=== vu_meter_multich ===
**config.mk**
```make
export PLATFORM = sky130hd
export DESIGN_NAME = vu_meter_multich
export DESIGN_NICKNAME = d
export VERILOG_FILES = /design/src/rtl/vu_meter_multich.sv
export SDC_FILE = /design/constraint.sdc
export NUM_CORES = 1
export LEC_CHECK = 0
export CAP_MARGIN = 40
export CORE_ASPECT_RATIO = 2
export CORE_MARGIN = 2
export CORE_UTILIZATION = 40
export CTS_BUF_LIST = sky130_fd_sc_hd__clkbuf_8
export DETAILED_ROUTE_END_ITERATION = 8
export SYNTH_ARGS = -nofsm -noshare
export SYNTH_HDL_FRONTEND = slang
export SYNTH_SLANG_ARGS = --single-unit
```
**constraint.sdc**
```tcl
create_clock -name clk -period 7.4 [get_ports clk]
set_clock_uncertainty 0.15 [all_clocks]
set_input_delay 0.74 -clock clk [delete_from_list [all_inputs] [get_ports clk]]
set_output_delay 0.74 -clock clk [all_outputs]
set_load 0.005 [all_outputs]
```
**src/rtl/vu_meter_multich.sv**
```systemverilog
// Multi-channel VU meter driver: per-channel rectify, windowed average/peak, attack/decay
// ballistics and a shared-counter PWM drive for each analogue meter.
module vu_meter_multich #(
  parameter int NUM_CH       = 2,
  parameter int SAMPLE_W     = 16,
  parameter int AVG_LOG2     = 4,
  parameter int PWM_BITS     = 7,
  parameter int PWM_PRESCALE = 64,
  parameter int DECAY_SHIFT  = 3
) (
  input  logic                         clk,
  input  logic                         rst_n,
  input  logic [NUM_CH-1:0]            data_en,
  input  logic                         audio_enable,
  input  logic [NUM_CH*SAMPLE_W-1:0]   audio_in,
  input  logic [1:0]                   mode,
  input  logic [PWM_BITS-1:0]          test_duty,
  output logic [NUM_CH-1:0]            window_stb,
  output logic [NUM_CH*PWM_BITS-1:0]   level_out,
  output logic [NUM_CH-1:0]            vu_pwm_out
);

  localparam int MAG_W = SAMPLE_W - 1;
  localparam int SUM_W = MAG_W + AVG_LOG2;
  localparam int PS_W  = (PWM_PRESCALE > 1) ? $clog2(PWM_PRESCALE) : 1;
  localparam logic [PS_W-1:0] PS_LAST   = PS_W'(PWM_PRESCALE - 1);
  localparam logic [1:0]      MODE_PEAK = 2'd1;
  localparam logic [1:0]      MODE_TEST = 2'd2;

  logic [PS_W-1:0]     presc_q;
  logic [PWM_BITS-1:0] phase_q;
  logic                tick;
  logic                frame_end;
  logic                test_mode;
  logic                blank;

  assign tick      = (presc_q == PS_LAST);
  assign frame_end = tick && (phase_q == {PWM_BITS{1'b1}});
  assign test_mode = (mode == MODE_TEST);
  assign blank     = ~audio_enable & ~test_mode;

  // Shared PWM timebase; it never stops, so all meters stay frame-aligned.
  always_ff @(posedge clk or negedge rst_n) begin
    if (!rst_n) begin
      presc_q <= '0;
      phase_q <= '0;
    end else if (tick) begin
      presc_q <= '0;
      phase_q <= phase_q + PWM_BITS'(1);
    end else begin
      presc_q <= presc_q + PS_W'(1);
    end
  end

  for (genvar c = 0; c < NUM_CH; c++) begin : g_ch
    logic [SAMPLE_W-1:0] smp;
    logic [SAMPLE_W-1:0] neg;
    logic [MAG_W-1:0]    mag;
    logic [MAG_W-1:0]    peak_q;
    logic [MAG_W-1:0]    peak_nxt;
    logic [SUM_W-1:0]    sum_q;
    logic [SUM_W-1:0]    sum_nxt;
    logic [AVG_LOG2-1:0] cnt_q;
    logic [PWM_BITS-1:0] level_q;
    logic [PWM_BITS-1:0] duty_q;
    logic [PWM_BITS-1:0] new_lvl;
    logic [PWM_BITS-1:0] diff;
    logic [PWM_BITS-1:0] shifted;
    logic [PWM_BITS-1:0] step;
    logic [PWM_BITS-1:0] level_nxt;
    logic                take;
    logic                close;
    logic                stb_q;
    logic                pwm_q;

    assign smp = audio_in[c*SAMPLE_W +: SAMPLE_W];
    assign neg = SAMPLE_W'(0) - smp;

    // Only the most-negative code still negates to a negative value; clamp it.
    always_comb begin
      if (!smp[SAMPLE_W-1])
        mag = smp[MAG_W-1:0];
      else if (neg[SAMPLE_W-1])
        mag = '1;
      else
        mag = neg[MAG_W-1:0];
    end

    assign take     = data_en[c] & audio_enable;
    assign close    = take & (cnt_q == {AVG_LOG2{1'b1}});
    assign sum_nxt  = sum_q + SUM_W'(mag);
    assign peak_nxt = (mag > peak_q) ? mag : peak_q;

    // Top bits of the sum are the top bits of the window average.
    assign new_lvl = (mode == MODE_PEAK) ? peak_nxt[MAG_W-1 -: PWM_BITS]
                                         : sum_nxt[SUM_W-1 -: PWM_BITS];

    assign diff      = level_q - new_lvl;
    assign shifted   = diff >> DECAY_SHIFT;
    assign step      = (shifted == '0) ? PWM_BITS'(1) : shifted;
    assign level_nxt = (new_lvl >= level_q) ? new_lvl : (level_q - step);

    always_ff @(posedge clk or negedge rst_n) begin
      if (!rst_n) begin
        sum_q   <= '0;
        peak_q  <= '0;
        cnt_q   <= '0;
        level_q <= '0;
        stb_q   <= 1'b0;
      end else if (blank) begin
        sum_q   <= '0;
        peak_q  <= '0;
        cnt_q   <= '0;
        level_q <= '0;
        stb_q   <= 1'b0;
      end else begin
        stb_q <= close;
        if (close) begin
          sum_q   <= '0;
          peak_q  <= '0;
          cnt_q   <= '0;
          level_q <= level_nxt;
        end else if (take) begin
          sum_q  <= sum_nxt;
          peak_q <= peak_nxt;
          cnt_q  <= cnt_q + AVG_LOG2'(1);
        end
      end
    end

    // Duty only changes at the frame boundary so a frame is never cut short.
    always_ff @(posedge clk or negedge rst_n) begin
      if (!rst_n) begin
        duty_q <= '0;
        pwm_q  <= 1'b0;
      end else begin
        if (frame_end)
          duty_q <= test_mode ? test_duty : level_q;
        pwm_q <= ~blank & (phase_q < duty_q);
      end
    end

    assign window_stb[c]                      = stb_q;
    assign level_out[c*PWM_BITS +: PWM_BITS]  = level_q;
    assign vu_pwm_out[c]                      = pwm_q;
  end

endmodule

```
=== msg_schedule ===
==> src/rtl/msg_schedule.sv <==
// msg_schedule: SHA-256 message schedule generator.
// Fetches 16 message words from a 1-cycle synchronous SRAM, streams them out
// as W[0..15], then expands and streams W[16..63], one word per cycle.
// A sticky done flag marks the end of the run until the next reset.
//
// Optional build macro MSG_BYTE_SWAP_EN: when defined, every word read from the
// SRAM is byte-reversed before use (little-endian message memories). When it
// is undefined, msg_data is used unchanged.
module msg_schedule #(
  parameter int                    ADDR_WIDTH = 8,
  parameter logic [ADDR_WIDTH-1:0] BASE_ADDR  = '0
) (
  input  logic                  clock,
  input  logic                  reset,
  input  logic                  enable,
  input  logic [31:0]           msg_data,
  output logic                  msg_rd,
  output logic [ADDR_WIDTH-1:0] msg_addr,
  output logic [31:0]           w_out,
  output logic                  w_valid,
  output logic [5:0]            round_idx,
  output logic                  done
);

  typedef enum logic [1:0] {
    S_IDLE,
    S_LOAD,
    S_EXPAND,
    S_DONE
  } state_t;

  state_t      state;
  logic [3:0]  rd_idx;    // index of the read currently being issued
  logic        rd_q;      // msg_rd delayed one cycle: msg_data is valid now
  logic [5:0]  t_idx;     // index of the next word to be registered
  logic [31:0] win [16];  // win[0] = W[t-16] ... win[15] = W[t-1]

  logic [31:0] data_in;
  logic [31:0] w_next;

  // Small sigma functions of FIPS 180-4.
  function automatic logic [31:0] sigma0(input logic [31:0] x);
    return {x[6:0], x[31:7]} ^ {x[17:0], x[31:18]} ^ (x >> 3);
  endfunction

  function automatic logic [31:0] sigma1(input logic [31:0] x);
    return {x[16:0], x[31:17]} ^ {x[18:0], x[31:19]} ^ (x >> 10);
  endfunction

  // Present the SRAM word in the schedule's big-endian word order.
`ifdef MSG_BYTE_SWAP_EN
  assign data_in = {msg_data[7:0], msg_data[15:8], msg_data[23:16], msg_data[31:24]};
`else
  assign data_in = msg_data;
`endif

  // Expansion term for W[t] from the sliding 16-word window.
  assign w_next = sigma1(win[14]) + win[9] + sigma0(win[1]) + win[0];

  // Control FSM, SRAM read sequencing, window shift and registered outputs.
  // NOTE: all state here is updated with non-blocking assignments so every
  // flop samples pre-edge values; the window shift depends on that ordering.
  always_ff @(posedge clock or posedge reset) begin
    if (reset) begin
      state     <= S_IDLE;
      msg_rd    <= 1'b0;
      msg_addr  <= BASE_ADDR;
      w_out     <= '0;
      w_valid   <= 1'b0;
      round_idx <= '0;
      done      <= 1'b0;
      rd_idx    <= '0;
      rd_q      <= 1'b0;
      t_idx     <= '0;
      // NOTE: the window is a register file, not SRAM, so it is cleared here
      // like every other flop; a fresh run never sees stale words.
      for (int i = 0; i < 16; i++) win[i] <= '0;
    end else begin
      rd_q <= msg_rd;
      case (state)
        S_IDLE: begin
          w_valid <= 1'b0;
          if (enable) begin
            state    <= S_LOAD;
            msg_rd   <= 1'b1;
            msg_addr <= BASE_ADDR;
            rd_idx   <= '0;
            t_idx    <= '0;
          end
        end

        S_LOAD: begin
          // Issue reads BASE_ADDR+0 .. BASE_ADDR+15; the address wraps freely.
          if (msg_rd) begin
            if (rd_idx == 4'd15) begin
              msg_rd <= 1'b0;
            end else begin
              rd_idx   <= rd_idx + 4'd1;
              msg_addr <= msg_addr + ADDR_WIDTH'(1);
            end
          end
          // Capture the word read in the previous cycle.
          if (rd_q) begin
            for (int i = 0; i < 15; i++) win[i] <= win[i+1];
            win[15]   <= data_in;
            w_out     <= data_in;
            w_valid   <= 1'b1;
            round_idx <= t_idx;
            t_idx     <= t_idx + 6'd1;
            if (t_idx == 6'd15) state <= S_EXPAND;
          end else begin
            w_valid <= 1'b0;
          end
        end

        S_EXPAND: begin
          for (int i = 0; i < 15; i++) win[i] <= win[i+1];
          win[15]   <= w_next;
          w_out     <= w_next;
          w_valid   <= 1'b1;
          round_idx <= t_idx;
          t_idx     <= t_idx + 6'd1;
          if (t_idx == 6'd63) state <= S_DONE;
        end

        S_DONE: begin
          // Terminal until reset; enable is ignored and w_out keeps W[63].
          msg_rd  <= 1'b0;
          w_valid <= 1'b0;
          done    <= 1'b1;
        end

        default: state <= S_IDLE;
      endcase
    end
  end

endmodule

==> config.mk <==
export PLATFORM = sky130hd
export DESIGN_NAME = msg_schedule
export DESIGN_NICKNAME = d
export VERILOG_FILES = /design/src/rtl/msg_schedule.sv
export SDC_FILE = /design/constraint.sdc
export NUM_CORES = 2
export LEC_CHECK = 0
export CAP_MARGIN = 20
export CORE_ASPECT_RATIO = 1.2
export CORE_UTILIZATION = 55
export DETAILED_ROUTE_END_ITERATION = 16
export PLACE_DENSITY = 0.73
export SLEW_MARGIN = 20
export SYNTH_ARGS = -nofsm -noshare
export SYNTH_HDL_FRONTEND = slang
export SYNTH_SLANG_ARGS = --single-unit
export TNS_END_PERCENT = 100
==> constraint.sdc <==
create_clock -name clock -period 19.9 [get_ports clock]
set_clock_uncertainty 0.2 [all_clocks]
set_input_delay 1.99 -clock clock [delete_from_list [all_inputs] [get_ports clock]]
set_output_delay 1.99 -clock clock [all_outputs]
set_load 0.1 [all_outputs]
=== ctrl_fsm ===
$ cat src/rtl/ctrl_pkg.sv
// Shared types for the control unit: opcodes, FSM state codes, ALU selects, field slices and the control bundle.
// Pure definitions: no latency, no backpressure.
package ctrl_pkg;

    localparam int OP_MSB   = 15;
    localparam int OP_LSB   = 12;
    localparam int ADDR_MSB = 11;
    localparam int ADDR_LSB = 4;
    localparam int RA_MSB   = 11;
    localparam int RA_LSB   = 8;
    localparam int RB_MSB   = 7;
    localparam int RB_LSB   = 4;
    localparam int RD_MSB   = 3;
    localparam int RD_LSB   = 0;

    localparam int D_AW = ADDR_MSB - ADDR_LSB + 1;
    localparam int R_AW = RD_MSB - RD_LSB + 1;

    localparam logic [2:0] ALU_PASS = 3'd0;
    localparam logic [2:0] ALU_ADD  = 3'd1;
    localparam logic [2:0] ALU_SUB  = 3'd2;

    typedef enum logic [3:0] {
        OP_NOOP  = 4'h0,
        OP_STORE = 4'h1,
        OP_LOAD  = 4'h2,
        OP_ADD   = 4'h3,
        OP_SUB   = 4'h4,
        OP_HALT  = 4'h5
    } opcode_t;

    typedef enum logic [3:0] {
        S_INIT   = 4'd0,
        S_FETCH  = 4'd1,
        S_DECODE = 4'd2,
        S_NOOP   = 4'd3,
        S_LOAD_A = 4'd4,
        S_LOAD_B = 4'd5,
        S_STORE  = 4'd6,
        S_ADD    = 4'd7,
        S_SUB    = 4'd8,
        S_HALT   = 4'd9
    } state_t;

    typedef struct packed {
        logic            pc_clr;
        logic            pc_up;
        logic            ir_ld;
        logic [D_AW-1:0] d_addr;
        logic            d_wr;
        logic            rf_s;
        logic [R_AW-1:0] rf_w_addr;
        logic            rf_w_en;
        logic [R_AW-1:0] rf_ra_addr;
        logic [R_AW-1:0] rf_rb_addr;
        logic [2:0]      alu_s0;
    } ctrl_t;

endpackage

$ cat src/rtl/ctrl_decode.sv
// Moore output decode: maps the current state plus instruction fields onto the control bundle.
// Purely combinational (zero latency); no backpressure.
module ctrl_decode
    import ctrl_pkg::*;
(
    input  state_t      state,
    input  logic [11:0] instr,
    output ctrl_t       ctl
);

    always_comb begin
        ctl = '0;
        case (state)
            S_INIT:   ctl.pc_clr = 1'b1;
            S_FETCH: begin
                ctl.ir_ld = 1'b1;
                ctl.pc_up = 1'b1;
            end
            // operands are pre-read here so the execute cycle sees settled RF data
            S_DECODE: begin
                ctl.rf_ra_addr = instr[RA_MSB:RA_LSB];
                ctl.rf_rb_addr = instr[RB_MSB:RB_LSB];
            end
            S_STORE: begin
                ctl.d_addr     = instr[ADDR_MSB:ADDR_LSB];
                ctl.rf_ra_addr = instr[RD_MSB:RD_LSB];
                ctl.alu_s0     = ALU_PASS;
                ctl.d_wr       = 1'b1;
            end
            S_LOAD_A: begin
                ctl.d_addr = instr[ADDR_MSB:ADDR_LSB];
                ctl.rf_s   = 1'b1;
            end
            S_LOAD_B: begin
                ctl.d_addr    = instr[ADDR_MSB:ADDR_LSB];
                ctl.rf_s      = 1'b1;
                ctl.rf_w_addr = instr[RD_MSB:RD_LSB];
                ctl.rf_w_en   = 1'b1;
            end
            S_ADD, S_SUB: begin
                ctl.rf_ra_addr = instr[RA_MSB:RA_LSB];
                ctl.rf_rb_addr = instr[RB_MSB:RB_LSB];
                ctl.alu_s0     = (state == S_ADD) ? ALU_ADD : ALU_SUB;
                ctl.rf_w_addr  = instr[RD_MSB:RD_LSB];
                ctl.rf_w_en    = 1'b1;
            end
            default: ctl = '0;
        endcase
    end

endmodule

$ cat src/rtl/ctrl_fsm.sv
// Processor control FSM: fetch/decode/execute sequencer, 3 cycles per instruction (LOAD 4), HALT parks until reset.
// No backpressure. Optional ILLEGAL_OP_TRAP_EN: undefined opcodes trap to HALT and raise a sticky Illegal.
module ctrl_fsm
    import ctrl_pkg::*;
#(
    parameter int AW = 8,
    parameter int RW = 4
) (
    input  logic          Clk,
    input  logic          ResetN,
    input  logic [15:0]   Instruction,
    output logic          PC_Clr,
    output logic          PC_Up,
    output logic          IR_Ld,
    output logic [AW-1:0] D_Addr,
    output logic          D_Wr,
    output logic          RF_s,
    output logic [RW-1:0] RF_W_addr,
    output logic          RF_W_en,
    output logic [RW-1:0] RF_Ra_addr,
    output logic [RW-1:0] RF_Rb_addr,
    output logic [2:0]    ALU_s0,
    output logic          Illegal,
    output logic [3:0]    OutState
);

    state_t  state;
    state_t  state_nxt;
    opcode_t op;
    ctrl_t   ctl;

    assign op = opcode_t'(Instruction[OP_MSB:OP_LSB]);

    always_comb begin
        state_nxt = state;
        case (state)
            S_INIT:   state_nxt = S_FETCH;
            S_FETCH:  state_nxt = S_DECODE;
            S_DECODE: begin
                case (op)
                    OP_NOOP:  state_nxt = S_NOOP;
                    OP_STORE: state_nxt = S_STORE;
                    OP_LOAD:  state_nxt = S_LOAD_A;
                    OP_ADD:   state_nxt = S_ADD;
                    OP_SUB:   state_nxt = S_SUB;
                    OP_HALT:  state_nxt = S_HALT;
`ifdef ILLEGAL_OP_TRAP_EN
                    default:  state_nxt = S_HALT;
`else
                    default:  state_nxt = S_NOOP;
`endif
                endcase
            end
            S_LOAD_A: state_nxt = S_LOAD_B;
            S_LOAD_B, S_NOOP, S_STORE, S_ADD, S_SUB: state_nxt = S_FETCH;
            S_HALT:   state_nxt = S_HALT;
            default:  state_nxt = S_INIT;
        endcase
    end

    // async clear drops the state to INIT at once, which kills any write strobe combinationally
    always_ff @(posedge Clk or negedge ResetN) begin
        if (!ResetN) state <= S_INIT;
        else         state <= state_nxt;
    end

`ifdef ILLEGAL_OP_TRAP_EN
    logic illegal_q;
    always_ff @(posedge Clk or negedge ResetN) begin
        if (!ResetN)
            illegal_q <= 1'b0;
        else if (state == S_DECODE && op > OP_HALT)
            illegal_q <= 1'b1;
    end
    assign Illegal = illegal_q;
`else
    assign Illegal = 1'b0;
`endif

    ctrl_decode u_decode (
        .state (state),
        .instr (Instruction[11:0]),
        .ctl   (ctl)
    );

    assign PC_Clr     = ctl.pc_clr;
    assign PC_Up      = ctl.pc_up;
    assign IR_Ld      = ctl.ir_ld;
    assign D_Addr     = ctl.d_addr;
    assign D_Wr       = ctl.d_wr;
    assign RF_s       = ctl.rf_s;
    assign RF_W_addr  = ctl.rf_w_addr;
    assign RF_W_en    = ctl.rf_w_en;
    assign RF_Ra_addr = ctl.rf_ra_addr;
    assign RF_Rb_addr = ctl.rf_rb_addr;
    assign ALU_s0     = ctl.alu_s0;
    assign OutState   = state;

endmodule

$ cat config.mk
export PLATFORM = sky130hd
export DESIGN_NAME = ctrl_fsm
export DESIGN_NICKNAME = d
export VERILOG_FILES = /design/src/rtl/ctrl_pkg.sv /design/src/rtl/ctrl_decode.sv /design/src/rtl/ctrl_fsm.sv
export SDC_FILE = /design/constraint.sdc
export NUM_CORES = 1
export LEC_CHECK = 0
export CORE_MARGIN = 4
export CORE_UTILIZATION = 28
export CTS_BUF_LIST = sky130_fd_sc_hd__clkbuf_2
export DETAILED_ROUTE_END_ITERATION = 8
export GPL_TIMING_DRIVEN = 0
export PLACE_DENSITY = 0.78
export SLEW_MARGIN = 20
export SYNTH_ARGS = -nofsm -noshare
export SYNTH_HDL_FRONTEND = slang
export SYNTH_SLANG_ARGS = --single-unit
$ cat constraint.sdc
create_clock -name Clk -period 1.3 [get_ports Clk]
set_input_delay 0.195 -clock Clk [delete_from_list [all_inputs] [get_ports Clk]]
set_output_delay 0.195 -clock Clk [all_outputs]
set_load 0.01 [all_outputs]
### Met2 routing, msg_schedule

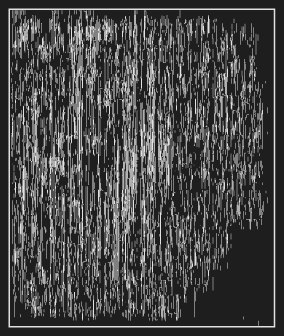
nets with wire on the layer	2,269
main direction	vertical
wire length on this layer	26.8 mm

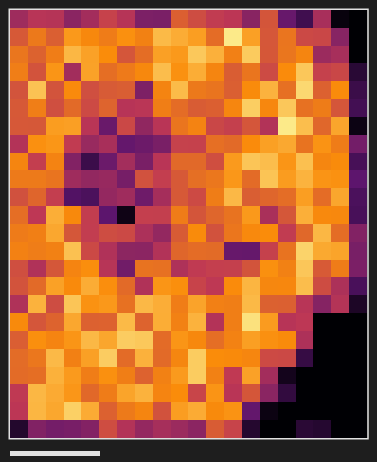
*Placement density heat map, msg_schedule*
Scale bar: 50 um. The die is cut into 20 by 24 equal tiles; black is low, pale yellow is high, 0 to 100% covered.
mean over tiles	58%
tiles over 75% full	24%
nearly empty tiles	6.0%

==> Changelog: implementation, msg_schedule <==
### Metrics

* Setup Crit Path Kind: in2async
* Busiest metal layer after global routing: met2
* Cells on Worst Hold Path at 0
* Post-route cell area at 27,800 um2
* Smallest hold slack at 0.252 ns
* Worst Hold Launch: msg_rd$_DFFE_PP0P_
* Critical register-to-register path startpoint: win[51]$_DFFE_PP0P_
* Arrival time reported for the critical path endpoint at approximately 6.5 ns
* Count of final setup violators at 0
* Number of max-slew violations in the final report at 0
* Antenna viol nets, final at 0
* Clock tree from TritonCTS: built
* Met3 wirelength from detailed routing at 2.32 mm
* Sum of buffers and inverters on the critical path at 6
* Beginning of the critical path: reset
* Critical Path Stages at 6
* Combinational fraction of design power at 0.184
* GPL Wtd Cong at 0.915
* Adder-cell area share of the yosys netlist at 0.0696
* Instance count of the mapped netlist at 2,859
* Source-to-sink clock delay at the later pin of the worst-skew pair at 0.60 ns
* Xor/xnor share of the synthesized area at 0.0493
* Power density over the cells at 96.3 nW/um2
* Wire length of the first global-routing pass at about 95 mm
* Result of the run: finished clean
* Logic power comb at around 500 uW
* Part of the power in registers at 0.442
* Terminating pin of the worst hold path: rd_q$_DFF_PP0_
* Maximum number of pins on one net before global-route repair at 260
* Maximum level of the CTS H-tree at 2
* Max clock buf depth at 3
* Post-Place Worst Slack at 12.96 ns
* Via total after detailed routing at 18,100
* Total wirelength of the detailed-routed design at between 50 and 60 mm
[msg_schedule: cell type report]
class | instances | area (um2) | share of cell area
clock buffer | 79 | 1520 | 0.0548
clock inverter | 15 | 210 | 0.00755
inverter | 131 | 507 | 0.0182
multi-input combinational | 1980 | 10300 | 0.369
sequential | 542 | 13600 | 0.487
tap | 609 | 762 | 0.0274
timing repair buffer | 97 | 985 | 0.0354
[msg_schedule: synthesized netlist by cell type, drive strengths merged (3+ instances only)]
| library cell | instances |
|---|---|
| nor3 | 15 |
| dfrtp | 542 |
| o22ai | 7 |
| fa | 62 |
| inv | 131 |
| nor2b | 6 |
| o21bai | 5 |
| xnor2 | 85 |
| a21oi | 66 |
| ha | 41 |
| nand3 | 18 |
| mux2i | 7 |
| o31a | 3 |
| o21ai | 138 |
| mux2 | 3 |
| and2 | 3 |
| nor2 | 37 |
| o211ai | 3 |
| and3 | 9 |
| a22o | 9 |
| a31oi | 6 |
| nand4 | 5 |
| clkbuf | 166 |
| nand2 | 1343 |
| or3 | 4 |
| a21o | 11 |
| buf | 40 |
| a211oi | 4 |
| xor2 | 57 |
| o21a | 6 |
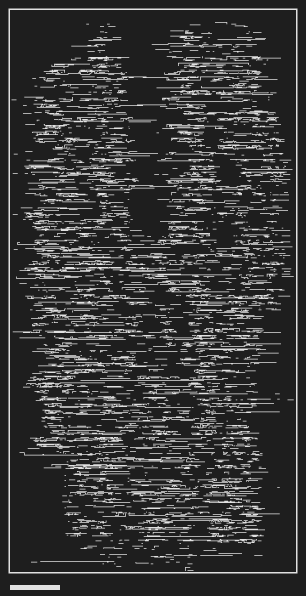
*The metal 1 layer, vu_meter_multich*
Scale bar: 20 um.
longest straight run	49.2 um
wire length on this layer	11,100 um
nets with wire on the layer	1,442
share of all routed wire	36%

==> Changelog: implementation, vu_meter_multich <==
### Metrics

* GR Util met3 at 0.0361
* Via count normalized by instance count at between 5 and 6
* Result of the run: finished clean
* Core Region at 23,900 um2
* Area of the multi-input gates at 6420 um2
* Least-Margin Pin Slew at 0.835 ns
* Sum of buffers and inverters on the critical path at 5
* Total number of clock tree sinks at 121
* Area after detailed placement at 12,000 um2
* Layout cells sized above 1 at 0.206
* Highest routing layer actually used: met4
* Post-layout min period at 7.14 ns
* Yosys-reported design area after synthesis at 9750 um2
* Top Family by Delay on Critical Path: AND-OR/OR-AND gates
* MUX share of area at 0.0217
* Top power group: combinational logic
* Post-route cell area at 12,600 um2
* Cell count in the Yosys report at 1,137
* Slack of the worst reg-to-reg path at 1.73 ns
* Setup Crit Path Kind: in2reg
* Buffer cell driving the clock tree root: clkbuf_8
* Primary FF master, synth: dfrtp_1
* Post-synth cell types at roughly 70
* Clock-pin slew on the worst setup and hold paths at 0.10 ns
* IR drop worst, VDD at 0.120 mV
* Number of antenna violations at the first check in global routing at 0
* Ranking of synthesized cells by instance count: dfrtp_1, nand2_1, ha_1, a21oi_1, o21ai_0
* Post-synthesis instance area at 9750 um2
* Floorplan Utilization at 0.408
* Total leakage power at 5.99 nW
* Proportion of synthesized flip-flops having asynchronous set or reset at 1.00
* GPL Wtd Cong at roughly 0.9
* Vias in the first global route at 9,815
* Max clock buf depth at 2
* Xor/xnor share of the synthesized area at 0.0476
* DR WL/cell at 18.7 um
* R2r endpoint: g_ch[1].level_q[6]$_DFFE_PN0P_
* Most used cells in the layout excluding fill and tap cells: buf_4, dfrtp_1, nand2_1, ha_1, a21oi_1
* Busiest metal layer after global routing: met2
* Most repeated library cell on the critical path: buf_4
* Overflow left after global routing at 0
* Placed cells at 1,633
-- vu_meter_multich: kinds of logic (layout without fill, tap and decap cells) --
family,Yosys count,count (layout)
AND-OR/OR-AND,379,379
buffers and inverters,119,366
flip-flops,121,121
multiplexers,20,20
adder cells (fa/ha/maj),106,106
AND/OR/NAND/NOR,339,339
XOR/XNOR,53,53
-- vu_meter_multich: state kept, by name, summed over array words and instances (netlist names), 6 cells and up --
signal,count
g_ch.sum_q,38
phase_q,7
g_ch.level_q,14
g_ch.duty_q,14
g_ch.cnt_q,8
presc_q,6
g_ch.peak_q,30
-- vu_meter_multich: area by class of cell --
type                            instances  share of cell area
Timing Repair Buffer                  258               0.167
Clock buffer                           17              0.0185
Multi-Input combinational cell        897               0.508
Tap cell                              287              0.0284
Clock inverter                         15              0.0149
Inverter                               76              0.0226
Sequential cell                       121               0.240
-- vu_meter_multich: per-stage QoR --
step	hold WS, ns	TNS, ns
CTS	0.0575	0
detailed placement	0.317	-0.749
floorplan	0.294	0
finish	0.0668	0
global route	0.0806	-0.0827
global placement	0.314	-0.570
-- vu_meter_multich: what timing repair did --
action,CTS,global route
setup buffers,0,6
hold buffers,0,0
gates resized,0,36
setup endpoints to repair,0,3
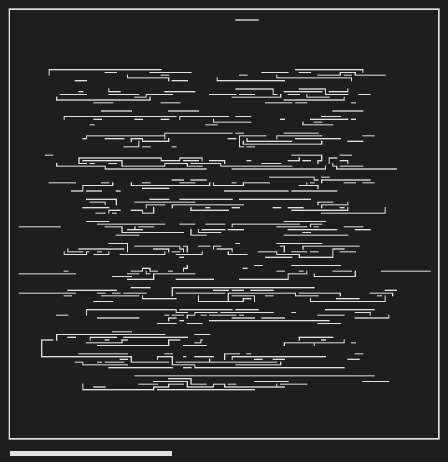
*The metal 1 layer, ctrl_fsm*
Scale bar: 20 um.
main direction	horizontal
wire length on this layer	1,260 um

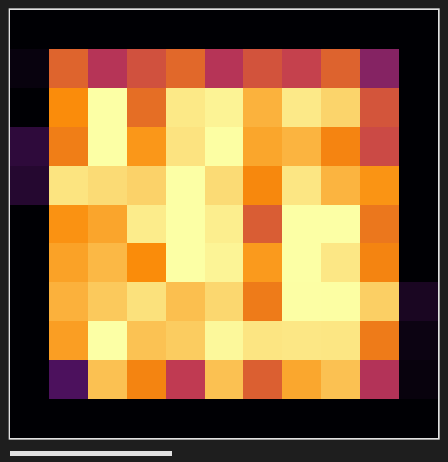
*Placement density heat map, ctrl_fsm*
Scale bar: 20 um. The die is cut into 11 by 11 equal tiles; black is low, pale yellow is high, 0 to 100% covered.
emptiest ninth of the die	north-east
mean over tiles	54%
tiles over 75% full	46%
Floorplan Utilization: 0.311
Core Region: 1800 um2
core occupancy in the finished layout: 0.858

==> Changelog: implementation, ctrl_fsm <==
### Metrics

* Final layout net count at 175
* Post-route DRC at 0
* Type of element launching the critical path: flip-flop
* Cell with the most instances after synthesis: and2_1
* Quantity of I/O buffers inserted on ports at 49
* CP endpoint: RF_W_addr[3]
* Maximum level of the CTS H-tree at 1
* Count of final setup violators at 32
* HPWL Detailed at 1.69 mm
* Placed cells at 142
* Violated checks: negative setup slack
* Combinational fraction of design power at 0.835
* Worst reg-to-reg path cell count at 6
* Post-synthesis to final-layout area growth at 176%
* Most repeated library cell on the critical path: buf_6
* Setup repair after global routing missed its margin: true
* Storage cell area at 104 um2
* Buffer cell driving the clock tree root: clkbuf_2
* Worst-case setup margin in the final layout at -0.512 ns
* Share of the synthesized area in the top cell type at 0.190
* Warnings from Yosys at 0
* Top logic family: simple AND/OR/NAND/NOR gates
* Yosys-reported design area after synthesis at 561 um2
* Maximum clock frequency at between 500 and 600 MHz
* Clock tree from TritonCTS: built
* Result of the run: finished, violations left
* Top Family by Delay on Critical Path: buffers and inverters
ctrl_fsm: per-stage QoR:
stage	hold slack, ns	util	instance area (um2)	power [mW]
after CTS	0.181	0.772	1390	1.81
after global routing	0.220	0.858	1550	2.26
after global placement	0.402	0.612	1100	1.31
final	0.200	0.858	1550	2.15
after detailed placement	0.407	0.612	1100	1.33
after floorplan	-0.101	-	581	0.800
ctrl_fsm: layer usage:
layer  global-route usage  vias up  wire, um
met3               0.0142        2        89
li1                     -      409         -
met5                    0        -         0
met2                0.403       27      1760
met1                0.236      422      1260
met4               0.0596        0        15
ctrl_fsm: cell type report:
cell class,instances,area share
Buffer,7,0.0486
Clock buffer,3,0.00972
Inverter,3,0.00891
Multi-Input combinational cell,54,0.343
Sequential cell,4,0.0672
Tap cell,25,0.0202
Timing Repair Buffer,84,0.503
ctrl_fsm: power by group through the flow:
stage / Clock, mW / Combinational (mW) / Sequential, mW
2_1_floorplan: 0 / 0.559 / 0.242
3_3_place_gp: 0 / 1.08 / 0.233
3_5_place_dp: 0 / 1.10 / 0.233
4_1_cts: 0.116 / 1.46 / 0.230
5_1_grt: 0.128 / 1.89 / 0.243
6_report: 0.120 / 1.80 / 0.235

=== phy_reg_free_list ===
### Met2 routing, phy_reg_free_list

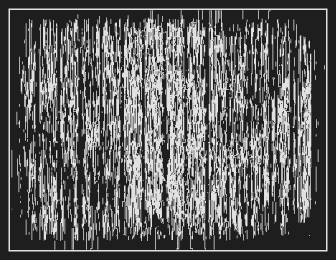

$ cat config.mk
export PLATFORM = sky130hd
export DESIGN_NAME = phy_reg_free_list
export DESIGN_NICKNAME = d
export VERILOG_FILES = /design/src/rtl/phy_reg_free_list_pkg.sv /design/src/rtl/phy_reg_free_list_checker.sv /design/src/rtl/phy_reg_free_list.sv
export SDC_FILE = /design/constraint.sdc
export NUM_CORES = 1
export LEC_CHECK = 0
export CAP_MARGIN = 20
export CELL_PAD_IN_SITES_DETAIL_PLACEMENT = 1
export CELL_PAD_IN_SITES_GLOBAL_PLACEMENT = 1
export CORE_ASPECT_RATIO = 0.75
export CORE_MARGIN = 4
export CORE_UTILIZATION = 52
export CTS_CLUSTER_DIAMETER = 60
export CTS_CLUSTER_SIZE = 16
export DETAILED_ROUTE_END_ITERATION = 10
export PLACE_DENSITY_LB_ADDON = 0.1
export SLEW_MARGIN = 25
export SYNTH_ARGS = -nofsm -noshare
export SYNTH_HDL_FRONTEND = slang
export SYNTH_SLANG_ARGS = --single-unit
$ cat constraint.sdc
create_clock -name clk -period 3.05 [get_ports clk]
set_clock_uncertainty 0.05 [all_clocks]
set_input_delay 0.61 -clock clk [delete_from_list [all_inputs] [get_ports clk]]
set_output_delay 0.61 -clock clk [all_outputs]
set_load 0.03 [all_outputs]
$ cat src/rtl/phy_reg_free_list_pkg.sv
// Shared rename-stage types and sizing for the physical-register free list.
// Commit-side struct mirrors the ROB commit fields so it maps field-for-field.
package phy_reg_free_list_pkg;
    localparam int PHY_REG_NUM  = 64;
    localparam int ARCH_REG_NUM = 32;
    localparam int ALLOC_WIDTH  = 2;
    localparam int FREE_WIDTH   = 2;
    localparam int DEPTH        = PHY_REG_NUM - ARCH_REG_NUM;
    localparam int PW           = $clog2(PHY_REG_NUM);
    localparam int IW           = $clog2(DEPTH);

    typedef logic [PW-1:0] PhyRegIdx;
    typedef logic [IW:0]   FlPtr;

    typedef struct packed {
        logic [ALLOC_WIDTH-1:0] req;
        logic                   ready;
    } FreeListAllocSt;

    typedef struct packed {
        logic     valid;
        logic     rd_valid;
        PhyRegIdx old_preg;
    } FreeListCmtSt;
endpackage

$ cat src/rtl/phy_reg_free_list_checker.sv
// Busy-vector consistency checker for the free list; dbg_err_o is registered and sticky.
// Flush rebuilds the speculative busy vector from the architectural copy.
module phy_reg_free_list_checker
    import phy_reg_free_list_pkg::*;
(
    input  logic                             clk,
    input  logic                             rst_n,
    input  logic                             flush_i,
    input  logic                             alloc_fire_i,
    input  logic [ALLOC_WIDTH-1:0]           alloc_req_i,
    input  logic [ALLOC_WIDTH-1:0][PW-1:0]   alloc_preg_i,
    input  logic [FREE_WIDTH-1:0]            cmt_fire_i,
    input  logic [FREE_WIDTH-1:0][PW-1:0]    cmt_old_preg_i,
    input  logic [FREE_WIDTH-1:0][PW-1:0]    cmt_new_preg_i,
    output logic                             dbg_err_o
);
    localparam logic [PHY_REG_NUM-1:0] BUSY_RST = {{DEPTH{1'b0}}, {ARCH_REG_NUM{1'b1}}};

    logic [PHY_REG_NUM-1:0] busy_q, busy_d;
    logic [PHY_REG_NUM-1:0] arch_busy_q, arch_busy_d;
    logic                   err_q, err_d;

    always_comb begin
        busy_d      = busy_q;
        arch_busy_d = arch_busy_q;
        err_d       = err_q;
        // Retiring an instruction frees its old mapping and makes its new preg architectural.
        for (int j = 0; j < FREE_WIDTH; j++) begin
            if (cmt_fire_i[j]) begin
                if (cmt_old_preg_i[j] == '0 || !busy_q[cmt_old_preg_i[j]]) begin
                    err_d = 1'b1;
                end
                busy_d[cmt_old_preg_i[j]]      = 1'b0;
                arch_busy_d[cmt_old_preg_i[j]] = 1'b0;
                arch_busy_d[cmt_new_preg_i[j]] = 1'b1;
            end
        end
        for (int i = 0; i < ALLOC_WIDTH; i++) begin
            if (alloc_fire_i && alloc_req_i[i]) begin
                if (busy_q[alloc_preg_i[i]]) begin
                    err_d = 1'b1;
                end
                busy_d[alloc_preg_i[i]] = 1'b1;
            end
        end
        if (flush_i) begin
            busy_d = arch_busy_d;
        end
    end

    always_ff @(posedge clk or negedge rst_n) begin
        if (!rst_n) begin
            busy_q      <= BUSY_RST;
            arch_busy_q <= BUSY_RST;
            err_q       <= 1'b0;
        end else begin
            busy_q      <= busy_d;
            arch_busy_q <= arch_busy_d;
            err_q       <= err_d;
        end
    end

    assign dbg_err_o = err_q;
endmodule

$ cat src/rtl/phy_reg_free_list.sv
// Circular physical-register free list: zero-latency compacted allocation, in-order reclaim,
// one-cycle flush restore. Gnt only when a full group fits. FREELIST_CHECK_EN adds dbg_err_o.
module phy_reg_free_list
    import phy_reg_free_list_pkg::*;
(
    input  logic                             clk,
    input  logic                             rst_n,
    input  logic                             flush_i,
    input  logic [ALLOC_WIDTH-1:0]           alloc_req_i,
    input  logic                             alloc_ready_i,
    output logic                             alloc_gnt_o,
    output logic [ALLOC_WIDTH-1:0][PW-1:0]   alloc_preg_o,
    input  logic [FREE_WIDTH-1:0]            cmt_valid_i,
    input  logic [FREE_WIDTH-1:0]            cmt_rd_valid_i,
    input  logic [FREE_WIDTH-1:0][PW-1:0]    cmt_old_preg_i,
    output logic [IW:0]                      free_cnt_o
`ifdef FREELIST_CHECK_EN
    ,
    output logic                             dbg_err_o
`endif
);
    PhyRegIdx entry_q [DEPTH];
    FlPtr     spec_head_q, spec_head_d;
    FlPtr     arch_head_q, arch_head_d;
    FlPtr     tail_q, tail_d;
    FlPtr     count_q, count_d;

    FreeListAllocSt                  alloc_s;
    FreeListCmtSt [FREE_WIDTH-1:0]   cmt_s;
    logic [FREE_WIDTH-1:0]           cmt_fire;
    logic [ALLOC_WIDTH-1:0][IW:0]    alloc_ofs;
    logic [ALLOC_WIDTH-1:0][IW:0]    alloc_ptr;
    logic [FREE_WIDTH-1:0][IW:0]     cmt_ofs;
    logic [FREE_WIDTH-1:0][IW:0]     cmt_wr_ptr;
    FlPtr                            alloc_total, cmt_total, alloc_n;
    logic                            alloc_fire;

    assign alloc_s = '{req: alloc_req_i, ready: alloc_ready_i};

    always_comb begin
        for (int j = 0; j < FREE_WIDTH; j++) begin
            cmt_s[j]    = '{valid: cmt_valid_i[j], rd_valid: cmt_rd_valid_i[j], old_preg: cmt_old_preg_i[j]};
            cmt_fire[j] = cmt_s[j].valid & cmt_s[j].rd_valid;
        end
    end

    // Prefix popcounts compact both the read and write sides onto consecutive entries.
    always_comb begin
        alloc_total = '0;
        for (int i = 0; i < ALLOC_WIDTH; i++) begin
            alloc_ofs[i] = alloc_total;
            alloc_ptr[i] = spec_head_q + alloc_total;
            alloc_total  = alloc_total + FlPtr'(alloc_s.req[i]);
        end
        cmt_total = '0;
        for (int j = 0; j < FREE_WIDTH; j++) begin
            cmt_ofs[j]    = cmt_total;
            cmt_wr_ptr[j] = tail_q + cmt_total;
            cmt_total     = cmt_total + FlPtr'(cmt_fire[j]);
        end
    end

    always_comb begin
        for (int i = 0; i < ALLOC_WIDTH; i++) begin
            alloc_preg_o[i] = entry_q[alloc_ptr[i][IW-1:0]];
        end
    end

    assign alloc_gnt_o = (count_q >= FlPtr'(ALLOC_WIDTH));
    assign alloc_fire  = alloc_gnt_o & alloc_s.ready & ~flush_i;
    assign alloc_n     = alloc_fire ? alloc_total : '0;
    assign free_cnt_o  = count_q;

    always_comb begin
        tail_d      = tail_q + cmt_total;
        arch_head_d = arch_head_q + cmt_total;
        if (flush_i) begin
            spec_head_d = arch_head_d;
            count_d     = FlPtr'(DEPTH);
        end else begin
            spec_head_d = spec_head_q + alloc_n;
            count_d     = count_q + cmt_total - alloc_n;
        end
    end

    always_ff @(posedge clk or negedge rst_n) begin
        if (!rst_n) begin
            spec_head_q <= '0;
            arch_head_q <= '0;
            tail_q      <= FlPtr'(DEPTH);
            count_q     <= FlPtr'(DEPTH);
        end else begin
            spec_head_q <= spec_head_d;
            arch_head_q <= arch_head_d;
            tail_q      <= tail_d;
            count_q     <= count_d;
        end
    end

    always_ff @(posedge clk or negedge rst_n) begin
        if (!rst_n) begin
            for (int i = 0; i < DEPTH; i++) begin
                entry_q[i] <= PhyRegIdx'(ARCH_REG_NUM + i);
            end
        end else begin
            for (int j = 0; j < FREE_WIDTH; j++) begin
                if (cmt_fire[j]) begin
                    entry_q[cmt_wr_ptr[j][IW-1:0]] <= cmt_s[j].old_preg;
                end
            end
        end
    end

`ifdef FREELIST_CHECK_EN
    // Tail and arch head share an index, so the slot being overwritten holds the retiring new preg.
    logic [FREE_WIDTH-1:0][PW-1:0] cmt_new_preg;
    logic [FREE_WIDTH-1:0][IW:0]   cmt_arch_ptr;

    always_comb begin
        for (int j = 0; j < FREE_WIDTH; j++) begin
            cmt_arch_ptr[j] = arch_head_q + cmt_ofs[j];
            cmt_new_preg[j] = entry_q[cmt_arch_ptr[j][IW-1:0]];
        end
    end

    phy_reg_free_list_checker u_checker (
        .clk            (clk),
        .rst_n          (rst_n),
        .flush_i        (flush_i),
        .alloc_fire_i   (alloc_fire),
        .alloc_req_i    (alloc_s.req),
        .alloc_preg_i   (alloc_preg_o),
        .cmt_fire_i     (cmt_fire),
        .cmt_old_preg_i (cmt_old_preg_i),
        .cmt_new_preg_i (cmt_new_preg),
        .dbg_err_o      (dbg_err_o)
    );
`endif
endmodule

=== object_detector ===
File: src/rtl/obj_det_pkg.sv
// obj_det_pkg: shared types and coordinate-width helpers for the object detector
package obj_det_pkg;
  typedef enum logic [1:0] {IDLE, SCAN, REPORT} state_t;
  typedef struct packed {
    logic [7:0] r;
    logic [7:0] g;
    logic [7:0] b;
  } rgb_t;
  function automatic int xcoord_w(input int w);
    return $clog2(w);
  endfunction
  function automatic int ycoord_w(input int h);
    return $clog2(h);
  endfunction
endpackage

File: src/rtl/bbox_accumulator.sv
// bbox_accumulator: running min/max of matching pixel coordinates; clear and update may coincide
module bbox_accumulator
  import obj_det_pkg::*;
#(
  parameter int W  = 640,
  parameter int H  = 480,
  parameter int XW = xcoord_w(W),
  parameter int YW = ycoord_w(H)
) (
  input  logic          clk,
  input  logic          rst,
  input  logic          clear,
  input  logic          update,
  input  logic [XW-1:0] x,
  input  logic [YW-1:0] y,
  output logic [XW-1:0] x_min,
  output logic [XW-1:0] x_max,
  output logic [YW-1:0] y_min,
  output logic [YW-1:0] y_max
);
  logic [XW-1:0] bx_min, bx_max, nx_min, nx_max;
  logic [YW-1:0] by_min, by_max, ny_min, ny_max;
  // A clear applies first so the SOF pixel itself can seed the box
  always_comb begin
    bx_min = clear ? XW'(W - 1) : x_min;
    bx_max = clear ? '0 : x_max;
    by_min = clear ? YW'(H - 1) : y_min;
    by_max = clear ? '0 : y_max;
    nx_min = (update && x < bx_min) ? x : bx_min;
    nx_max = (update && x > bx_max) ? x : bx_max;
    ny_min = (update && y < by_min) ? y : by_min;
    ny_max = (update && y > by_max) ? y : by_max;
  end
  always_ff @(posedge clk) begin
    if (rst) begin
      x_min <= '0;
      x_max <= '0;
      y_min <= '0;
      y_max <= '0;
    end else begin
      x_min <= nx_min;
      x_max <= nx_max;
      y_min <= ny_min;
      y_max <= ny_max;
    end
  end
endmodule

File: src/rtl/object_detector.sv
// object_detector: colour-window pixel counter with bounding box, reported once per completed frame
module object_detector
  import obj_det_pkg::*;
#(
  parameter int         IMG_WIDTH  = 640,
  parameter int         IMG_HEIGHT = 480,
  parameter int         MIN_PIXELS = 64,
  parameter logic [7:0] R_MIN      = 8'd160,
  parameter logic [7:0] G_MAX      = 8'd96,
  parameter logic [7:0] B_MAX      = 8'd96
) (
  input  logic                          clk,
  input  logic                          rst,
  input  logic                          iPixValid,
  input  logic                          iSOF,
  input  logic [23:0]                   iPixel,
  output logic                          oObjectDetected,
  output logic                          oFrameDone,
  output logic [$clog2(IMG_WIDTH)-1:0]  oXMin,
  output logic [$clog2(IMG_WIDTH)-1:0]  oXMax,
  output logic [$clog2(IMG_HEIGHT)-1:0] oYMin,
  output logic [$clog2(IMG_HEIGHT)-1:0] oYMax
);
  localparam int XW = xcoord_w(IMG_WIDTH);
  localparam int YW = ycoord_w(IMG_HEIGHT);
  localparam int CW = $clog2(MIN_PIXELS + 1);
  localparam logic [CW-1:0] CMAX = CW'(MIN_PIXELS);
  state_t state, state_nxt;
  rgb_t pix;
  logic [XW-1:0] x, cx, bx_min, bx_max, xmin_q, xmax_q, lx_min, lx_max;
  logic [YW-1:0] y, cy, by_min, by_max, ymin_q, ymax_q, ly_min, ly_max;
  logic [CW-1:0] count;
  logic sof, scan_px, last, match, report, det_live, det_q, x_wrap;
  assign pix      = rgb_t'(iPixel);
  assign sof      = iPixValid & iSOF;
  assign scan_px  = iPixValid & ~iSOF & (state == SCAN);
  assign x_wrap   = x == XW'(IMG_WIDTH - 1);
  assign last     = scan_px & x_wrap & (y == YW'(IMG_HEIGHT - 1));
  assign match    = (sof | scan_px) & (pix.r >= R_MIN) & (pix.g <= G_MAX) & (pix.b <= B_MAX);
  assign cx       = sof ? '0 : x;
  assign cy       = sof ? '0 : y;
  assign report   = state == REPORT;
  assign det_live = count >= CMAX;
  assign lx_min   = det_live ? bx_min : '0;
  assign lx_max   = det_live ? bx_max : '0;
  assign ly_min   = det_live ? by_min : '0;
  assign ly_max   = det_live ? by_max : '0;
  always_ff @(posedge clk) begin
    if (rst) state <= IDLE;
    else     state <= state_nxt;
  end
  // SOF restarts from any state, which also turns a mid-frame SOF into an abort
  always_comb begin
    state_nxt = sof ? SCAN : (state == SCAN) ? (last ? REPORT : SCAN) : IDLE;
  end
  always_comb begin
    oFrameDone      = report;
    oObjectDetected = report ? det_live : det_q;
    oXMin           = report ? lx_min : xmin_q;
    oXMax           = report ? lx_max : xmax_q;
    oYMin           = report ? ly_min : ymin_q;
    oYMax           = report ? ly_max : ymax_q;
  end
  always_ff @(posedge clk) begin
    if (rst) begin
      x      <= '0;
      y      <= '0;
      count  <= '0;
      det_q  <= 1'b0;
      xmin_q <= '0;
      xmax_q <= '0;
      ymin_q <= '0;
      ymax_q <= '0;
    end else begin
      if (sof) begin
        x <= XW'(1);
        y <= '0;
      end else if (scan_px) begin
        x <= x_wrap ? '0 : x + 1'b1;
        y <= x_wrap ? y + 1'b1 : y;
      end
      count <= sof ? CW'(match) : count + CW'(match && count != CMAX);
      if (report) begin
        det_q  <= det_live;
        xmin_q <= lx_min;
        xmax_q <= lx_max;
        ymin_q <= ly_min;
        ymax_q <= ly_max;
      end
    end
  end
  bbox_accumulator #(.W(IMG_WIDTH), .H(IMG_HEIGHT), .XW(XW), .YW(YW)) u_bbox (
    .clk    (clk),
    .rst    (rst),
    .clear  (sof),
    .update (match),
    .x      (cx),
    .y      (cy),
    .x_min  (bx_min),
    .x_max  (bx_max),
    .y_min  (by_min),
    .y_max  (by_max)
  );
endmodule

File: config.mk
export PLATFORM = sky130hd
export DESIGN_NAME = object_detector
export DESIGN_NICKNAME = d
export VERILOG_FILES = /design/src/rtl/obj_det_pkg.sv /design/src/rtl/bbox_accumulator.sv /design/src/rtl/object_detector.sv
export SDC_FILE = /design/constraint.sdc
export NUM_CORES = 1
export LEC_CHECK = 0
export ABC_AREA = 1
export CORE_ASPECT_RATIO = 1.25
export CORE_MARGIN = 2
export CORE_UTILIZATION = 51
export DETAILED_ROUTE_END_ITERATION = 6
export PLACE_DENSITY = 0.74
export RECOVER_POWER = 100
export SLEW_MARGIN = 20
export SYNTH_ARGS = -nofsm -noshare
export SYNTH_HDL_FRONTEND = slang
export SYNTH_SLANG_ARGS = --single-unit
File: constraint.sdc
create_clock -name clk -period 2.56 [get_ports clk]
set_input_delay 0.512 -clock clk [delete_from_list [all_inputs] [get_ports clk]]
set_output_delay 0.512 -clock clk [all_outputs]
set_load 0.02 [all_outputs]
=== calc1_req_driver ===
## src/rtl/calc1_pkg.sv

```systemverilog
// Shared types and encodings for the calc1 request driver and its wait timer.
package calc1_pkg;

    localparam int CMD_W_DEF  = 4;
    localparam int DATA_W_DEF = 32;

    localparam logic [3:0] CMD_NOP = 4'd0;
    localparam logic [3:0] CMD_ADD = 4'd1;
    localparam logic [3:0] CMD_SUB = 4'd2;
    localparam logic [3:0] CMD_SHL = 4'd5;
    localparam logic [3:0] CMD_SHR = 4'd6;

    localparam logic [1:0] RESP_NONE = 2'b00;
    localparam logic [1:0] RESP_OK   = 2'b01;
    localparam logic [1:0] RESP_ERR  = 2'b10;

    typedef enum logic [2:0] {
        ST_IDLE  = 3'd0,
        ST_SEND1 = 3'd1,
        ST_SEND2 = 3'd2,
        ST_WAIT  = 3'd3,
        ST_RESP  = 3'd4
    } state_t;

endpackage

```

## src/rtl/calc1_wait_timer.sv

```systemverilog
// Saturating cycle counter for the WAIT state; expired once the count
// reaches TIMEOUT_CYCLES-1 and holds there until cleared.
module calc1_wait_timer #(
    parameter int TIMEOUT_CYCLES = 64
) (
    input  logic clk,
    input  logic reset,
    input  logic clear,
    input  logic enable,
    output logic expired
);

    localparam int CNT_W = $clog2(TIMEOUT_CYCLES);
    localparam logic [CNT_W-1:0] LAST = CNT_W'(TIMEOUT_CYCLES - 1);

    logic [CNT_W-1:0] count;

    always_ff @(posedge clk) begin
        if (reset || clear) begin
            count <= '0;
        end else if (enable && (count != LAST)) begin
            count <= count + CNT_W'(1);
        end
    end

    assign expired = (count == LAST);

endmodule

```

## src/rtl/calc1_req_driver.sv

```systemverilog
// Drives one calc1 transaction at a time over the two-cycle request protocol
// and returns the captured response (or a timeout) to the downstream stage.
module calc1_req_driver
    import calc1_pkg::*;
#(
    parameter int DATA_W         = DATA_W_DEF,
    parameter int CMD_W          = CMD_W_DEF,
    parameter int TIMEOUT_CYCLES = 64
) (
    input  logic              c_clk,
    input  logic              reset,
    input  logic              txn_valid,
    output logic              txn_ready,
    input  logic [CMD_W-1:0]  txn_cmd,
    input  logic [DATA_W-1:0] txn_op1,
    input  logic [DATA_W-1:0] txn_op2,
    output logic [CMD_W-1:0]  req_cmd_out,
    output logic [DATA_W-1:0] req_data_out,
    input  logic [1:0]        calc_resp_in,
    input  logic [DATA_W-1:0] calc_data_in,
    output logic              rsp_valid,
    input  logic              rsp_ready,
    output logic [1:0]        rsp_code,
    output logic [DATA_W-1:0] rsp_data,
    output logic              rsp_timeout,
    output logic              stray_resp,
    output logic              busy,
    output logic [2:0]        state_dbg
);

    // Handshakes: a transfer happens on an edge where valid && ready are both
    // high; valid-side payload is held stable until that edge.
    state_t            state;
    logic [DATA_W-1:0] op2_q;
    logic              timer_expired;

    calc1_wait_timer #(
        .TIMEOUT_CYCLES(TIMEOUT_CYCLES)
    ) u_wait_timer (
        .clk    (c_clk),
        .reset  (reset),
        .clear  (state == ST_SEND2),
        .enable (state == ST_WAIT),
        .expired(timer_expired)
    );

    always_ff @(posedge c_clk) begin
        if (reset) begin
            state        <= ST_IDLE;
            op2_q        <= '0;
            txn_ready    <= 1'b1;
            req_cmd_out  <= '0;
            req_data_out <= '0;
            rsp_valid    <= 1'b0;
            rsp_code     <= RESP_NONE;
            rsp_data     <= '0;
            rsp_timeout  <= 1'b0;
            stray_resp   <= 1'b0;
        end else begin
            if ((calc_resp_in != RESP_NONE) && (state != ST_WAIT)) begin
                stray_resp <= 1'b1;
            end

            case (state)
                ST_IDLE: begin
                    if (txn_valid) begin
                        txn_ready <= 1'b0;
                        op2_q     <= txn_op2;
                        if (txn_cmd == '0) begin
                            // A NOP is rejected locally; calc1 never sees it.
                            rsp_valid   <= 1'b1;
                            rsp_code    <= RESP_ERR;
                            rsp_data    <= '0;
                            rsp_timeout <= 1'b0;
                            state       <= ST_RESP;
                        end else begin
                            req_cmd_out  <= txn_cmd;
                            req_data_out <= txn_op1;
                            state        <= ST_SEND1;
                        end
                    end
                end
                ST_SEND1: begin
                    req_cmd_out  <= '0;
                    req_data_out <= op2_q;
                    state        <= ST_SEND2;
                end
                ST_SEND2: begin
                    req_data_out <= '0;
                    state        <= ST_WAIT;
                end
                ST_WAIT: begin
                    // A response arriving on the expiry cycle takes priority.
                    if (calc_resp_in != RESP_NONE) begin
                        rsp_valid   <= 1'b1;
                        rsp_code    <= calc_resp_in;
                        rsp_data    <= calc_data_in;
                        rsp_timeout <= 1'b0;
                        state       <= ST_RESP;
                    end else if (timer_expired) begin
                        rsp_valid   <= 1'b1;
                        rsp_code    <= RESP_NONE;
                        rsp_data    <= '0;
                        rsp_timeout <= 1'b1;
                        state       <= ST_RESP;
                    end
                end
                ST_RESP: begin
                    if (rsp_ready) begin
                        rsp_valid   <= 1'b0;
                        rsp_code    <= RESP_NONE;
                        rsp_data    <= '0;
                        rsp_timeout <= 1'b0;
                        txn_ready   <= 1'b1;
                        state       <= ST_IDLE;
                    end
                end
                default: begin
                    state <= ST_IDLE;
                end
            endcase
        end
    end

    assign busy      = (state != ST_IDLE);
    assign state_dbg = state;

endmodule

```

## config.mk

```make
export PLATFORM = sky130hd
export DESIGN_NAME = calc1_req_driver
export DESIGN_NICKNAME = d
export VERILOG_FILES = /design/src/rtl/calc1_pkg.sv /design/src/rtl/calc1_wait_timer.sv /design/src/rtl/calc1_req_driver.sv
export SDC_FILE = /design/constraint.sdc
export NUM_CORES = 1
export LEC_CHECK = 0
export CAP_MARGIN = 5
export CORE_UTILIZATION = 55
export CTS_CLUSTER_SIZE = 24
export DETAILED_ROUTE_END_ITERATION = 8
export DONT_BUFFER_PORTS = 1
export GPL_TIMING_DRIVEN = 0
export PLACE_DENSITY = 0.7
export SYNTH_ARGS = -nofsm -noshare
export SYNTH_HDL_FRONTEND = slang
export SYNTH_SLANG_ARGS = --single-unit
```

## constraint.sdc

```tcl
create_clock -name c_clk -period 3.4 [get_ports c_clk]
set_clock_uncertainty 0.05 [all_clocks]
set_input_delay 0.68 -clock c_clk [delete_from_list [all_inputs] [get_ports c_clk]]
set_output_delay 0.68 -clock c_clk [all_outputs]
set_load 0.1 [all_outputs]
```

### Routed metal per tile, object_detector

Scale bar: 20 um. The die is cut into 20 by 25 equal tiles; black is low, pale yellow is high, scaled to the fullest tile. Values are wire area over tile area, all layers added.
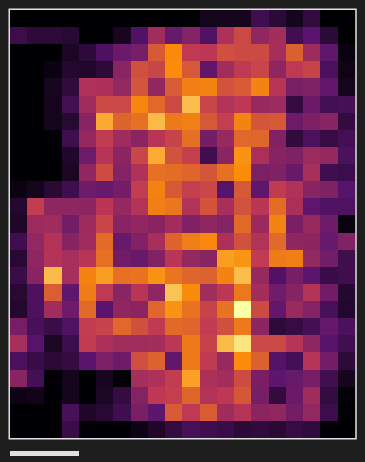
emptiest ninth of the die	north-west
fullest tile	0.49
densest ninth of the die	center
mean over tiles	0.17

==> Changelog: implementation, object_detector <==
### Metrics

* Ranking of synthesized cells by area: dfxtp_1, nand2_1, nor2_1
* Adder-cell area share of the yosys netlist at 0.0690
* Post-route DRC at 0
* Final standard cell count with taps included and fillers excluded at 1,128
* Post-synth cell types at 35
* Part of the power in registers at 0.493
* Post-route cell area at approximately 7300 um2
* Period utilisation layout at 0.932
* CP Max Fanout at 19
* Slack of the worst reg-to-reg path at 0.47 ns
* Total Routing Usage GR at 0.228
* Power Internal at 2.63 mW
* HPWL Detailed at 9.57 mm
* Result of the run: finished clean
* Slowest stage cell, crit path: dlygate4sd2_1
* Maximum level of the CTS H-tree at 3
* List of cells traversed by the critical path: inv_1, nor2_1, inv_1, nor2_4, clkbuf_16, nand2_1, nand2_1, dlygate4sd2_1
* Post-CTS repair timing setup buffer count at 0
* Buffer cell driving the clock tree root: clkbuf_16
* Total iterations of the first detailed-routing run at 5
* MUX share of area at 0
* Count of warning messages emitted by the tools at 32
* Mean post-synth cell area at 6.58 um2
* Placed cells at 1,108
* Sw Pwr at approximately 770 uW
* Wire length of the first global-routing pass at 22.7 mm
* Net switching fraction of the power at 0.226
* Terminating pin of the worst hold path: xmax_q[4]$_SDFF_PP0_
* Number of nets at floorplan at 942
* Basic-gate share of the synthesized area counting and, or, nand and nor cells at 0.349
* Number of buffers created by CTS at 9
-- object_detector: power by group through the flow --
| stage | combinational (mW) | clock, mW | sequential [mW] |
|---|---|---|---|
| after floorplan | 0.161 | 0 | 1.70 |
| after global placement | 0.257 | 0 | 1.71 |
| after detailed placement | 0.262 | 0 | 1.71 |
| after CTS | 0.264 | 1.47 | 1.67 |
| after global routing | 0.304 | 1.53 | 1.67 |
| final | 0.266 | 1.45 | 1.67 |
-- object_detector: routing by layer --
layer,GRT usage,routed length [um],up-vias
met2,0.386,6260,115
li1,-,-,3005
met5,0,0,-
met1,0.307,6800,2507
met3,0.0305,469,13
met4,0.0574,148,0
-- object_detector: cell type report --
class	instances	area share
Inverter	116	0.0595
Timing Repair Buffer	125	0.155
Tap cell	135	0.0231
Sequential cell	105	0.287
Multi-Input combinational cell	632	0.433
Clock inverter	5	0.0111
Clock buffer	10	0.0313
-- object_detector: sequential cells by signal, summed over array words and instances (netlist names) --
signal	flops
xmax_q	10
u_bbox.y_max	9
ymax_q	9
u_bbox.y_min	9
x	10
xmin_q	10
u_bbox.x_max	10
u_bbox.x_min	10
count	7
y	9
state	2
ymin_q	9
det_q	1
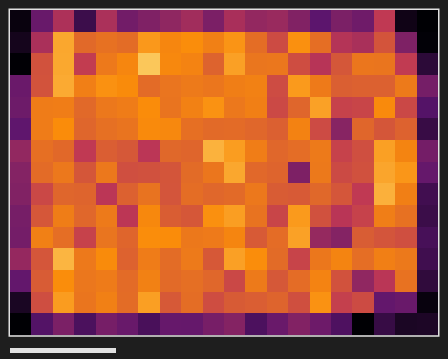
*Placement density heat map, phy_reg_free_list*
Scale bar: 50 um. The die is cut into 20 by 15 equal tiles; black is low, pale yellow is high, 0 to 100% covered.
nearly empty tiles	1.7%
tiles over 75% full	11%
mean over tiles	56%

Notes on 'Met2 routing' of phy_reg_free_list above:
wire length on this layer	23.8 mm
share of all routed wire	43%
nets with wire on the layer	1,285
longest straight run	66.3 um
main direction	vertical

==> Changelog: implementation, phy_reg_free_list <==
### Metrics

* Smallest hold slack at -0.0191 ns
* Path type of the worst min-delay path: in2async
* Share of power burned in the clock network at 0.130
* Number of antenna violations at the first check in global routing at 2
* DR iter-0 viols at 1,244
* IR drop worst, VDD at 0.588 mV
* Warnings from Yosys at 0
* Worst endpoint required time at 2.39 ns
* Final standard cell count with taps included and fillers excluded at about 1,800
* Count of warning messages emitted by the tools at 29
* Slowest stage cell, crit path: mux4_2
* Clk pwr at 2.93 mW
* Violated checks: negative hold slack, negative setup slack
* Boundary Pins at 41
* Number of buffers created by CTS at 23
* Core occupancy in the finished layout at 0.642
* Clock-pin slew on the worst setup and hold paths at 0.08 ns
* # fillers at 2,770
* Count of final setup violators at 12
* Total number of clock tree sinks at 213
* Total leakage power at around 7.6 nW
* Quantity of I/O buffers inserted on ports at ~40
* Floorplan Utilization at 0.528
* Power density over the cells at 1260 nW/um2
* Antenna viol nets, final at 0
* DR WL/cell at 31.6 um
* Result of the run: finished, violations left
* Cell count in the Yosys report at 1,223
* Final layout net count at 1,404
* HPWL Detailed at 37.4 mm
* Number of hold violations in the final report at 10
* Placement Rows at 53
* Sum of buffers and inverters on the critical path at 4
* Worst-case setup margin in the final layout at -0.454 ns
* R2r endpoint: free_cnt_o[5]$_DFF_PN1_
* Critical register-to-register path startpoint: free_cnt_o[2]$_DFF_PN0_
* Net switching fraction of the power at 0.422
* List of cells traversed by the critical path: buf_12, buf_12, buf_16, mux4_2, mux4_2, nand2_2, nand3_2, buf_6
* Via total after detailed routing at 11,800
* Setup Crit Path Kind: reg2out
* Maximum level of the CTS H-tree at 1
* Post-synthesis instance area at 14,800 um2
* Post-route DRC at 0
* Worst slew margin at 0.270
* Design Power at 22.6 mW
==> phy_reg_free_list: flip-flops by register name (all words and copies together) (netlist names) <==
signal       cells
spec_head_q      5
arch_head_q      5
tail_q           5
free_cnt_o       6
entry_q        192
==> phy_reg_free_list: routing by layer <==
layer | vias up | track usage | share of wire
met1 | 6175 | 0.487 | 0.42
li1 | 4799 | - | -
met2 | 656 | 0.506 | 0.43
met4 | 4 | 0.118 | 0.040
met5 | - | 0.0202 | 0.0018
met3 | 170 | 0.117 | 0.11
==> phy_reg_free_list: final cells by class <==
class	count	area (um2)	area share
Clock buffer	27	591	0.0329
Clock inverter	15	171	0.00954
Sequential cell	213	5480	0.305
Tap cell	385	482	0.0268
Multi-Input combinational cell	890	9090	0.506
Timing Repair Buffer	203	2060	0.115
Inverter	26	97.6	0.00543
Antenna cell	1	2.50	0.000139
==> phy_reg_free_list: cell families after synthesis <==
| logic type | share of synthesized area |
|---|---|
| mux | 0.420 |
| simple gates | 0.0855 |
| flops | 0.370 |
| compound gates | 0.0529 |
| buf+inv | 0.0376 |
| fa+ha+maj | 0.0237 |
| xor+xnor | 0.00940 |
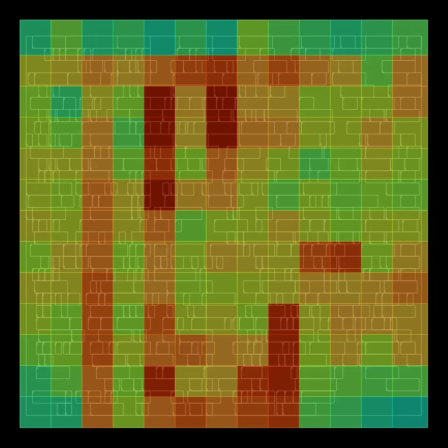
*Routing congestion map, calc1_req_driver*
DR WL/cell: 18.4 um
GR Util met3: 0.105
fraction of met1 tracks used by global routing: 0.283

==> Changelog: implementation, calc1_req_driver <==
### Metrics

* Critical path capture point type: output pin
* Post-synthesis compound-gate area fraction at 0.269
* Result of the run: finished clean
* Met2 GRT Util at 0.468
* Primary FF master, synth: dfxtp_1
* Top Family by Delay on Critical Path: simple AND/OR/NAND/NOR gates
* Cell group occupying the most layout area: sequential cells
* Core Region at 7410 um2
* Worst-case setup margin in the final layout at 0.317 ns
* Die X-Extent at 90.6 um
* Total wirelength of the detailed-routed design at 10.9 mm
* Terminating pin of the worst hold path: rsp_data[20]$_SDFFE_PP0P_
* Number of buffers created by CTS at 17
* Worst slew margin at 0.309
* DR iter-0 viols at 131
* # clk buffers at 18
-- calc1_req_driver: cells by family (layout without fill, tap and decap cells) --
kind of cell / count (synthesis) / in the layout
buffers and inverters: 40 / 72
AND-OR/OR-AND: 159 / 159
XOR/XNOR: 4 / 4
AND/OR/NAND/NOR: 136 / 136
adder cells (fa/ha/maj): 1 / 1
multiplexers: 3 / 3
flip-flops: 115 / 115
-- calc1_req_driver: layout by cell type, fill, tap and decap left out, drive strengths merged, types with 3 or more instances in the layout --
cell      n
a211oi   36
a21oi    41
a22o     32
a22oi    32
buf       7
bufinv    3
clkbuf   46
clkinv    8
dfxtp   115
inv       7
mux2i     3
nand2    75
nand3     8
nor2     40
-- calc1_req_driver: what timing repair did --
action	in CTS	in global routing
endpoints found under the hold margin	0	0
pin swaps	0	0
setup buffers	0	0
gates resized	2	1
setup endpoints to repair	1	1
-- calc1_req_driver: routing by layer --
metal | up-vias | wire length (um)
li1 | 1702 | -
met1 | 1681 | 4240
met2 | 174 | 5400
met3 | 13 | 1060
met4 | 0 | 160
met5 | - | 0

=== regfile_incdec_unit ===
### Met2 routing, regfile_incdec_unit

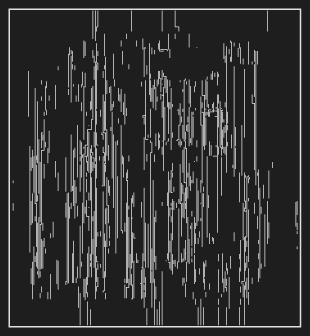

### config.mk
export PLATFORM = sky130hd
export DESIGN_NAME = regfile_incdec_unit
export DESIGN_NICKNAME = d
export VERILOG_FILES = /design/src/rtl/arch_defs_pkg.sv /design/src/rtl/incdec_alu.sv /design/src/rtl/regfile_incdec_unit.sv
export SDC_FILE = /design/constraint.sdc
export NUM_CORES = 1
export LEC_CHECK = 0
export CELL_PAD_IN_SITES_DETAIL_PLACEMENT = 0
export CELL_PAD_IN_SITES_GLOBAL_PLACEMENT = 2
export CORE_ASPECT_RATIO = 1.1
export CORE_MARGIN = 5
export CORE_UTILIZATION = 40
export CTS_BUF_LIST = sky130_fd_sc_hd__clkbuf_8
export CTS_CLUSTER_SIZE = 24
export DETAILED_ROUTE_END_ITERATION = 10
export PLACE_DENSITY_LB_ADDON = 0.1
export SYNTH_ARGS = -nofsm -noshare
export SYNTH_HDL_FRONTEND = slang
export SYNTH_HIERARCHICAL = 1
export SYNTH_SLANG_ARGS = --single-unit
### constraint.sdc
create_clock -name clk -period 3.16 [get_ports clk]
set_input_delay 0.79 -clock clk [delete_from_list [all_inputs] [get_ports clk]]
set_output_delay 0.79 -clock clk [all_outputs]
set_load 0.01 [all_outputs]
### src/rtl/arch_defs_pkg.sv
// Shared architectural definitions for the register-file load/increment/decrement unit.
// Holds the operation and FSM state encodings and the default data width.
package arch_defs_pkg;

  localparam int DEFAULT_DATA_WIDTH = 8;

  typedef enum logic [1:0] {
    OP_LOAD = 2'd0,
    OP_INC  = 2'd1,
    OP_DEC  = 2'd2,
    OP_NOP  = 2'd3
  } incdec_op_t;

  typedef enum logic [1:0] {
    S_IDLE  = 2'd0,
    S_FETCH = 2'd1,
    S_EXEC  = 2'd2,
    S_WRITE = 2'd3
  } incdec_state_t;

endpackage

### src/rtl/incdec_alu.sv
// Combinational incrementer/decrementer over DATA_WIDTH+1 bits.
// The top bit of o_result is the INC carry-out or the DEC borrow.
module incdec_alu
  import arch_defs_pkg::*;
#(
  parameter int DATA_WIDTH = DEFAULT_DATA_WIDTH
) (
  input  logic [1:0]            i_op,
  input  logic [DATA_WIDTH-1:0] i_operand,
  output logic [DATA_WIDTH:0]   o_result,
  output logic                  o_zero,
  output logic                  o_negative,
  output logic                  o_carry
);

  logic [DATA_WIDTH:0] w_ext;

  always_comb begin
    w_ext    = {1'b0, i_operand};
    o_result = w_ext;
    case (incdec_op_t'(i_op))
      OP_INC:  o_result = w_ext + (DATA_WIDTH+1)'(1);
      // 0 - 1 sets the extra bit, which doubles as the borrow.
      OP_DEC:  o_result = w_ext - (DATA_WIDTH+1)'(1);
      default: o_result = w_ext;
    endcase
  end

  assign o_zero     = (o_result[DATA_WIDTH-1:0] == '0);
  assign o_negative = o_result[DATA_WIDTH-1];
  assign o_carry    = o_result[DATA_WIDTH];

endmodule

### src/rtl/regfile_incdec_unit.sv
// Register-file execution unit for LOAD/INC/DEC with start/done handshake,
// Z/N/C flags and out-of-range select detection.
//
//   state   | meaning
//   S_IDLE  | waiting for start_i; latches op/sel/load_data on start
//   S_FETCH | operand <- regs[sel], or load_data for LOAD
//   S_EXEC  | ALU result and flag candidates registered
//   S_WRITE | register and flags commit; done_o/err_o pulse next cycle
module regfile_incdec_unit
  import arch_defs_pkg::*;
#(
  parameter int DATA_WIDTH = DEFAULT_DATA_WIDTH,
  parameter int NUM_REGS   = 4,
  parameter int SEL_WIDTH  = $clog2(NUM_REGS)
) (
  input  logic                  clk,
  input  logic                  reset,
  input  logic                  start_i,
  input  logic [1:0]            op_i,
  input  logic [SEL_WIDTH-1:0]  sel_i,
  input  logic [DATA_WIDTH-1:0] load_data_i,
  output logic                  busy_o,
  output logic                  done_o,
  output logic                  err_o,
  input  logic [SEL_WIDTH-1:0]  rd_sel_i,
  output logic [DATA_WIDTH-1:0] rd_data_o,
  output logic                  flag_zero_o,
  output logic                  flag_negative_o,
  output logic                  flag_carry_o
);

  incdec_state_t         r_state, w_state_next;
  incdec_op_t            r_op;
  logic [SEL_WIDTH-1:0]  r_sel;
  logic [DATA_WIDTH-1:0] r_load;
  logic [DATA_WIDTH-1:0] r_temp;
  logic [DATA_WIDTH:0]   r_res;
  logic                  r_res_zero, r_res_neg;
  logic                  r_flag_z, r_flag_n, r_flag_c;
  logic                  r_done, r_err;
  logic [DATA_WIDTH-1:0] r_regs [NUM_REGS];

  logic [DATA_WIDTH-1:0] w_fetch, w_rd;
  logic [DATA_WIDTH:0]   w_alu_result;
  logic                  w_alu_zero, w_alu_neg, w_alu_carry;
  logic                  w_sel_ok, w_commit;

  incdec_alu #(.DATA_WIDTH(DATA_WIDTH)) u_alu (
    .i_op       (r_op),
    .i_operand  (r_temp),
    .o_result   (w_alu_result),
    .o_zero     (w_alu_zero),
    .o_negative (w_alu_neg),
    .o_carry    (w_alu_carry)
  );

  assign w_sel_ok = (int'(r_sel) < NUM_REGS);
  assign w_commit = w_sel_ok && (r_op != OP_NOP);

  // Loop-based muxes keep non-power-of-2 register counts safe: out-of-range reads give 0.
  always_comb begin
    w_fetch = '0;
    w_rd    = '0;
    for (int i = 0; i < NUM_REGS; i++) begin
      if (SEL_WIDTH'(i) == r_sel)    w_fetch = r_regs[i];
      if (SEL_WIDTH'(i) == rd_sel_i) w_rd    = r_regs[i];
    end
  end

  always_comb begin
    w_state_next = r_state;
    case (r_state)
      S_IDLE:  if (start_i) w_state_next = S_FETCH;
      S_FETCH: w_state_next = S_EXEC;
      S_EXEC:  w_state_next = S_WRITE;
      S_WRITE: w_state_next = S_IDLE;
      default: w_state_next = S_IDLE;
    endcase
  end

  always_ff @(posedge clk) begin
    if (reset) begin
      r_state    <= S_IDLE;
      r_op       <= OP_NOP;
      r_sel      <= '0;
      r_load     <= '0;
      r_temp     <= '0;
      r_res      <= '0;
      r_res_zero <= 1'b0;
      r_res_neg  <= 1'b0;
      r_flag_z   <= 1'b0;
      r_flag_n   <= 1'b0;
      r_flag_c   <= 1'b0;
      r_done     <= 1'b0;
      r_err      <= 1'b0;
      for (int i = 0; i < NUM_REGS; i++) r_regs[i] <= '0;
    end else begin
      r_state <= w_state_next;
      r_done  <= 1'b0;
      r_err   <= 1'b0;
      case (r_state)
        S_IDLE: begin
          if (start_i) begin
            r_op   <= incdec_op_t'(op_i);
            r_sel  <= sel_i;
            r_load <= load_data_i;
          end
        end
        S_FETCH: r_temp <= (r_op == OP_LOAD) ? r_load : w_fetch;
        S_EXEC: begin
          r_res      <= w_alu_result;
          r_res_zero <= w_alu_zero;
          r_res_neg  <= w_alu_neg;
        end
        S_WRITE: begin
          r_done <= 1'b1;
          r_err  <= !w_sel_ok;
          if (w_commit) begin
            for (int i = 0; i < NUM_REGS; i++)
              if (SEL_WIDTH'(i) == r_sel) r_regs[i] <= r_res[DATA_WIDTH-1:0];
            r_flag_z <= r_res_zero;
            r_flag_n <= r_res_neg;
            if (r_op != OP_LOAD) r_flag_c <= r_res[DATA_WIDTH];
          end
        end
        default: ;
      endcase
    end
  end

  assign busy_o          = (r_state != S_IDLE);
  assign done_o          = r_done;
  assign err_o           = r_err;
  assign rd_data_o       = w_rd;
  assign flag_zero_o     = r_flag_z;
  assign flag_negative_o = r_flag_n;
  assign flag_carry_o    = r_flag_c;

  // The carry output of the ALU is folded into r_res; keep it observable for clarity.
  logic w_unused_carry;
  assign w_unused_carry = w_alu_carry;

endmodule

=== trig_debounce ===
<file path="src/rtl/trig_debounce.sv">
`default_nettype none
// ============================================================================
// Module      : trig_debounce
// Description : Synchronise, debounce and publish a raw level as trig, with
//               one-cycle rise/fall strobes. Define DEBOUNCE_GLITCH_CNT_EN to
//               add a saturating count of aborted qualifications.
// Revision    : 1.0 - initial release
// ============================================================================
module trig_debounce #(
    parameter int SYNC_STAGES     = 2,
    parameter int DEBOUNCE_CYCLES = 16,
    parameter int CNT_WIDTH       = 5
) (
    input  logic       clk,
    input  logic       rst_n,
    input  logic       en,
    input  logic       din,
    output logic       trig,
    output logic       rise,
    output logic       fall,
    output logic       busy
`ifdef DEBOUNCE_GLITCH_CNT_EN
    ,
    output logic [7:0] glitch_count
`endif
);

    localparam logic [1:0] c_idle_low  = 2'd0;
    localparam logic [1:0] c_qual_high = 2'd1;
    localparam logic [1:0] c_idle_high = 2'd2;
    localparam logic [1:0] c_qual_low  = 2'd3;

    localparam logic [CNT_WIDTH-1:0] c_cnt_last = CNT_WIDTH'(DEBOUNCE_CYCLES - 1);
    localparam logic [CNT_WIDTH-1:0] c_cnt_one  = CNT_WIDTH'(1);

    logic [SYNC_STAGES-1:0] sync_q, sync_d;
    logic [1:0]             state_q, state_d;
    logic [CNT_WIDTH-1:0]   cnt_q, cnt_d;
    logic                   trig_q, trig_d;
    logic                   rise_q, rise_d;
    logic                   fall_q, fall_d;
    logic                   s;

    assign sync_d = {sync_q[SYNC_STAGES-2:0], din};
    assign s      = sync_q[SYNC_STAGES-1];

    // State register: synchroniser, FSM, counter and registered outputs.
    always_ff @(posedge clk or negedge rst_n) begin
        if (!rst_n) begin
            sync_q  <= '0;
            state_q <= c_idle_low;
            cnt_q   <= '0;
            trig_q  <= 1'b0;
            rise_q  <= 1'b0;
            fall_q  <= 1'b0;
        end else begin
            sync_q  <= sync_d;
            state_q <= state_d;
            cnt_q   <= cnt_d;
            trig_q  <= trig_d;
            rise_q  <= rise_d;
            fall_q  <= fall_d;
        end
    end

    // Next-state logic; a disabled block parks in the idle state matching trig.
    always_comb begin
        state_d = state_q;
        cnt_d   = cnt_q;
        if (!en) begin
            state_d = trig_q ? c_idle_high : c_idle_low;
            cnt_d   = '0;
        end else begin
            case (state_q)
                c_idle_low: begin
                    if (s) begin
                        if (DEBOUNCE_CYCLES == 1) begin
                            state_d = c_idle_high;
                        end else begin
                            state_d = c_qual_high;
                            cnt_d   = c_cnt_one;
                        end
                    end
                end
                c_qual_high: begin
                    if (!s) begin
                        state_d = c_idle_low;
                        cnt_d   = '0;
                    end else if (cnt_q == c_cnt_last) begin
                        state_d = c_idle_high;
                        cnt_d   = '0;
                    end else begin
                        cnt_d = cnt_q + c_cnt_one;
                    end
                end
                c_idle_high: begin
                    if (!s) begin
                        if (DEBOUNCE_CYCLES == 1) begin
                            state_d = c_idle_low;
                        end else begin
                            state_d = c_qual_low;
                            cnt_d   = c_cnt_one;
                        end
                    end
                end
                default: begin
                    if (s) begin
                        state_d = c_idle_high;
                        cnt_d   = '0;
                    end else if (cnt_q == c_cnt_last) begin
                        state_d = c_idle_low;
                        cnt_d   = '0;
                    end else begin
                        cnt_d = cnt_q + c_cnt_one;
                    end
                end
            endcase
        end
    end

    // Output logic: trig follows the level the next state represents.
    always_comb begin
        trig_d = (state_d == c_idle_high) || (state_d == c_qual_low);
        rise_d = trig_d & ~trig_q;
        fall_d = ~trig_d & trig_q;
        busy   = (state_q == c_qual_high) || (state_q == c_qual_low);
    end

    assign trig = trig_q;
    assign rise = rise_q;
    assign fall = fall_q;

`ifdef DEBOUNCE_GLITCH_CNT_EN
    logic [7:0] glitch_q, glitch_d;
    logic       abort;

    // Only a reverting input counts; disabling the block is not a glitch.
    assign abort = en && (((state_q == c_qual_high) && !s) ||
                          ((state_q == c_qual_low)  &&  s));

    always_comb begin
        glitch_d = glitch_q;
        if (abort && (glitch_q != 8'hFF)) begin
            glitch_d = glitch_q + 8'd1;
        end
    end

    always_ff @(posedge clk or negedge rst_n) begin
        if (!rst_n) begin
            glitch_q <= '0;
        end else begin
            glitch_q <= glitch_d;
        end
    end

    assign glitch_count = glitch_q;
`endif

endmodule
`default_nettype wire

</file>
<file path="config.mk">
export PLATFORM = sky130hd
export DESIGN_NAME = trig_debounce
export DESIGN_NICKNAME = d
export VERILOG_FILES = /design/src/rtl/trig_debounce.sv
export SDC_FILE = /design/constraint.sdc
export NUM_CORES = 1
export LEC_CHECK = 0
export CAP_MARGIN = 20
export CORE_AREA = 2 2 39 41
export DETAILED_ROUTE_END_ITERATION = 12
export DIE_AREA = 0 0 41 43
export PLACE_DENSITY = 0.59
export SLEW_MARGIN = 20
export SYNTH_ARGS = -nofsm -noshare
export SYNTH_HDL_FRONTEND = slang
export SYNTH_SLANG_ARGS = --single-unit
</file>
<file path="constraint.sdc">
create_clock -name clk -period 4.45 [get_ports clk]
set_clock_uncertainty 0.15 [all_clocks]
set_input_delay 0.6675 -clock clk [delete_from_list [all_inputs] [get_ports clk]]
set_output_delay 0.6675 -clock clk [all_outputs]
set_load 0.02 [all_outputs]
</file>
=== bram_fetch ===
## src/rtl/bram_fetch.sv

```systemverilog
// rtl/bram_fetch.sv - BRAM readout engine streaming N words through a credit-controlled FIFO
//
// Purpose: on start, reads word_count consecutive 32-bit words from a BRAM with
// fixed read latency and streams them out with a valid/ready handshake.
// Issue is throttled so that words in flight plus words already buffered can
// never exceed the output FIFO, so backpressure never loses data.
//
// Ports:
//   clk, rst_n          clock, asynchronous active-low reset
//   start, word_count   begin a readout of word_count words (sampled in IDLE)
//   BRAM_read_address   byte address of the current read (4*k)
//   BRAM_en             read enable, one read issued per high cycle
//   BRAM_read_data      BRAM data, valid READ_LATENCY cycles after BRAM_en
//   data_out/data_valid/data_ready   output stream
//   busy                readout in progress
//   done                one-cycle completion pulse
module bram_fetch #(
    parameter int READ_LATENCY = 2,
    parameter int FIFO_DEPTH   = 4
) (
    input  logic        clk,
    input  logic        rst_n,
    input  logic        start,
    input  logic [15:0] word_count,
    output logic [31:0] BRAM_read_address,
    output logic        BRAM_en,
    input  logic [31:0] BRAM_read_data,
    output logic [31:0] data_out,
    output logic        data_valid,
    input  logic        data_ready,
    output logic        busy,
    output logic        done
);
    localparam int AW = (FIFO_DEPTH > 1) ? $clog2(FIFO_DEPTH) : 1;
    localparam int CW = AW + 2;

    typedef enum logic [1:0] {S_IDLE, S_READ, S_DRAIN} state_t;

    state_t                  r_state;
    state_t                  w_next;
    logic [15:0]             r_n;
    logic [15:0]             r_issued;
    logic [15:0]             r_xfer;
    logic                    r_done;
    logic [READ_LATENCY-1:0] r_vpipe;
    logic [31:0]             r_mem [FIFO_DEPTH];
    logic [AW-1:0]           r_wr_ptr;
    logic [AW-1:0]           r_rd_ptr;
    logic [CW-1:0]           r_count;

    logic                    w_push;
    logic                    w_pop;
    logic                    w_en;
    logic                    w_start_go;
    logic                    w_start_zero;
    logic                    w_last_issue;
    logic                    w_last_xfer;
    logic [CW-1:0]           w_inflight;
    logic [CW-1:0]           w_used;

    assign w_push       = r_vpipe[READ_LATENCY-1];
    assign w_pop        = (r_count != '0) && data_ready;
    assign w_start_go   = (r_state == S_IDLE) && start && (word_count != 16'd0);
    assign w_start_zero = (r_state == S_IDLE) && start && (word_count == 16'd0);

    always_comb begin
        w_inflight = '0;
        for (int i = 0; i < READ_LATENCY; i++) begin
            w_inflight = w_inflight + CW'(r_vpipe[i]);
        end
    end

    // The word leaving the FIFO this cycle frees its slot before any new read
    // can land, so it is not counted; this keeps one word per cycle at
    // FIFO_DEPTH = READ_LATENCY + 1 while still guaranteeing no overflow.
    assign w_used = r_count - CW'(w_pop) + w_inflight;

    assign w_en         = (r_state == S_READ) && (r_issued < r_n) && (w_used < CW'(FIFO_DEPTH));
    assign w_last_issue = w_en && (r_issued == r_n - 16'd1);
    assign w_last_xfer  = (r_state == S_DRAIN) && w_pop && (r_xfer == r_n - 16'd1);

    always_comb begin
        w_next = r_state;
        case (r_state)
            S_IDLE:  if (w_start_go)   w_next = S_READ;
            S_READ:  if (w_last_issue) w_next = S_DRAIN;
            S_DRAIN: if (w_last_xfer)  w_next = S_IDLE;
            default: w_next = S_IDLE;
        endcase
    end

    always_ff @(posedge clk or negedge rst_n) begin
        if (!rst_n) begin
            r_state  <= S_IDLE;
            r_done   <= 1'b0;
            r_n      <= '0;
            r_issued <= '0;
            r_xfer   <= '0;
            r_vpipe  <= '0;
        end else begin
            r_state <= w_next;
            r_done  <= w_start_zero || w_last_xfer;
            if (w_start_go) begin
                r_n      <= word_count;
                r_issued <= '0;
                r_xfer   <= '0;
            end else begin
                if (w_en)  r_issued <= r_issued + 16'd1;
                if (w_pop) r_xfer   <= r_xfer + 16'd1;
            end
            // Valid pipeline mirrors the BRAM latency; its last stage marks
            // the cycle in which BRAM_read_data belongs to an issued read.
            r_vpipe[0] <= w_en;
            for (int i = 1; i < READ_LATENCY; i++) begin
                r_vpipe[i] <= r_vpipe[i-1];
            end
        end
    end

    always_ff @(posedge clk or negedge rst_n) begin
        if (!rst_n) begin
            r_wr_ptr <= '0;
            r_rd_ptr <= '0;
            r_count  <= '0;
        end else begin
            if (w_push) r_wr_ptr <= r_wr_ptr + 1'b1;
            if (w_pop)  r_rd_ptr <= r_rd_ptr + 1'b1;
            r_count <= r_count + CW'(w_push) - CW'(w_pop);
        end
    end

    always_ff @(posedge clk) begin
        if (w_push) r_mem[r_wr_ptr] <= BRAM_read_data;
    end

    assign BRAM_read_address = {14'd0, r_issued, 2'b00};
    assign BRAM_en           = w_en;
    assign data_valid        = (r_count != '0);
    // Masked when empty so stale storage never appears on data_out.
    assign data_out          = data_valid ? r_mem[r_rd_ptr] : 32'd0;
    assign busy              = (r_state != S_IDLE);
    assign done              = r_done;
endmodule

```

## config.mk

```make
export PLATFORM = sky130hd
export DESIGN_NAME = bram_fetch
export DESIGN_NICKNAME = d
export VERILOG_FILES = /design/src/rtl/bram_fetch.sv
export SDC_FILE = /design/constraint.sdc
export NUM_CORES = 1
export LEC_CHECK = 0
export CORE_MARGIN = 2
export CORE_UTILIZATION = 60
export DETAILED_ROUTE_END_ITERATION = 10
export GPL_TIMING_DRIVEN = 0
export PLACE_DENSITY = 0.86
export SYNTH_ARGS = -nofsm -noshare
export SYNTH_HDL_FRONTEND = slang
export SYNTH_SLANG_ARGS = --single-unit
```

## constraint.sdc

```tcl
create_clock -name clk -period 11.6 [get_ports clk]
set_clock_uncertainty 0.2 [all_clocks]
set_input_delay 1.74 -clock clk [delete_from_list [all_inputs] [get_ports clk]]
set_output_delay 1.74 -clock clk [all_outputs]
set_load 0.01 [all_outputs]
```

=== fft_bar_builder_flat ===
[src/rtl/fft_bar_builder_pkg.sv]
// Shared constants, FSM states and the scale/saturate helper for the FFT bar builder.
// The optional peak-hold build is selected with the BAR_PEAK_HOLD_EN macro.
package fft_bar_builder_pkg;

  localparam int FFT_LEN     = 1024;
  localparam int BAR_NUM     = 32;
  localparam int DATA_W      = 16;
  localparam int HEIGHT_W    = 8;
  localparam int SCALE_SHIFT = 6;
  localparam int DECAY       = 1;

  localparam int HALF      = FFT_LEN / 2;
  localparam int BINS      = HALF / BAR_NUM;
  localparam int BAR_AW    = $clog2(BAR_NUM);
  localparam int HMAX      = (1 << HEIGHT_W) - 1;
  localparam int CNT_W     = $clog2(FFT_LEN);
  localparam int BIN_SHIFT = $clog2(BINS);

  typedef enum logic [1:0] {IDLE, ACCUM, SKIP, COMMIT} state_e;

  function automatic logic [HEIGHT_W-1:0] satShift(input logic [DATA_W-1:0] value);
    logic [DATA_W-1:0] shifted;
    shifted = value >> SCALE_SHIFT;
    if (shifted > DATA_W'(HMAX)) return HEIGHT_W'(HMAX);
    return shifted[HEIGHT_W-1:0];
  endfunction

endpackage

[src/rtl/fft_bar_builder_if.sv]
// Amplitude stream and LCD read port of the FFT bar builder.
// Widths are shared through fft_bar_builder_pkg (BAR_PEAK_HOLD_EN does not affect this file).
interface fft_bar_builder_if;
  import fft_bar_builder_pkg::*;

  logic [DATA_W-1:0]   fft_data;
  logic                fft_sop;
  logic                fft_eop;
  logic                fft_valid;
  logic [BAR_AW-1:0]   rd_addr;
  logic [HEIGHT_W-1:0] rd_data;
  logic                frame_done;
  logic                frame_err;

  modport master (
    output fft_data, fft_sop, fft_eop, fft_valid, rd_addr,
    input  rd_data, frame_done, frame_err
  );

  modport slave (
    input  fft_data, fft_sop, fft_eop, fft_valid, rd_addr,
    output rd_data, frame_done, frame_err
  );
endinterface

[src/rtl/fft_bar_builder_bar_bank_2x.sv]
// Double-buffered bar height array: writes land in the back bank, readers see the front bank.
// With BAR_PEAK_HOLD_EN a second, combinational front-bank read port feeds the peak-hold logic.
module bar_bank_2x
  import fft_bar_builder_pkg::*;
(
  input  logic                clk,
  input  logic                rst,
  input  logic                we_i,
  input  logic [BAR_AW-1:0]   waddr_i,
  input  logic [HEIGHT_W-1:0] wdata_i,
  input  logic                swap_i,
  input  logic [BAR_AW-1:0]   rdAddr_i,
  output logic [HEIGHT_W-1:0] rdData_o
`ifdef BAR_PEAK_HOLD_EN
  ,
  input  logic [BAR_AW-1:0]   phAddr_i,
  output logic [HEIGHT_W-1:0] phData_o
`endif
);

  logic [HEIGHT_W-1:0] bank_q [2][BAR_NUM];
  logic                bankSel_q;
  logic [HEIGHT_W-1:0] rdData_q;

  // The LCD read uses the pre-swap select, so a read in the swap cycle still returns the old frame.
  always_ff @(posedge clk or posedge rst) begin
    if (rst) begin
      for (int i = 0; i < BAR_NUM; i++) begin
        bank_q[0][i] <= '0;
        bank_q[1][i] <= '0;
      end
      bankSel_q <= 1'b0;
      rdData_q  <= '0;
    end else begin
      if (we_i) bank_q[~bankSel_q][waddr_i] <= wdata_i;
      if (swap_i) bankSel_q <= ~bankSel_q;
      rdData_q <= bank_q[bankSel_q][rdAddr_i];
    end
  end

  assign rdData_o = rdData_q;

`ifdef BAR_PEAK_HOLD_EN
  assign phData_o = bank_q[bankSel_q][phAddr_i];
`endif

endmodule

[src/rtl/fft_bar_builder.sv]
// Reduces the positive half of each FFT amplitude frame to BAR_NUM saturated bar heights.
// Define BAR_PEAK_HOLD_EN to make bars fall by at most DECAY per committed frame.
module fft_bar_builder
  import fft_bar_builder_pkg::*;
(
  input logic              clk,
  input logic              rst,
  fft_bar_builder_if.slave bus
);

  localparam logic [CNT_W-1:0] BIN_MASK  = CNT_W'(BINS - 1);
  localparam logic [CNT_W-1:0] LAST_BIN  = CNT_W'(FFT_LEN - 1);
  localparam logic [CNT_W-1:0] HALF_LAST = CNT_W'(HALF - 1);

  state_e              state_q;
  logic [CNT_W-1:0]    binCnt_q;
  logic [DATA_W-1:0]   curMax_q;
  logic                frameDone_q;
  logic                frameErr_q;

  logic [CNT_W-1:0]    sampleIdx;
  logic [DATA_W-1:0]   newMax_d;
  logic                takeSample;
  logic                barWe;
  logic [BAR_AW-1:0]   barIdx;
  logic [HEIGHT_W-1:0] scaled;
  logic [HEIGHT_W-1:0] barData_d;
`ifdef BAR_PEAK_HOLD_EN
  logic [HEIGHT_W-1:0] frontBar;
  logic [HEIGHT_W-1:0] decayed;
`endif

  // A sop sample always counts as bin 0, which also covers the restart-on-sop error path.
  always_comb begin
    sampleIdx  = bus.fft_sop ? '0 : binCnt_q;
    takeSample = bus.fft_valid && !bus.fft_eop && (state_q != COMMIT) &&
                 (bus.fft_sop || (state_q == ACCUM));
    if (((sampleIdx & BIN_MASK) == '0) || (bus.fft_data > curMax_q)) newMax_d = bus.fft_data;
    else newMax_d = curMax_q;
    barWe  = takeSample && ((sampleIdx & BIN_MASK) == BIN_MASK);
    barIdx = BAR_AW'(sampleIdx >> BIN_SHIFT);
    scaled = satShift(newMax_d);
`ifdef BAR_PEAK_HOLD_EN
    decayed   = (frontBar > HEIGHT_W'(DECAY)) ? frontBar - HEIGHT_W'(DECAY) : '0;
    barData_d = (scaled > decayed) ? scaled : decayed;
`else
    barData_d = scaled;
`endif
  end

  always_ff @(posedge clk or posedge rst) begin
    if (rst) begin
      state_q     <= IDLE;
      binCnt_q    <= '0;
      curMax_q    <= '0;
      frameDone_q <= 1'b0;
      frameErr_q  <= 1'b0;
    end else begin
      frameDone_q <= 1'b0;
      frameErr_q  <= 1'b0;
      if (takeSample) curMax_q <= newMax_d;
      case (state_q)
        IDLE: begin
          if (bus.fft_valid && bus.fft_sop) begin
            if (bus.fft_eop) frameErr_q <= 1'b1;
            else begin
              binCnt_q <= CNT_W'(1);
              state_q  <= ACCUM;
            end
          end
        end
        ACCUM, SKIP: begin
          if (bus.fft_valid) begin
            if (bus.fft_sop) begin
              frameErr_q <= 1'b1;
              if (bus.fft_eop) begin
                binCnt_q <= '0;
                state_q  <= IDLE;
              end else begin
                binCnt_q <= CNT_W'(1);
                state_q  <= ACCUM;
              end
            end else if (bus.fft_eop) begin
              binCnt_q <= '0;
              if ((state_q == SKIP) && (binCnt_q == LAST_BIN)) begin
                frameDone_q <= 1'b1;
                state_q     <= COMMIT;
              end else begin
                frameErr_q <= 1'b1;
                state_q    <= IDLE;
              end
            end else if (binCnt_q == LAST_BIN) begin
              frameErr_q <= 1'b1;
              binCnt_q   <= '0;
              state_q    <= IDLE;
            end else begin
              binCnt_q <= binCnt_q + CNT_W'(1);
              if ((state_q == ACCUM) && (binCnt_q == HALF_LAST)) state_q <= SKIP;
            end
          end
        end
        COMMIT: begin
          binCnt_q <= '0;
          state_q  <= IDLE;
        end
        default: state_q <= IDLE;
      endcase
    end
  end

  bar_bank_2x u_bank (
    .clk      (clk),
    .rst      (rst),
    .we_i     (barWe),
    .waddr_i  (barIdx),
    .wdata_i  (barData_d),
    .swap_i   (state_q == COMMIT),
    .rdAddr_i (bus.rd_addr),
    .rdData_o (bus.rd_data)
`ifdef BAR_PEAK_HOLD_EN
    ,
    .phAddr_i (barIdx),
    .phData_o (frontBar)
`endif
  );

  assign bus.frame_done = frameDone_q;
  assign bus.frame_err  = frameErr_q;

endmodule

[src/flat_wrapper.sv]
// flat-port wrapper written by rule: the top's interface ports become plain ports
module fft_bar_builder_flat import fft_bar_builder_pkg::*;
  (clk, rst, bus_fft_data, bus_fft_sop, bus_fft_eop, bus_fft_valid, bus_rd_addr, bus_rd_data, bus_frame_done, bus_frame_err);
  fft_bar_builder_if bus_i ();
  input logic clk;
  input logic rst;
  input wire logic [$bits(bus_i.fft_data)-1:0] bus_fft_data;
  input wire logic [$bits(bus_i.fft_sop)-1:0] bus_fft_sop;
  input wire logic [$bits(bus_i.fft_eop)-1:0] bus_fft_eop;
  input wire logic [$bits(bus_i.fft_valid)-1:0] bus_fft_valid;
  input wire logic [$bits(bus_i.rd_addr)-1:0] bus_rd_addr;
  output wire logic [$bits(bus_i.rd_data)-1:0] bus_rd_data;
  output wire logic [$bits(bus_i.frame_done)-1:0] bus_frame_done;
  output wire logic [$bits(bus_i.frame_err)-1:0] bus_frame_err;
  assign bus_i.fft_data = bus_fft_data;
  assign bus_i.fft_sop = bus_fft_sop;
  assign bus_i.fft_eop = bus_fft_eop;
  assign bus_i.fft_valid = bus_fft_valid;
  assign bus_i.rd_addr = bus_rd_addr;
  assign bus_rd_data = bus_i.rd_data;
  assign bus_frame_done = bus_i.frame_done;
  assign bus_frame_err = bus_i.frame_err;
  fft_bar_builder u_core (.clk(clk), .rst(rst), .bus(bus_i));
endmodule
[config.mk]
export PLATFORM = sky130hd
export DESIGN_NAME = fft_bar_builder_flat
export DESIGN_NICKNAME = d
export VERILOG_FILES = /design/src/rtl/fft_bar_builder_pkg.sv /design/src/rtl/fft_bar_builder_if.sv /design/src/rtl/fft_bar_builder_bar_bank_2x.sv /design/src/rtl/fft_bar_builder.sv /design/src/flat_wrapper.sv
export SDC_FILE = /design/constraint.sdc
export NUM_CORES = 1
export LEC_CHECK = 0
export ABC_AREA = 1
export ABC_CLOCK_PERIOD_IN_PS = 24200
export CAP_MARGIN = 10
export CELL_PAD_IN_SITES_DETAIL_PLACEMENT = 1
export CELL_PAD_IN_SITES_GLOBAL_PLACEMENT = 1
export CORE_UTILIZATION = 49
export CTS_BUF_LIST = sky130_fd_sc_hd__clkbuf_8
export CTS_CLUSTER_SIZE = 8
export DETAILED_ROUTE_END_ITERATION = 8
export GPL_TIMING_DRIVEN = 0
export PLACE_DENSITY_LB_ADDON = 0.1
export SLEW_MARGIN = 30
export SYNTH_ARGS = -nofsm -noshare
export SYNTH_HDL_FRONTEND = slang
export SYNTH_SLANG_ARGS = --single-unit
[constraint.sdc]
create_clock -name clk -period 24.2 [get_ports clk]
set_clock_uncertainty 0.15 [all_clocks]
set_input_delay 2.42 -clock clk [delete_from_list [all_inputs] [get_ports clk]]
set_output_delay 2.42 -clock clk [all_outputs]
set_load 0.005 [all_outputs]
### Routing congestion map, regfile_incdec_unit

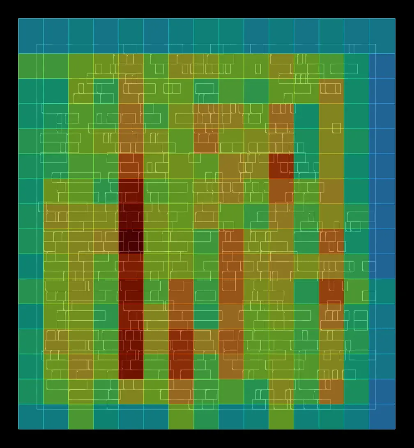
DR WL/cell: 18.2 um
Total Routing Usage GR: 0.157
GR Util met3: 0.0228
fraction of met1 tracks used by global routing: 0.211
core occupancy in the finished layout: 0.461

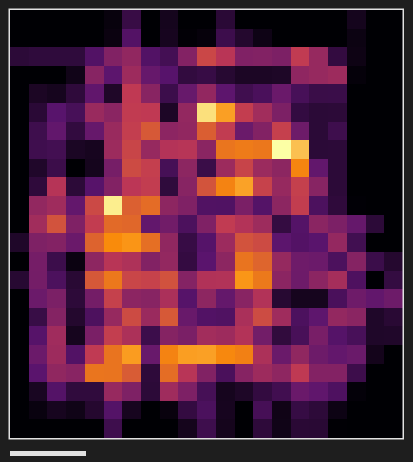
*Routed metal per tile, regfile_incdec_unit*
Scale bar: 20 um. The die is cut into 21 by 23 equal tiles; black is low, pale yellow is high, scaled to the fullest tile. Values are wire area over tile area, all layers added.
nearly empty tiles	22%
fullest tile	0.46
mean over tiles	0.12
emptiest ninth of the die	north-east
tiles over half the peak	15%

Notes on 'Met2 routing' of regfile_incdec_unit above:
share of all routed wire	48%
wire length on this layer	4,330 um
main direction	vertical
longest straight run	49.3 um
nets with wire on the layer	323

==> Changelog: implementation, regfile_incdec_unit <==
### Metrics

* Post-synth cell types at 57
* Yosys-reported design area after synthesis at between 3000 and 4000 um2
* Clock tree from TritonCTS: built
* Top reg by flops: r_regs
* Worst slew margin at 0.421
* Max Cap Viol at 0
* Number of buffers created by CTS at 9
* Resize count post-CTS at 8
* Xor/xnor share of the synthesized area at 0.0242
* Worst Hold Launch: r_res_neg$_SDFFE_PP0P_
* Buffers, non-clock at 34
* Share of power burned in the clock network at 0.257
* Critical register-to-register path startpoint: r_op[0]$_SDFFE_PP1P_
* Area of the die at 11,700 um2
* Proportion of cell area occupied by registers at 0.393
* Final TNS setup at 0 ns
* Total number of clock tree sinks at 69
* Result of the run: finished clean
* Final layout net count at 398
* Post-synthesis instance area at about 3900 um2
* Warnings from Yosys at 6
## regfile_incdec_unit: final timing paths
path	endpoint	slack, ns
max	rd_data_o[4]	0.12
min reg2reg	flag_negative_o$_SDFFE_PP0P_	0.45
min	flag_negative_o$_SDFFE_PP0P_	0.45
max reg2reg	r_res_zero$_SDFFE_PP0P_	0.52
## regfile_incdec_unit: worst max-delay path, stage by stage
cell	delay (ns)
clkdlybuf4s50_1	0.51
buf_12	0.15
mux4_2	0.50
dlygate4sd2_1	0.30
## regfile_incdec_unit: power groups by stage
stage | sequential (mW) | combinational, mW | clock (mW)
after global placement | 1.27 | 0.950 | 0
final | 1.24 | 0.942 | 0.758
after CTS | 1.25 | 0.950 | 0.779
after global routing | 1.27 | 1.05 | 0.821
after floorplan | 1.14 | 0.850 | 0
after detailed placement | 1.27 | 0.949 | 0
## regfile_incdec_unit: through the flow
stage	area, um2	cells
2_1_floorplan	3870	356
3_5_place_dp	4130	477
4_1_cts	4330	493
6_report	4330	493
5_1_grt	4330	493
3_3_place_gp	4130	477
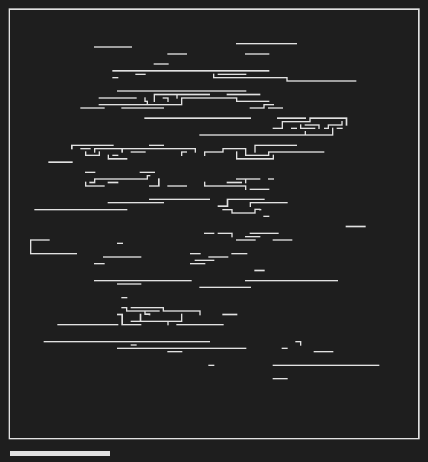
*The metal 1 layer, trig_debounce*
Scale bar: 10 um.
share of all routed wire	48%
nets with wire on the layer	56
wire length on this layer	403 um
main direction	horizontal
longest straight run	16.6 um
via total after detailed routing: 358
total wirelength of the detailed-routed design: 840 um
fraction of met1 tracks used by global routing: 0.164

==> Changelog: implementation, trig_debounce <==
### Metrics

* Setup repair after global routing missed its margin: false
* Post-Route M1 WL at 403 um
* Result of the run: finished clean
* Via count normalized by instance count at 5.04
* Period utilisation layout at 0.505
* Smallest hold slack at 0.197 ns
* Most used cells in the layout excluding fill and tap cells: dfrtp_1, clkdlybuf4s50_1, nor2b_1, a21oi_1, clkbuf_4
* Flops after synth at 12
* Post-Place Worst Slack at 2.49 ns
* Number of hold violations in the final report at 0
* Post-route cell area at about 640 um2
* Critical path capture point type: output pin
* # fillers at ~130
* Worst-case setup margin in the final layout at 2.20 ns
* Mi-comb count at 33
* Max Cap Viol at 0
* Post-route DRC at 0
* Boundary Pins at 8
* Post-layout min period at 2.25 ns
* Number of well taps at 16
* Path type of the worst min-delay path: reg2reg
* Count of warning messages emitted by the tools at 26
* List of cells traversed by the critical path: clkdlybuf4s50_1
* Antenna diode count at 0
* Instance count of the mapped netlist at approximately 49
* Total Routing Usage GR at 0.125
* Area of the die at 1760 um2
* Total iterations of the first detailed-routing run at 4
* Top Family by Delay on Critical Path: buffers and inverters
* Overflow left after global routing at 0
* Fraction of area in multi-input gates at 0.353
* Buffers, non-clock at 7
* Total number of clock tree sinks at 12
* Maximum clock frequency at 445 MHz
* Met2 Wirelength at 405 um
* Antenna viol nets, final at 0
* Highest routing layer actually used: met4
* Post-synthesis instance area at 542 um2
* Source-to-sink clock delay at the later pin of the worst-skew pair at 0.26 ns
* Hold Buf Count CTS at 0
* Die Y-Extent at 43 um
* Met3 wirelength from detailed routing at 24 um
* GR Util met3 at 0.0471
* Clock network area share at 0.0353
* DR WL/cell at ~12 um
* Yosys-reported design area after synthesis at 542 um2
* Final TNS setup at 0 ns
* Count of inverters not on the clock network in the layout at 0
* Final standard cell count with taps included and fillers excluded at 71
* Maximum level of the CTS H-tree at 1
* Clock tree from TritonCTS: built
* Worst endpoint required time at 3.63 ns
==> trig_debounce: final timing paths <==
path / startpoint / endpoint / cells after the start
setup / recovery: state_q[0]$_DFF_PN0_ / busy / 1
hold / removal: sync_q[0]$_DFF_PN0_ / sync_q[1]$_DFF_PN0_ / 0
setup reg to reg: cnt_q[0]$_DFFE_PN0P_ / fall$_DFF_PN0_ / 5
hold reg to reg: sync_q[0]$_DFF_PN0_ / sync_q[1]$_DFF_PN0_ / 0
max in group asynchronous: rst_n / cnt_q[1]$_DFFE_PN0P_ / 1
min in group asynchronous: rst_n / rise$_DFF_PN0_ / 1
==> trig_debounce: power breakdown <==
group | leakage (nW) | internal [mW] | switching, mW | total (mW)
clock network | 0.0138 | 0.0312 | 0.0311 | 0.0623
logic | 0.104 | 0.0182 | 0.0225 | 0.0406
registers | 0.152 | 0.118 | 0.00784 | 0.125
total | 0.269 | 0.167 | 0.0614 | 0.228
==> trig_debounce: registers in the layout, indices dropped and copies added, names as in the netlist <==
name     count
cnt_q        5
state_q      2
sync_q       2
fall         1
rise         1
trig         1
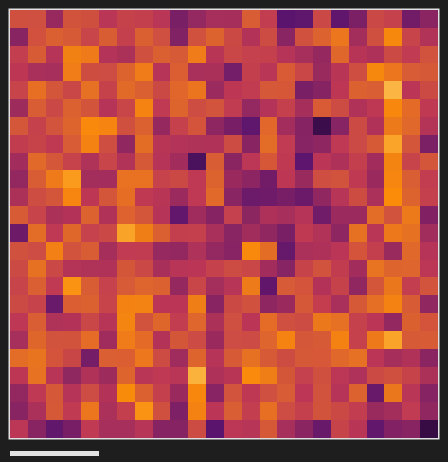
*Placement density heat map, fft_bar_builder_flat*
Scale bar: 50 um. The die is cut into 24 by 24 equal tiles; black is low, pale yellow is high, 0 to 100% covered.
mean over tiles	53%
tiles over 75% full	1.4%
fullest tile	84%

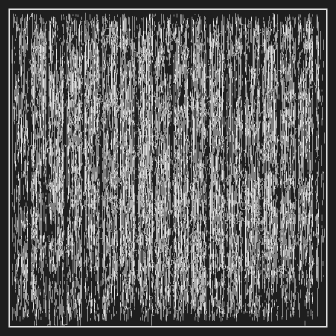
*Met2 routing, fft_bar_builder_flat*
wire length on this layer	56.2 mm
main direction	vertical

==> Changelog: implementation, fft_bar_builder_flat <==
### Metrics

* Number of antenna violations at the first check in global routing at 8
* Source-to-sink clock delay at the later pin of the worst-skew pair at roughly 0.75 ns
* Wire length of the first global-routing pass at 194 mm
* Sw Pwr at 1.30 mW
* Busiest metal layer after global routing: met2
* Critical register-to-register path startpoint: u_core.u_bank.bankSel_q$_DFFE_PP0N_
* DR iter-0 viols at 3,531
* Net switching fraction of the power at 0.438
* Final layout net count at 3,817
* Power Internal at around 1.7 mW
* Overflow left after global routing at 0
* Via count normalized by instance count at 6.14
* Result of the run: finished clean
* Flops after synth at 551
* Primary FF master, synth: dfrtp_1
* Basic-gate share of the synthesized area counting and, or, nand and nor cells at 0.335
* Period utilisation layout at 0.225
* Setup Crit Path Kind: in2reg
* Core occupancy in the finished layout at 0.559
* Delay contributed by the slowest stage of the critical path at ~0.84 ns
* Area of the multi-input gates at 12,500 um2
* Worst endpoint required time at 24.71 ns
* # fillers at slightly above 7,000
* GR Util met3 at 0.141
* Cells on Worst Hold Path at 2
* Hold Buf Count CTS at 0
* Highest routing layer actually used: met5
==> fft_bar_builder_flat: layout make-up <==
| type | instances | area share |
|---|---|---|
| Sequential cell | 551 | 0.437 |
| Antenna cell | 7 | 0.000556 |
| Tap cell | 756 | 0.0300 |
| Buffer | 170 | 0.0283 |
| Timing Repair Buffer | 42 | 0.0174 |
| Multi-Input combinational cell | 2728 | 0.397 |
| Clock inverter | 39 | 0.00683 |
| Inverter | 179 | 0.0247 |
| Clock buffer | 133 | 0.0581 |
==> fft_bar_builder_flat: layout by cell type (no fill, tap or decap), types with 60 or more instances in the layout <==
cell type / instances
buf_2: 72
dfrtp_1: 551
o22ai_1: 116
nand2_1: 1711
inv_1: 91
inv_2: 67
clkbuf_8: 134
nor2_1: 348
nor2_8: 60
o21ai_0: 290
==> fft_bar_builder_flat: power groups by stage <==
stage                     logic [mW]  registers (mW)  clock network, mW
final                           1.08           0.953              0.929
after global routing            1.09           0.954              0.963
after CTS                       1.01           0.953              0.925
after detailed placement        1.00           0.969                  0
after global placement         0.978           0.969                  0
after floorplan                0.487           0.968                  0
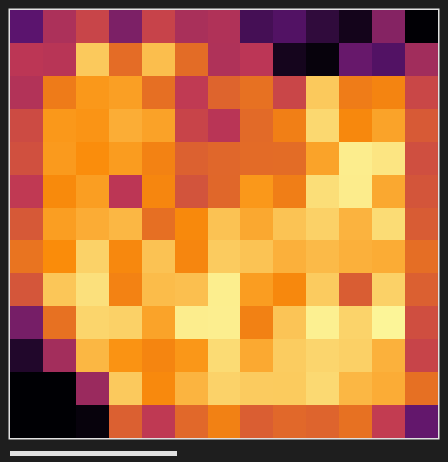
*Placement density heat map, bram_fetch*
Scale bar: 50 um. The die is cut into 13 by 13 equal tiles; black is low, pale yellow is high, 0 to 100% covered.
nearly empty tiles	4.1%
mean over tiles	66%
tiles over 75% full	44%

==> Changelog: implementation, bram_fetch <==
### Metrics

* Total Routing Usage GR at 0.266
* GPL Wtd Cong at between 0.9 and 1
* Antenna diode count at 0
* Adder-cell area share of the yosys netlist at 0.0439
* Clock-pin slew on the worst setup and hold paths at roughly 0.07 ns
* Result of the run: finished clean
* Setup repair after global routing missed its margin: false
* Beginning of the critical path: data_ready
* Antenna viol nets, final at 0
* Clock tree from TritonCTS: built
* Post-synthesis to final-layout area growth at 20.4%
* Total wirelength of the detailed-routed design at between 20 and 25 mm
* Critical register-to-register path startpoint: r_count[2]$_DFF_PN0_
* Arrival time reported for the critical path endpoint at 5.41 ns
* Via total after detailed routing at 6,368
* Count of warning messages emitted by the tools at 29
* Count of inverters not on the clock network in the layout at 37
* Resize count post-CTS at 0
* Overflow left after global routing at 0
* Flops after synth at between 150 and 200
* Buffers, non-clock at about 160
* Share of the synthesized area in the top cell type at 0.414
* Top Family by Delay on Critical Path: buffers and inverters
* Relative area of non-clock buffer cells in the final design at 0.119
* HPWL Detailed at 14.9 mm
* Area of the die at 16,500 um2
* Ranking of synthesized cells by instance count: edfxtp_1, dfrtp_1, nand2_1, and2_1
* Number of max-slew violations in the final report at 0
* Number of antenna violations at the first check in global routing at 0
* Worst reg-to-reg path cell count at 16
* Sum of buffers and inverters on the critical path at 6
* Met2 Wirelength at about 11 mm
* R2r endpoint: r_issued[14]$_DFFE_PN0P_
## bram_fetch: kinds of logic after synthesis
family | count (synthesis)
adder cells (fa/ha/maj) | 32
buffers and inverters | 92
AND/OR/NAND/NOR | 231
flip-flops | 189
other | 1
multiplexers | 36
XOR/XNOR | 60
AND-OR/OR-AND | 85
## bram_fetch: state kept, by name, indices dropped and copies added (netlist names)
register  count
r_mem       128
r_issued     16
r_n          16
r_xfer       16
r_count       4
r_rd_ptr      2
r_state       2
r_vpipe       2
r_wr_ptr      2
done          1
## bram_fetch: layer usage
layer  vias up  track usage
li1       2903            -
met1      3160        0.344
met2       264        0.446
met3        41       0.0545
met4         0        0.106
met5         -            0
## bram_fetch: power breakdown
part | internal (mW) | switching (mW)
sequential | 0.836 | 0.0669
combinational | 0.432 | 0.398
clock | 0.298 | 0.253
## bram_fetch: per-stage QoR
stage,cell area [um2],worst slack [ns],cells,util
3_3_place_gp,10600,4.48,1032,0.701
4_1_cts,11200,4.32,1065,0.739
2_1_floorplan,9350,6.00,741,-
6_report,11200,4.25,1065,0.739
5_1_grt,11200,4.08,1065,0.739
3_5_place_dp,10600,4.33,1033,0.702

=== mc_cpu_core ===
### Placement density heat map, mc_cpu_core

Scale bar: 50 um. The die is cut into 19 by 19 equal tiles; black is low, pale yellow is high, 0 to 100% covered.
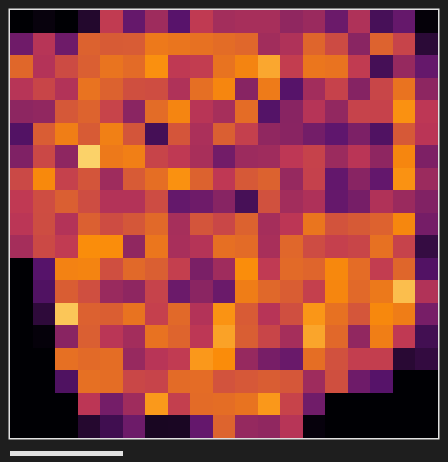
### Routing congestion map, mc_cpu_core

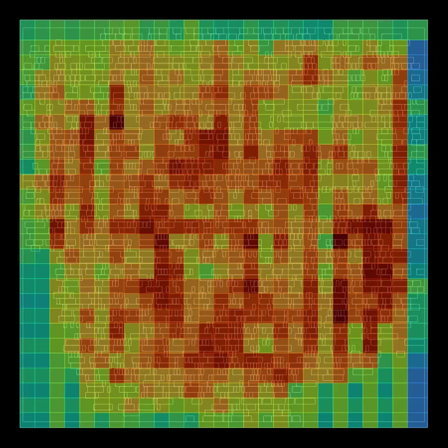
$ cat config.mk
export PLATFORM = sky130hd
export DESIGN_NAME = mc_cpu_core
export DESIGN_NICKNAME = d
export VERILOG_FILES = /design/src/rtl/mc_cpu_pkg.sv /design/src/rtl/mc_cpu_alu.sv /design/src/rtl/mc_cpu_core.sv
export SDC_FILE = /design/constraint.sdc
export NUM_CORES = 1
export LEC_CHECK = 0
export ABC_AREA = 0
export CAP_MARGIN = 20
export CORE_MARGIN = 1
export CORE_UTILIZATION = 45
export DETAILED_ROUTE_END_ITERATION = 8
export PLACE_DENSITY = 0.61
export SLEW_MARGIN = 10
export SYNTH_ARGS = -nofsm -noshare
export SYNTH_HDL_FRONTEND = slang
export SYNTH_SLANG_ARGS = --single-unit
$ cat constraint.sdc
create_clock -name clk -period 13.09 [get_ports clk]
set_clock_uncertainty 0.2 [all_clocks]
set_input_delay 1.9635 -clock clk [delete_from_list [all_inputs] [get_ports clk]]
set_output_delay 1.9635 -clock clk [all_outputs]
set_load 0.05 [all_outputs]
$ cat src/rtl/mc_cpu_pkg.sv
// Shared opcodes, FSM state encoding and decode helper for the multi-cycle
// accumulator CPU core.
package mc_cpu_pkg;

  localparam logic [3:0] OP_NOP = 4'h0;
  localparam logic [3:0] OP_LDA = 4'h1;
  localparam logic [3:0] OP_LDB = 4'h2;
  localparam logic [3:0] OP_STC = 4'h3;
  localparam logic [3:0] OP_ADD = 4'h4;
  localparam logic [3:0] OP_SUB = 4'h5;
  localparam logic [3:0] OP_AND = 4'h6;
  localparam logic [3:0] OP_OR  = 4'h7;
  localparam logic [3:0] OP_XOR = 4'h8;
  localparam logic [3:0] OP_MUL = 4'h9;
  localparam logic [3:0] OP_LDI = 4'hA;
  localparam logic [3:0] OP_JMP = 4'hB;
  localparam logic [3:0] OP_BEQ = 4'hC;
  localparam logic [3:0] OP_BGT = 4'hD;
  localparam logic [3:0] OP_BLT = 4'hE;
  localparam logic [3:0] OP_HLT = 4'hF;

  typedef enum logic [2:0] {
    S_IDLE   = 3'd0,
    S_FETCH  = 3'd1,
    S_DECODE = 3'd2,
    S_EXEC   = 3'd3,
    S_MEM    = 3'd4,
    S_HALT   = 3'd5
  } state_t;

  // ALU ops are the only instructions that write C and the flags together
  function automatic logic is_alu_op(input logic [3:0] op);
    return (op >= OP_ADD) && (op <= OP_MUL);
  endfunction

endpackage

$ cat src/rtl/mc_cpu_alu.sv
// Combinational ALU: computes the C result for opcodes ADD..MUL and the
// compare flags of the current A/B operands.
module mc_cpu_alu
  import mc_cpu_pkg::*;
#(
  parameter int DW = 16
) (
  input  logic [DW-1:0]   a,
  input  logic [DW-1:0]   b,
  input  logic [3:0]      opcode,
  output logic [2*DW-1:0] result,
  output logic            za,
  output logic            zb,
  output logic            eq,
  output logic            gt,
  output logic            lt
);

  logic [DW:0] sum;
  logic [DW:0] diff;

  // DW+1 bit difference so its top bit is the sign of the true A-B
  assign sum  = {1'b0, a} + {1'b0, b};
  assign diff = {1'b0, a} - {1'b0, b};

  always_comb begin
    result = '0;
    case (opcode)
      OP_ADD:  result = {{(DW-1){1'b0}}, sum};
      OP_SUB:  result = {{(DW-1){diff[DW]}}, diff};
      OP_AND:  result = {{DW{1'b0}}, a & b};
      OP_OR:   result = {{DW{1'b0}}, a | b};
      OP_XOR:  result = {{DW{1'b0}}, a ^ b};
      OP_MUL:  result = {{DW{1'b0}}, a} * {{DW{1'b0}}, b};
      default: result = '0;
    endcase
  end

  assign za = (a == '0);
  assign zb = (b == '0);
  assign eq = (a == b);
  assign gt = (a > b);
  assign lt = (a < b);

endmodule

$ cat src/rtl/mc_cpu_core.sv
// Multi-cycle accumulator CPU core with a req/ack memory bus that may stall.
//  state    | meaning
//  S_IDLE   | parked at an instruction boundary, waiting for en
//  S_FETCH  | reading instruction at PC, held until ack
//  S_DECODE | one cycle routing on the opcode
//  S_EXEC   | ALU/LDI write C, ALU ops update flags, branches load PC
//  S_MEM    | LDA/LDB read or STC write at IR address, held until ack
//  S_HALT   | stopped; left only by reset
module mc_cpu_core
  import mc_cpu_pkg::*;
#(
  parameter int            DW       = 16,
  parameter int            AW       = 12,
  parameter logic [AW-1:0] RESET_PC = '0
) (
  input  logic            clk,
  input  logic            rst_n,
  input  logic            en,
  output logic            mem_req,
  output logic            mem_we,
  output logic [AW-1:0]   mem_addr,
  output logic [2*DW-1:0] mem_wdata,
  input  logic [2*DW-1:0] mem_rdata,
  input  logic            mem_ack,
  output logic            za,
  output logic            zb,
  output logic            eq,
  output logic            gt,
  output logic            lt,
  output logic            halted
);

  generate
    if (AW + 4 > 2 * DW) begin : g_bad_width
      $error("instruction word {opcode, addr} does not fit in 2*DW bits");
    end
  endgenerate

  state_t          state;
  state_t          state_nxt;
  logic [AW-1:0]   pc;
  logic [AW+3:0]   ir;
  logic [DW-1:0]   reg_a;
  logic [DW-1:0]   reg_b;
  logic [2*DW-1:0] reg_c;
  logic [3:0]      ir_op;
  logic [AW-1:0]   ir_addr;
  logic [2*DW-1:0] alu_result;
  logic            alu_za;
  logic            alu_zb;
  logic            alu_eq;
  logic            alu_gt;
  logic            alu_lt;

  assign ir_op   = ir[AW+3:AW];
  assign ir_addr = ir[AW-1:0];

  mc_cpu_alu #(
    .DW(DW)
  ) u_alu (
    .a      (reg_a),
    .b      (reg_b),
    .opcode (ir_op),
    .result (alu_result),
    .za     (alu_za),
    .zb     (alu_zb),
    .eq     (alu_eq),
    .gt     (alu_gt),
    .lt     (alu_lt)
  );

  always_ff @(posedge clk or negedge rst_n) begin
    if (!rst_n) state <= S_IDLE;
    else        state <= state_nxt;
  end

  // Bus outputs decode straight from state so reset drops mem_req at once;
  // PC and IR are frozen while a request waits, keeping address/data stable.
  always_comb begin
    state_nxt = state;
    mem_req   = 1'b0;
    mem_we    = 1'b0;
    mem_addr  = '0;
    mem_wdata = '0;
    halted    = 1'b0;
    case (state)
      S_IDLE: begin
        if (en) state_nxt = S_FETCH;
      end
      S_FETCH: begin
        mem_req  = 1'b1;
        mem_addr = pc;
        if (mem_ack) state_nxt = S_DECODE;
      end
      S_DECODE: begin
        case (ir_op)
          OP_LDA, OP_LDB, OP_STC: state_nxt = S_MEM;
          OP_HLT:                 state_nxt = S_HALT;
          default:                state_nxt = S_EXEC;
        endcase
      end
      S_EXEC: begin
        state_nxt = en ? S_FETCH : S_IDLE;
      end
      S_MEM: begin
        mem_req  = 1'b1;
        mem_addr = ir_addr;
        if (ir_op == OP_STC) begin
          mem_we    = 1'b1;
          mem_wdata = reg_c;
        end
        if (mem_ack) state_nxt = en ? S_FETCH : S_IDLE;
      end
      S_HALT: begin
        halted = 1'b1;
      end
      default: state_nxt = S_IDLE;
    endcase
  end

  always_ff @(posedge clk or negedge rst_n) begin
    if (!rst_n) begin
      pc    <= RESET_PC;
      ir    <= '0;
      reg_a <= '0;
      reg_b <= '0;
      reg_c <= '0;
      za    <= 1'b0;
      zb    <= 1'b0;
      eq    <= 1'b0;
      gt    <= 1'b0;
      lt    <= 1'b0;
    end else begin
      case (state)
        S_FETCH: begin
          if (mem_ack) begin
            ir <= mem_rdata[AW+3:0];
            pc <= pc + AW'(1);
          end
        end
        S_EXEC: begin
          if (is_alu_op(ir_op)) begin
            reg_c <= alu_result;
            za    <= alu_za;
            zb    <= alu_zb;
            eq    <= alu_eq;
            gt    <= alu_gt;
            lt    <= alu_lt;
          end
          // branches test the flags as registered before this instruction
          case (ir_op)
            OP_LDI:  reg_c <= {{(2*DW-AW){1'b0}}, ir_addr};
            OP_JMP:  pc <= ir_addr;
            OP_BEQ:  if (eq) pc <= ir_addr;
            OP_BGT:  if (gt) pc <= ir_addr;
            OP_BLT:  if (lt) pc <= ir_addr;
            default: ;
          endcase
        end
        S_MEM: begin
          if (mem_ack) begin
            if (ir_op == OP_LDA) reg_a <= mem_rdata[DW-1:0];
            if (ir_op == OP_LDB) reg_b <= mem_rdata[2*DW-1:DW];
          end
        end
        default: ;
      endcase
    end
  end

endmodule

==> Changelog: implementation <==
### Metrics

* Post-Place Worst Slack at about 6 ns
* Post-synth cell types at 88
* Via total after detailed routing at 13,900
* Result of the run: finished clean
* Met2 Wirelength at 25.3 mm
* Overflow left after global routing at 0
* Post-synthesis compound-gate area fraction at 0.157
* Buffer cell driving the clock tree root: clkbuf_16
* Cells on Worst Hold Path at 2
* Count of final setup violators at 0
* Clk pwr at about 290 uW
* Count of warning messages emitted by the tools at ~58
* Post-synthesis instance area at around 16,000 um2
* Delay contributed by the slowest stage of the critical path at just under 0.9 ns
* Area after detailed placement at 16,900 um2
## Picture notes: 'Placement density heat map' of mc_cpu_core
mean over tiles	47%
nearly empty tiles	8.6%
fullest tile	90%
tiles over 75% full	5.0%
core occupancy in the finished layout: 0.509
Floorplan Utilization: 0.463
Core Region: 33,900 um2

## Picture notes: 'Routing congestion map' of mc_cpu_core
busiest metal layer after global routing: met2
Total Routing Usage GR: 0.318
GR Util met3: 0.0657
fraction of met1 tracks used by global routing: 0.413
met2 GRT Util: 0.514

==> registers in the layout, indices dropped and copies added, names as in the netlist <==
register and cells:
gt 1, lt 1, state 3, zb 1, pc 12, reg_c 32
reg_a 16, reg_b 16, eq 1, za 1, ir 16
==> cell usage in the layout (no fill, tap or decap), drive strengths merged, types with 15 or more instances in the layout <==
| cell | netlist | routed |
|---|---|---|
| a21o | 16 | 16 |
| a21oi | 95 | 95 |
| a22oi | 26 | 26 |
| and2 | 36 | 36 |
| buf | 32 | 20 |
| clkdlybuf4s50 | 0 | 86 |
| dfrtp | 100 | 100 |
| fa | 196 | 196 |
| ha | 153 | 153 |
| inv | 296 | 298 |
| mux2 | 48 | 48 |
| nand2 | 201 | 201 |
| nand2b | 15 | 15 |
| nand3 | 28 | 28 |
| nor2 | 208 | 208 |
| nor2b | 15 | 15 |
| nor3 | 20 | 20 |
| o21ai | 78 | 78 |
| xnor2 | 16 | 16 |
==> layout make-up <==
cell class                 instances  area [um2]
sequential                       100        2500
clock buffer                      10         239
timing repair buffer             106        1020
multi-input combinational       1359       11700
tap                              448         561
clock inverter                     6        57.6
inverter                         303        1140
fill                            3337       16600


==> gallery <==
Routing congestion map.
panel A
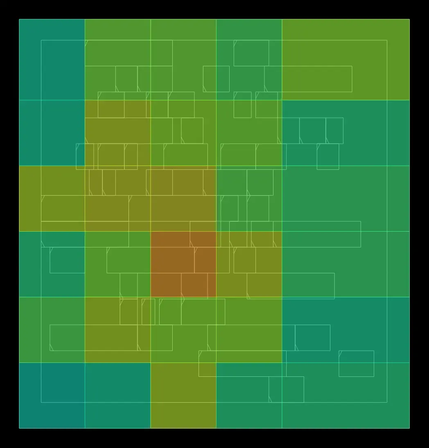
panel B
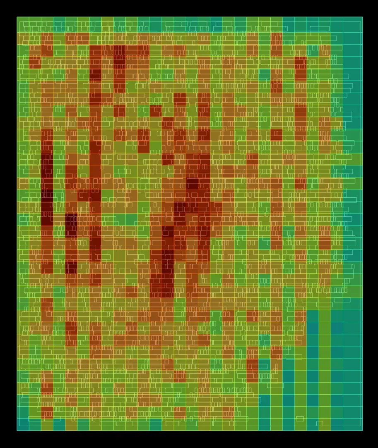
panel C
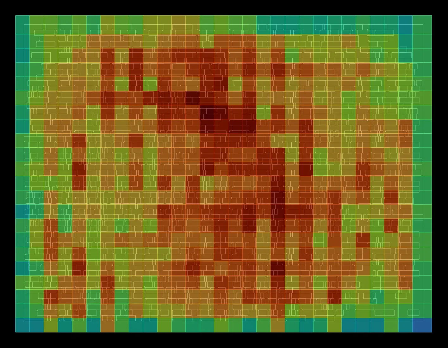
panel D
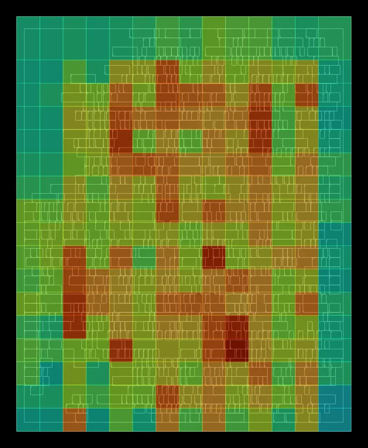
panel E
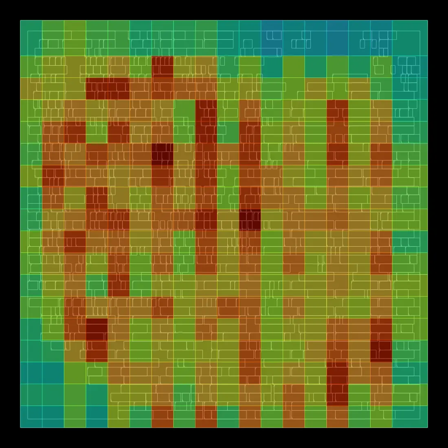
panel F
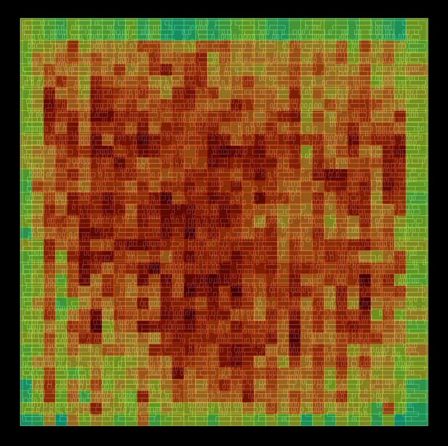
For phy_reg_free_list, see panel C.
For msg_schedule, see panel B.
For fft_bar_builder_flat, see panel F.
For trig_debounce, see panel A.
For bram_fetch, see panel E.
For object_detector, see panel D.
- lowest track usage: panel A
- highest track usage: panel F


==> screenshots <==
Met2 routing.
Plate I
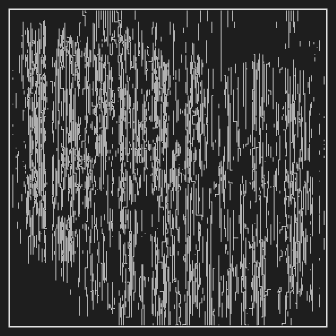
Plate II
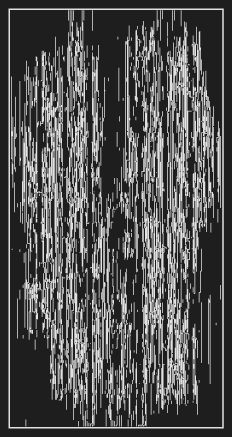
Plate III
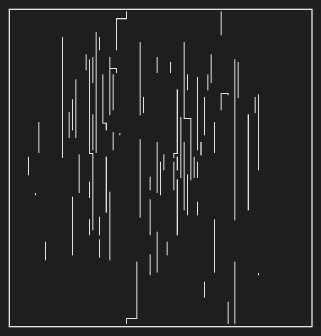
Plate IV
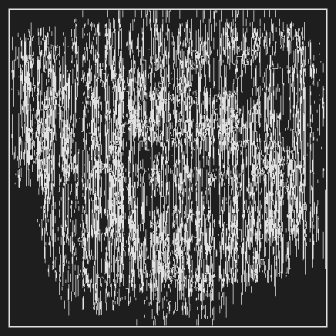
Plate V
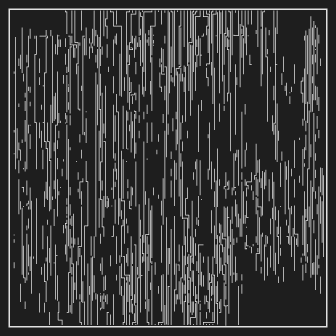
Plate VI
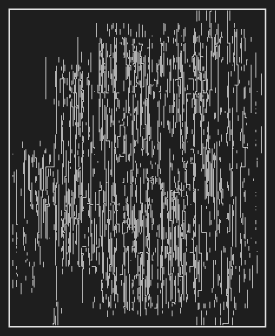
Plate III -> trig_debounce
Plate VI -> object_detector
Plate V -> calc1_req_driver
Plate IV -> mc_cpu_core
Plate II -> vu_meter_multich
Plate I -> bram_fetch

Power is estimated from default activity; no workload was simulated.
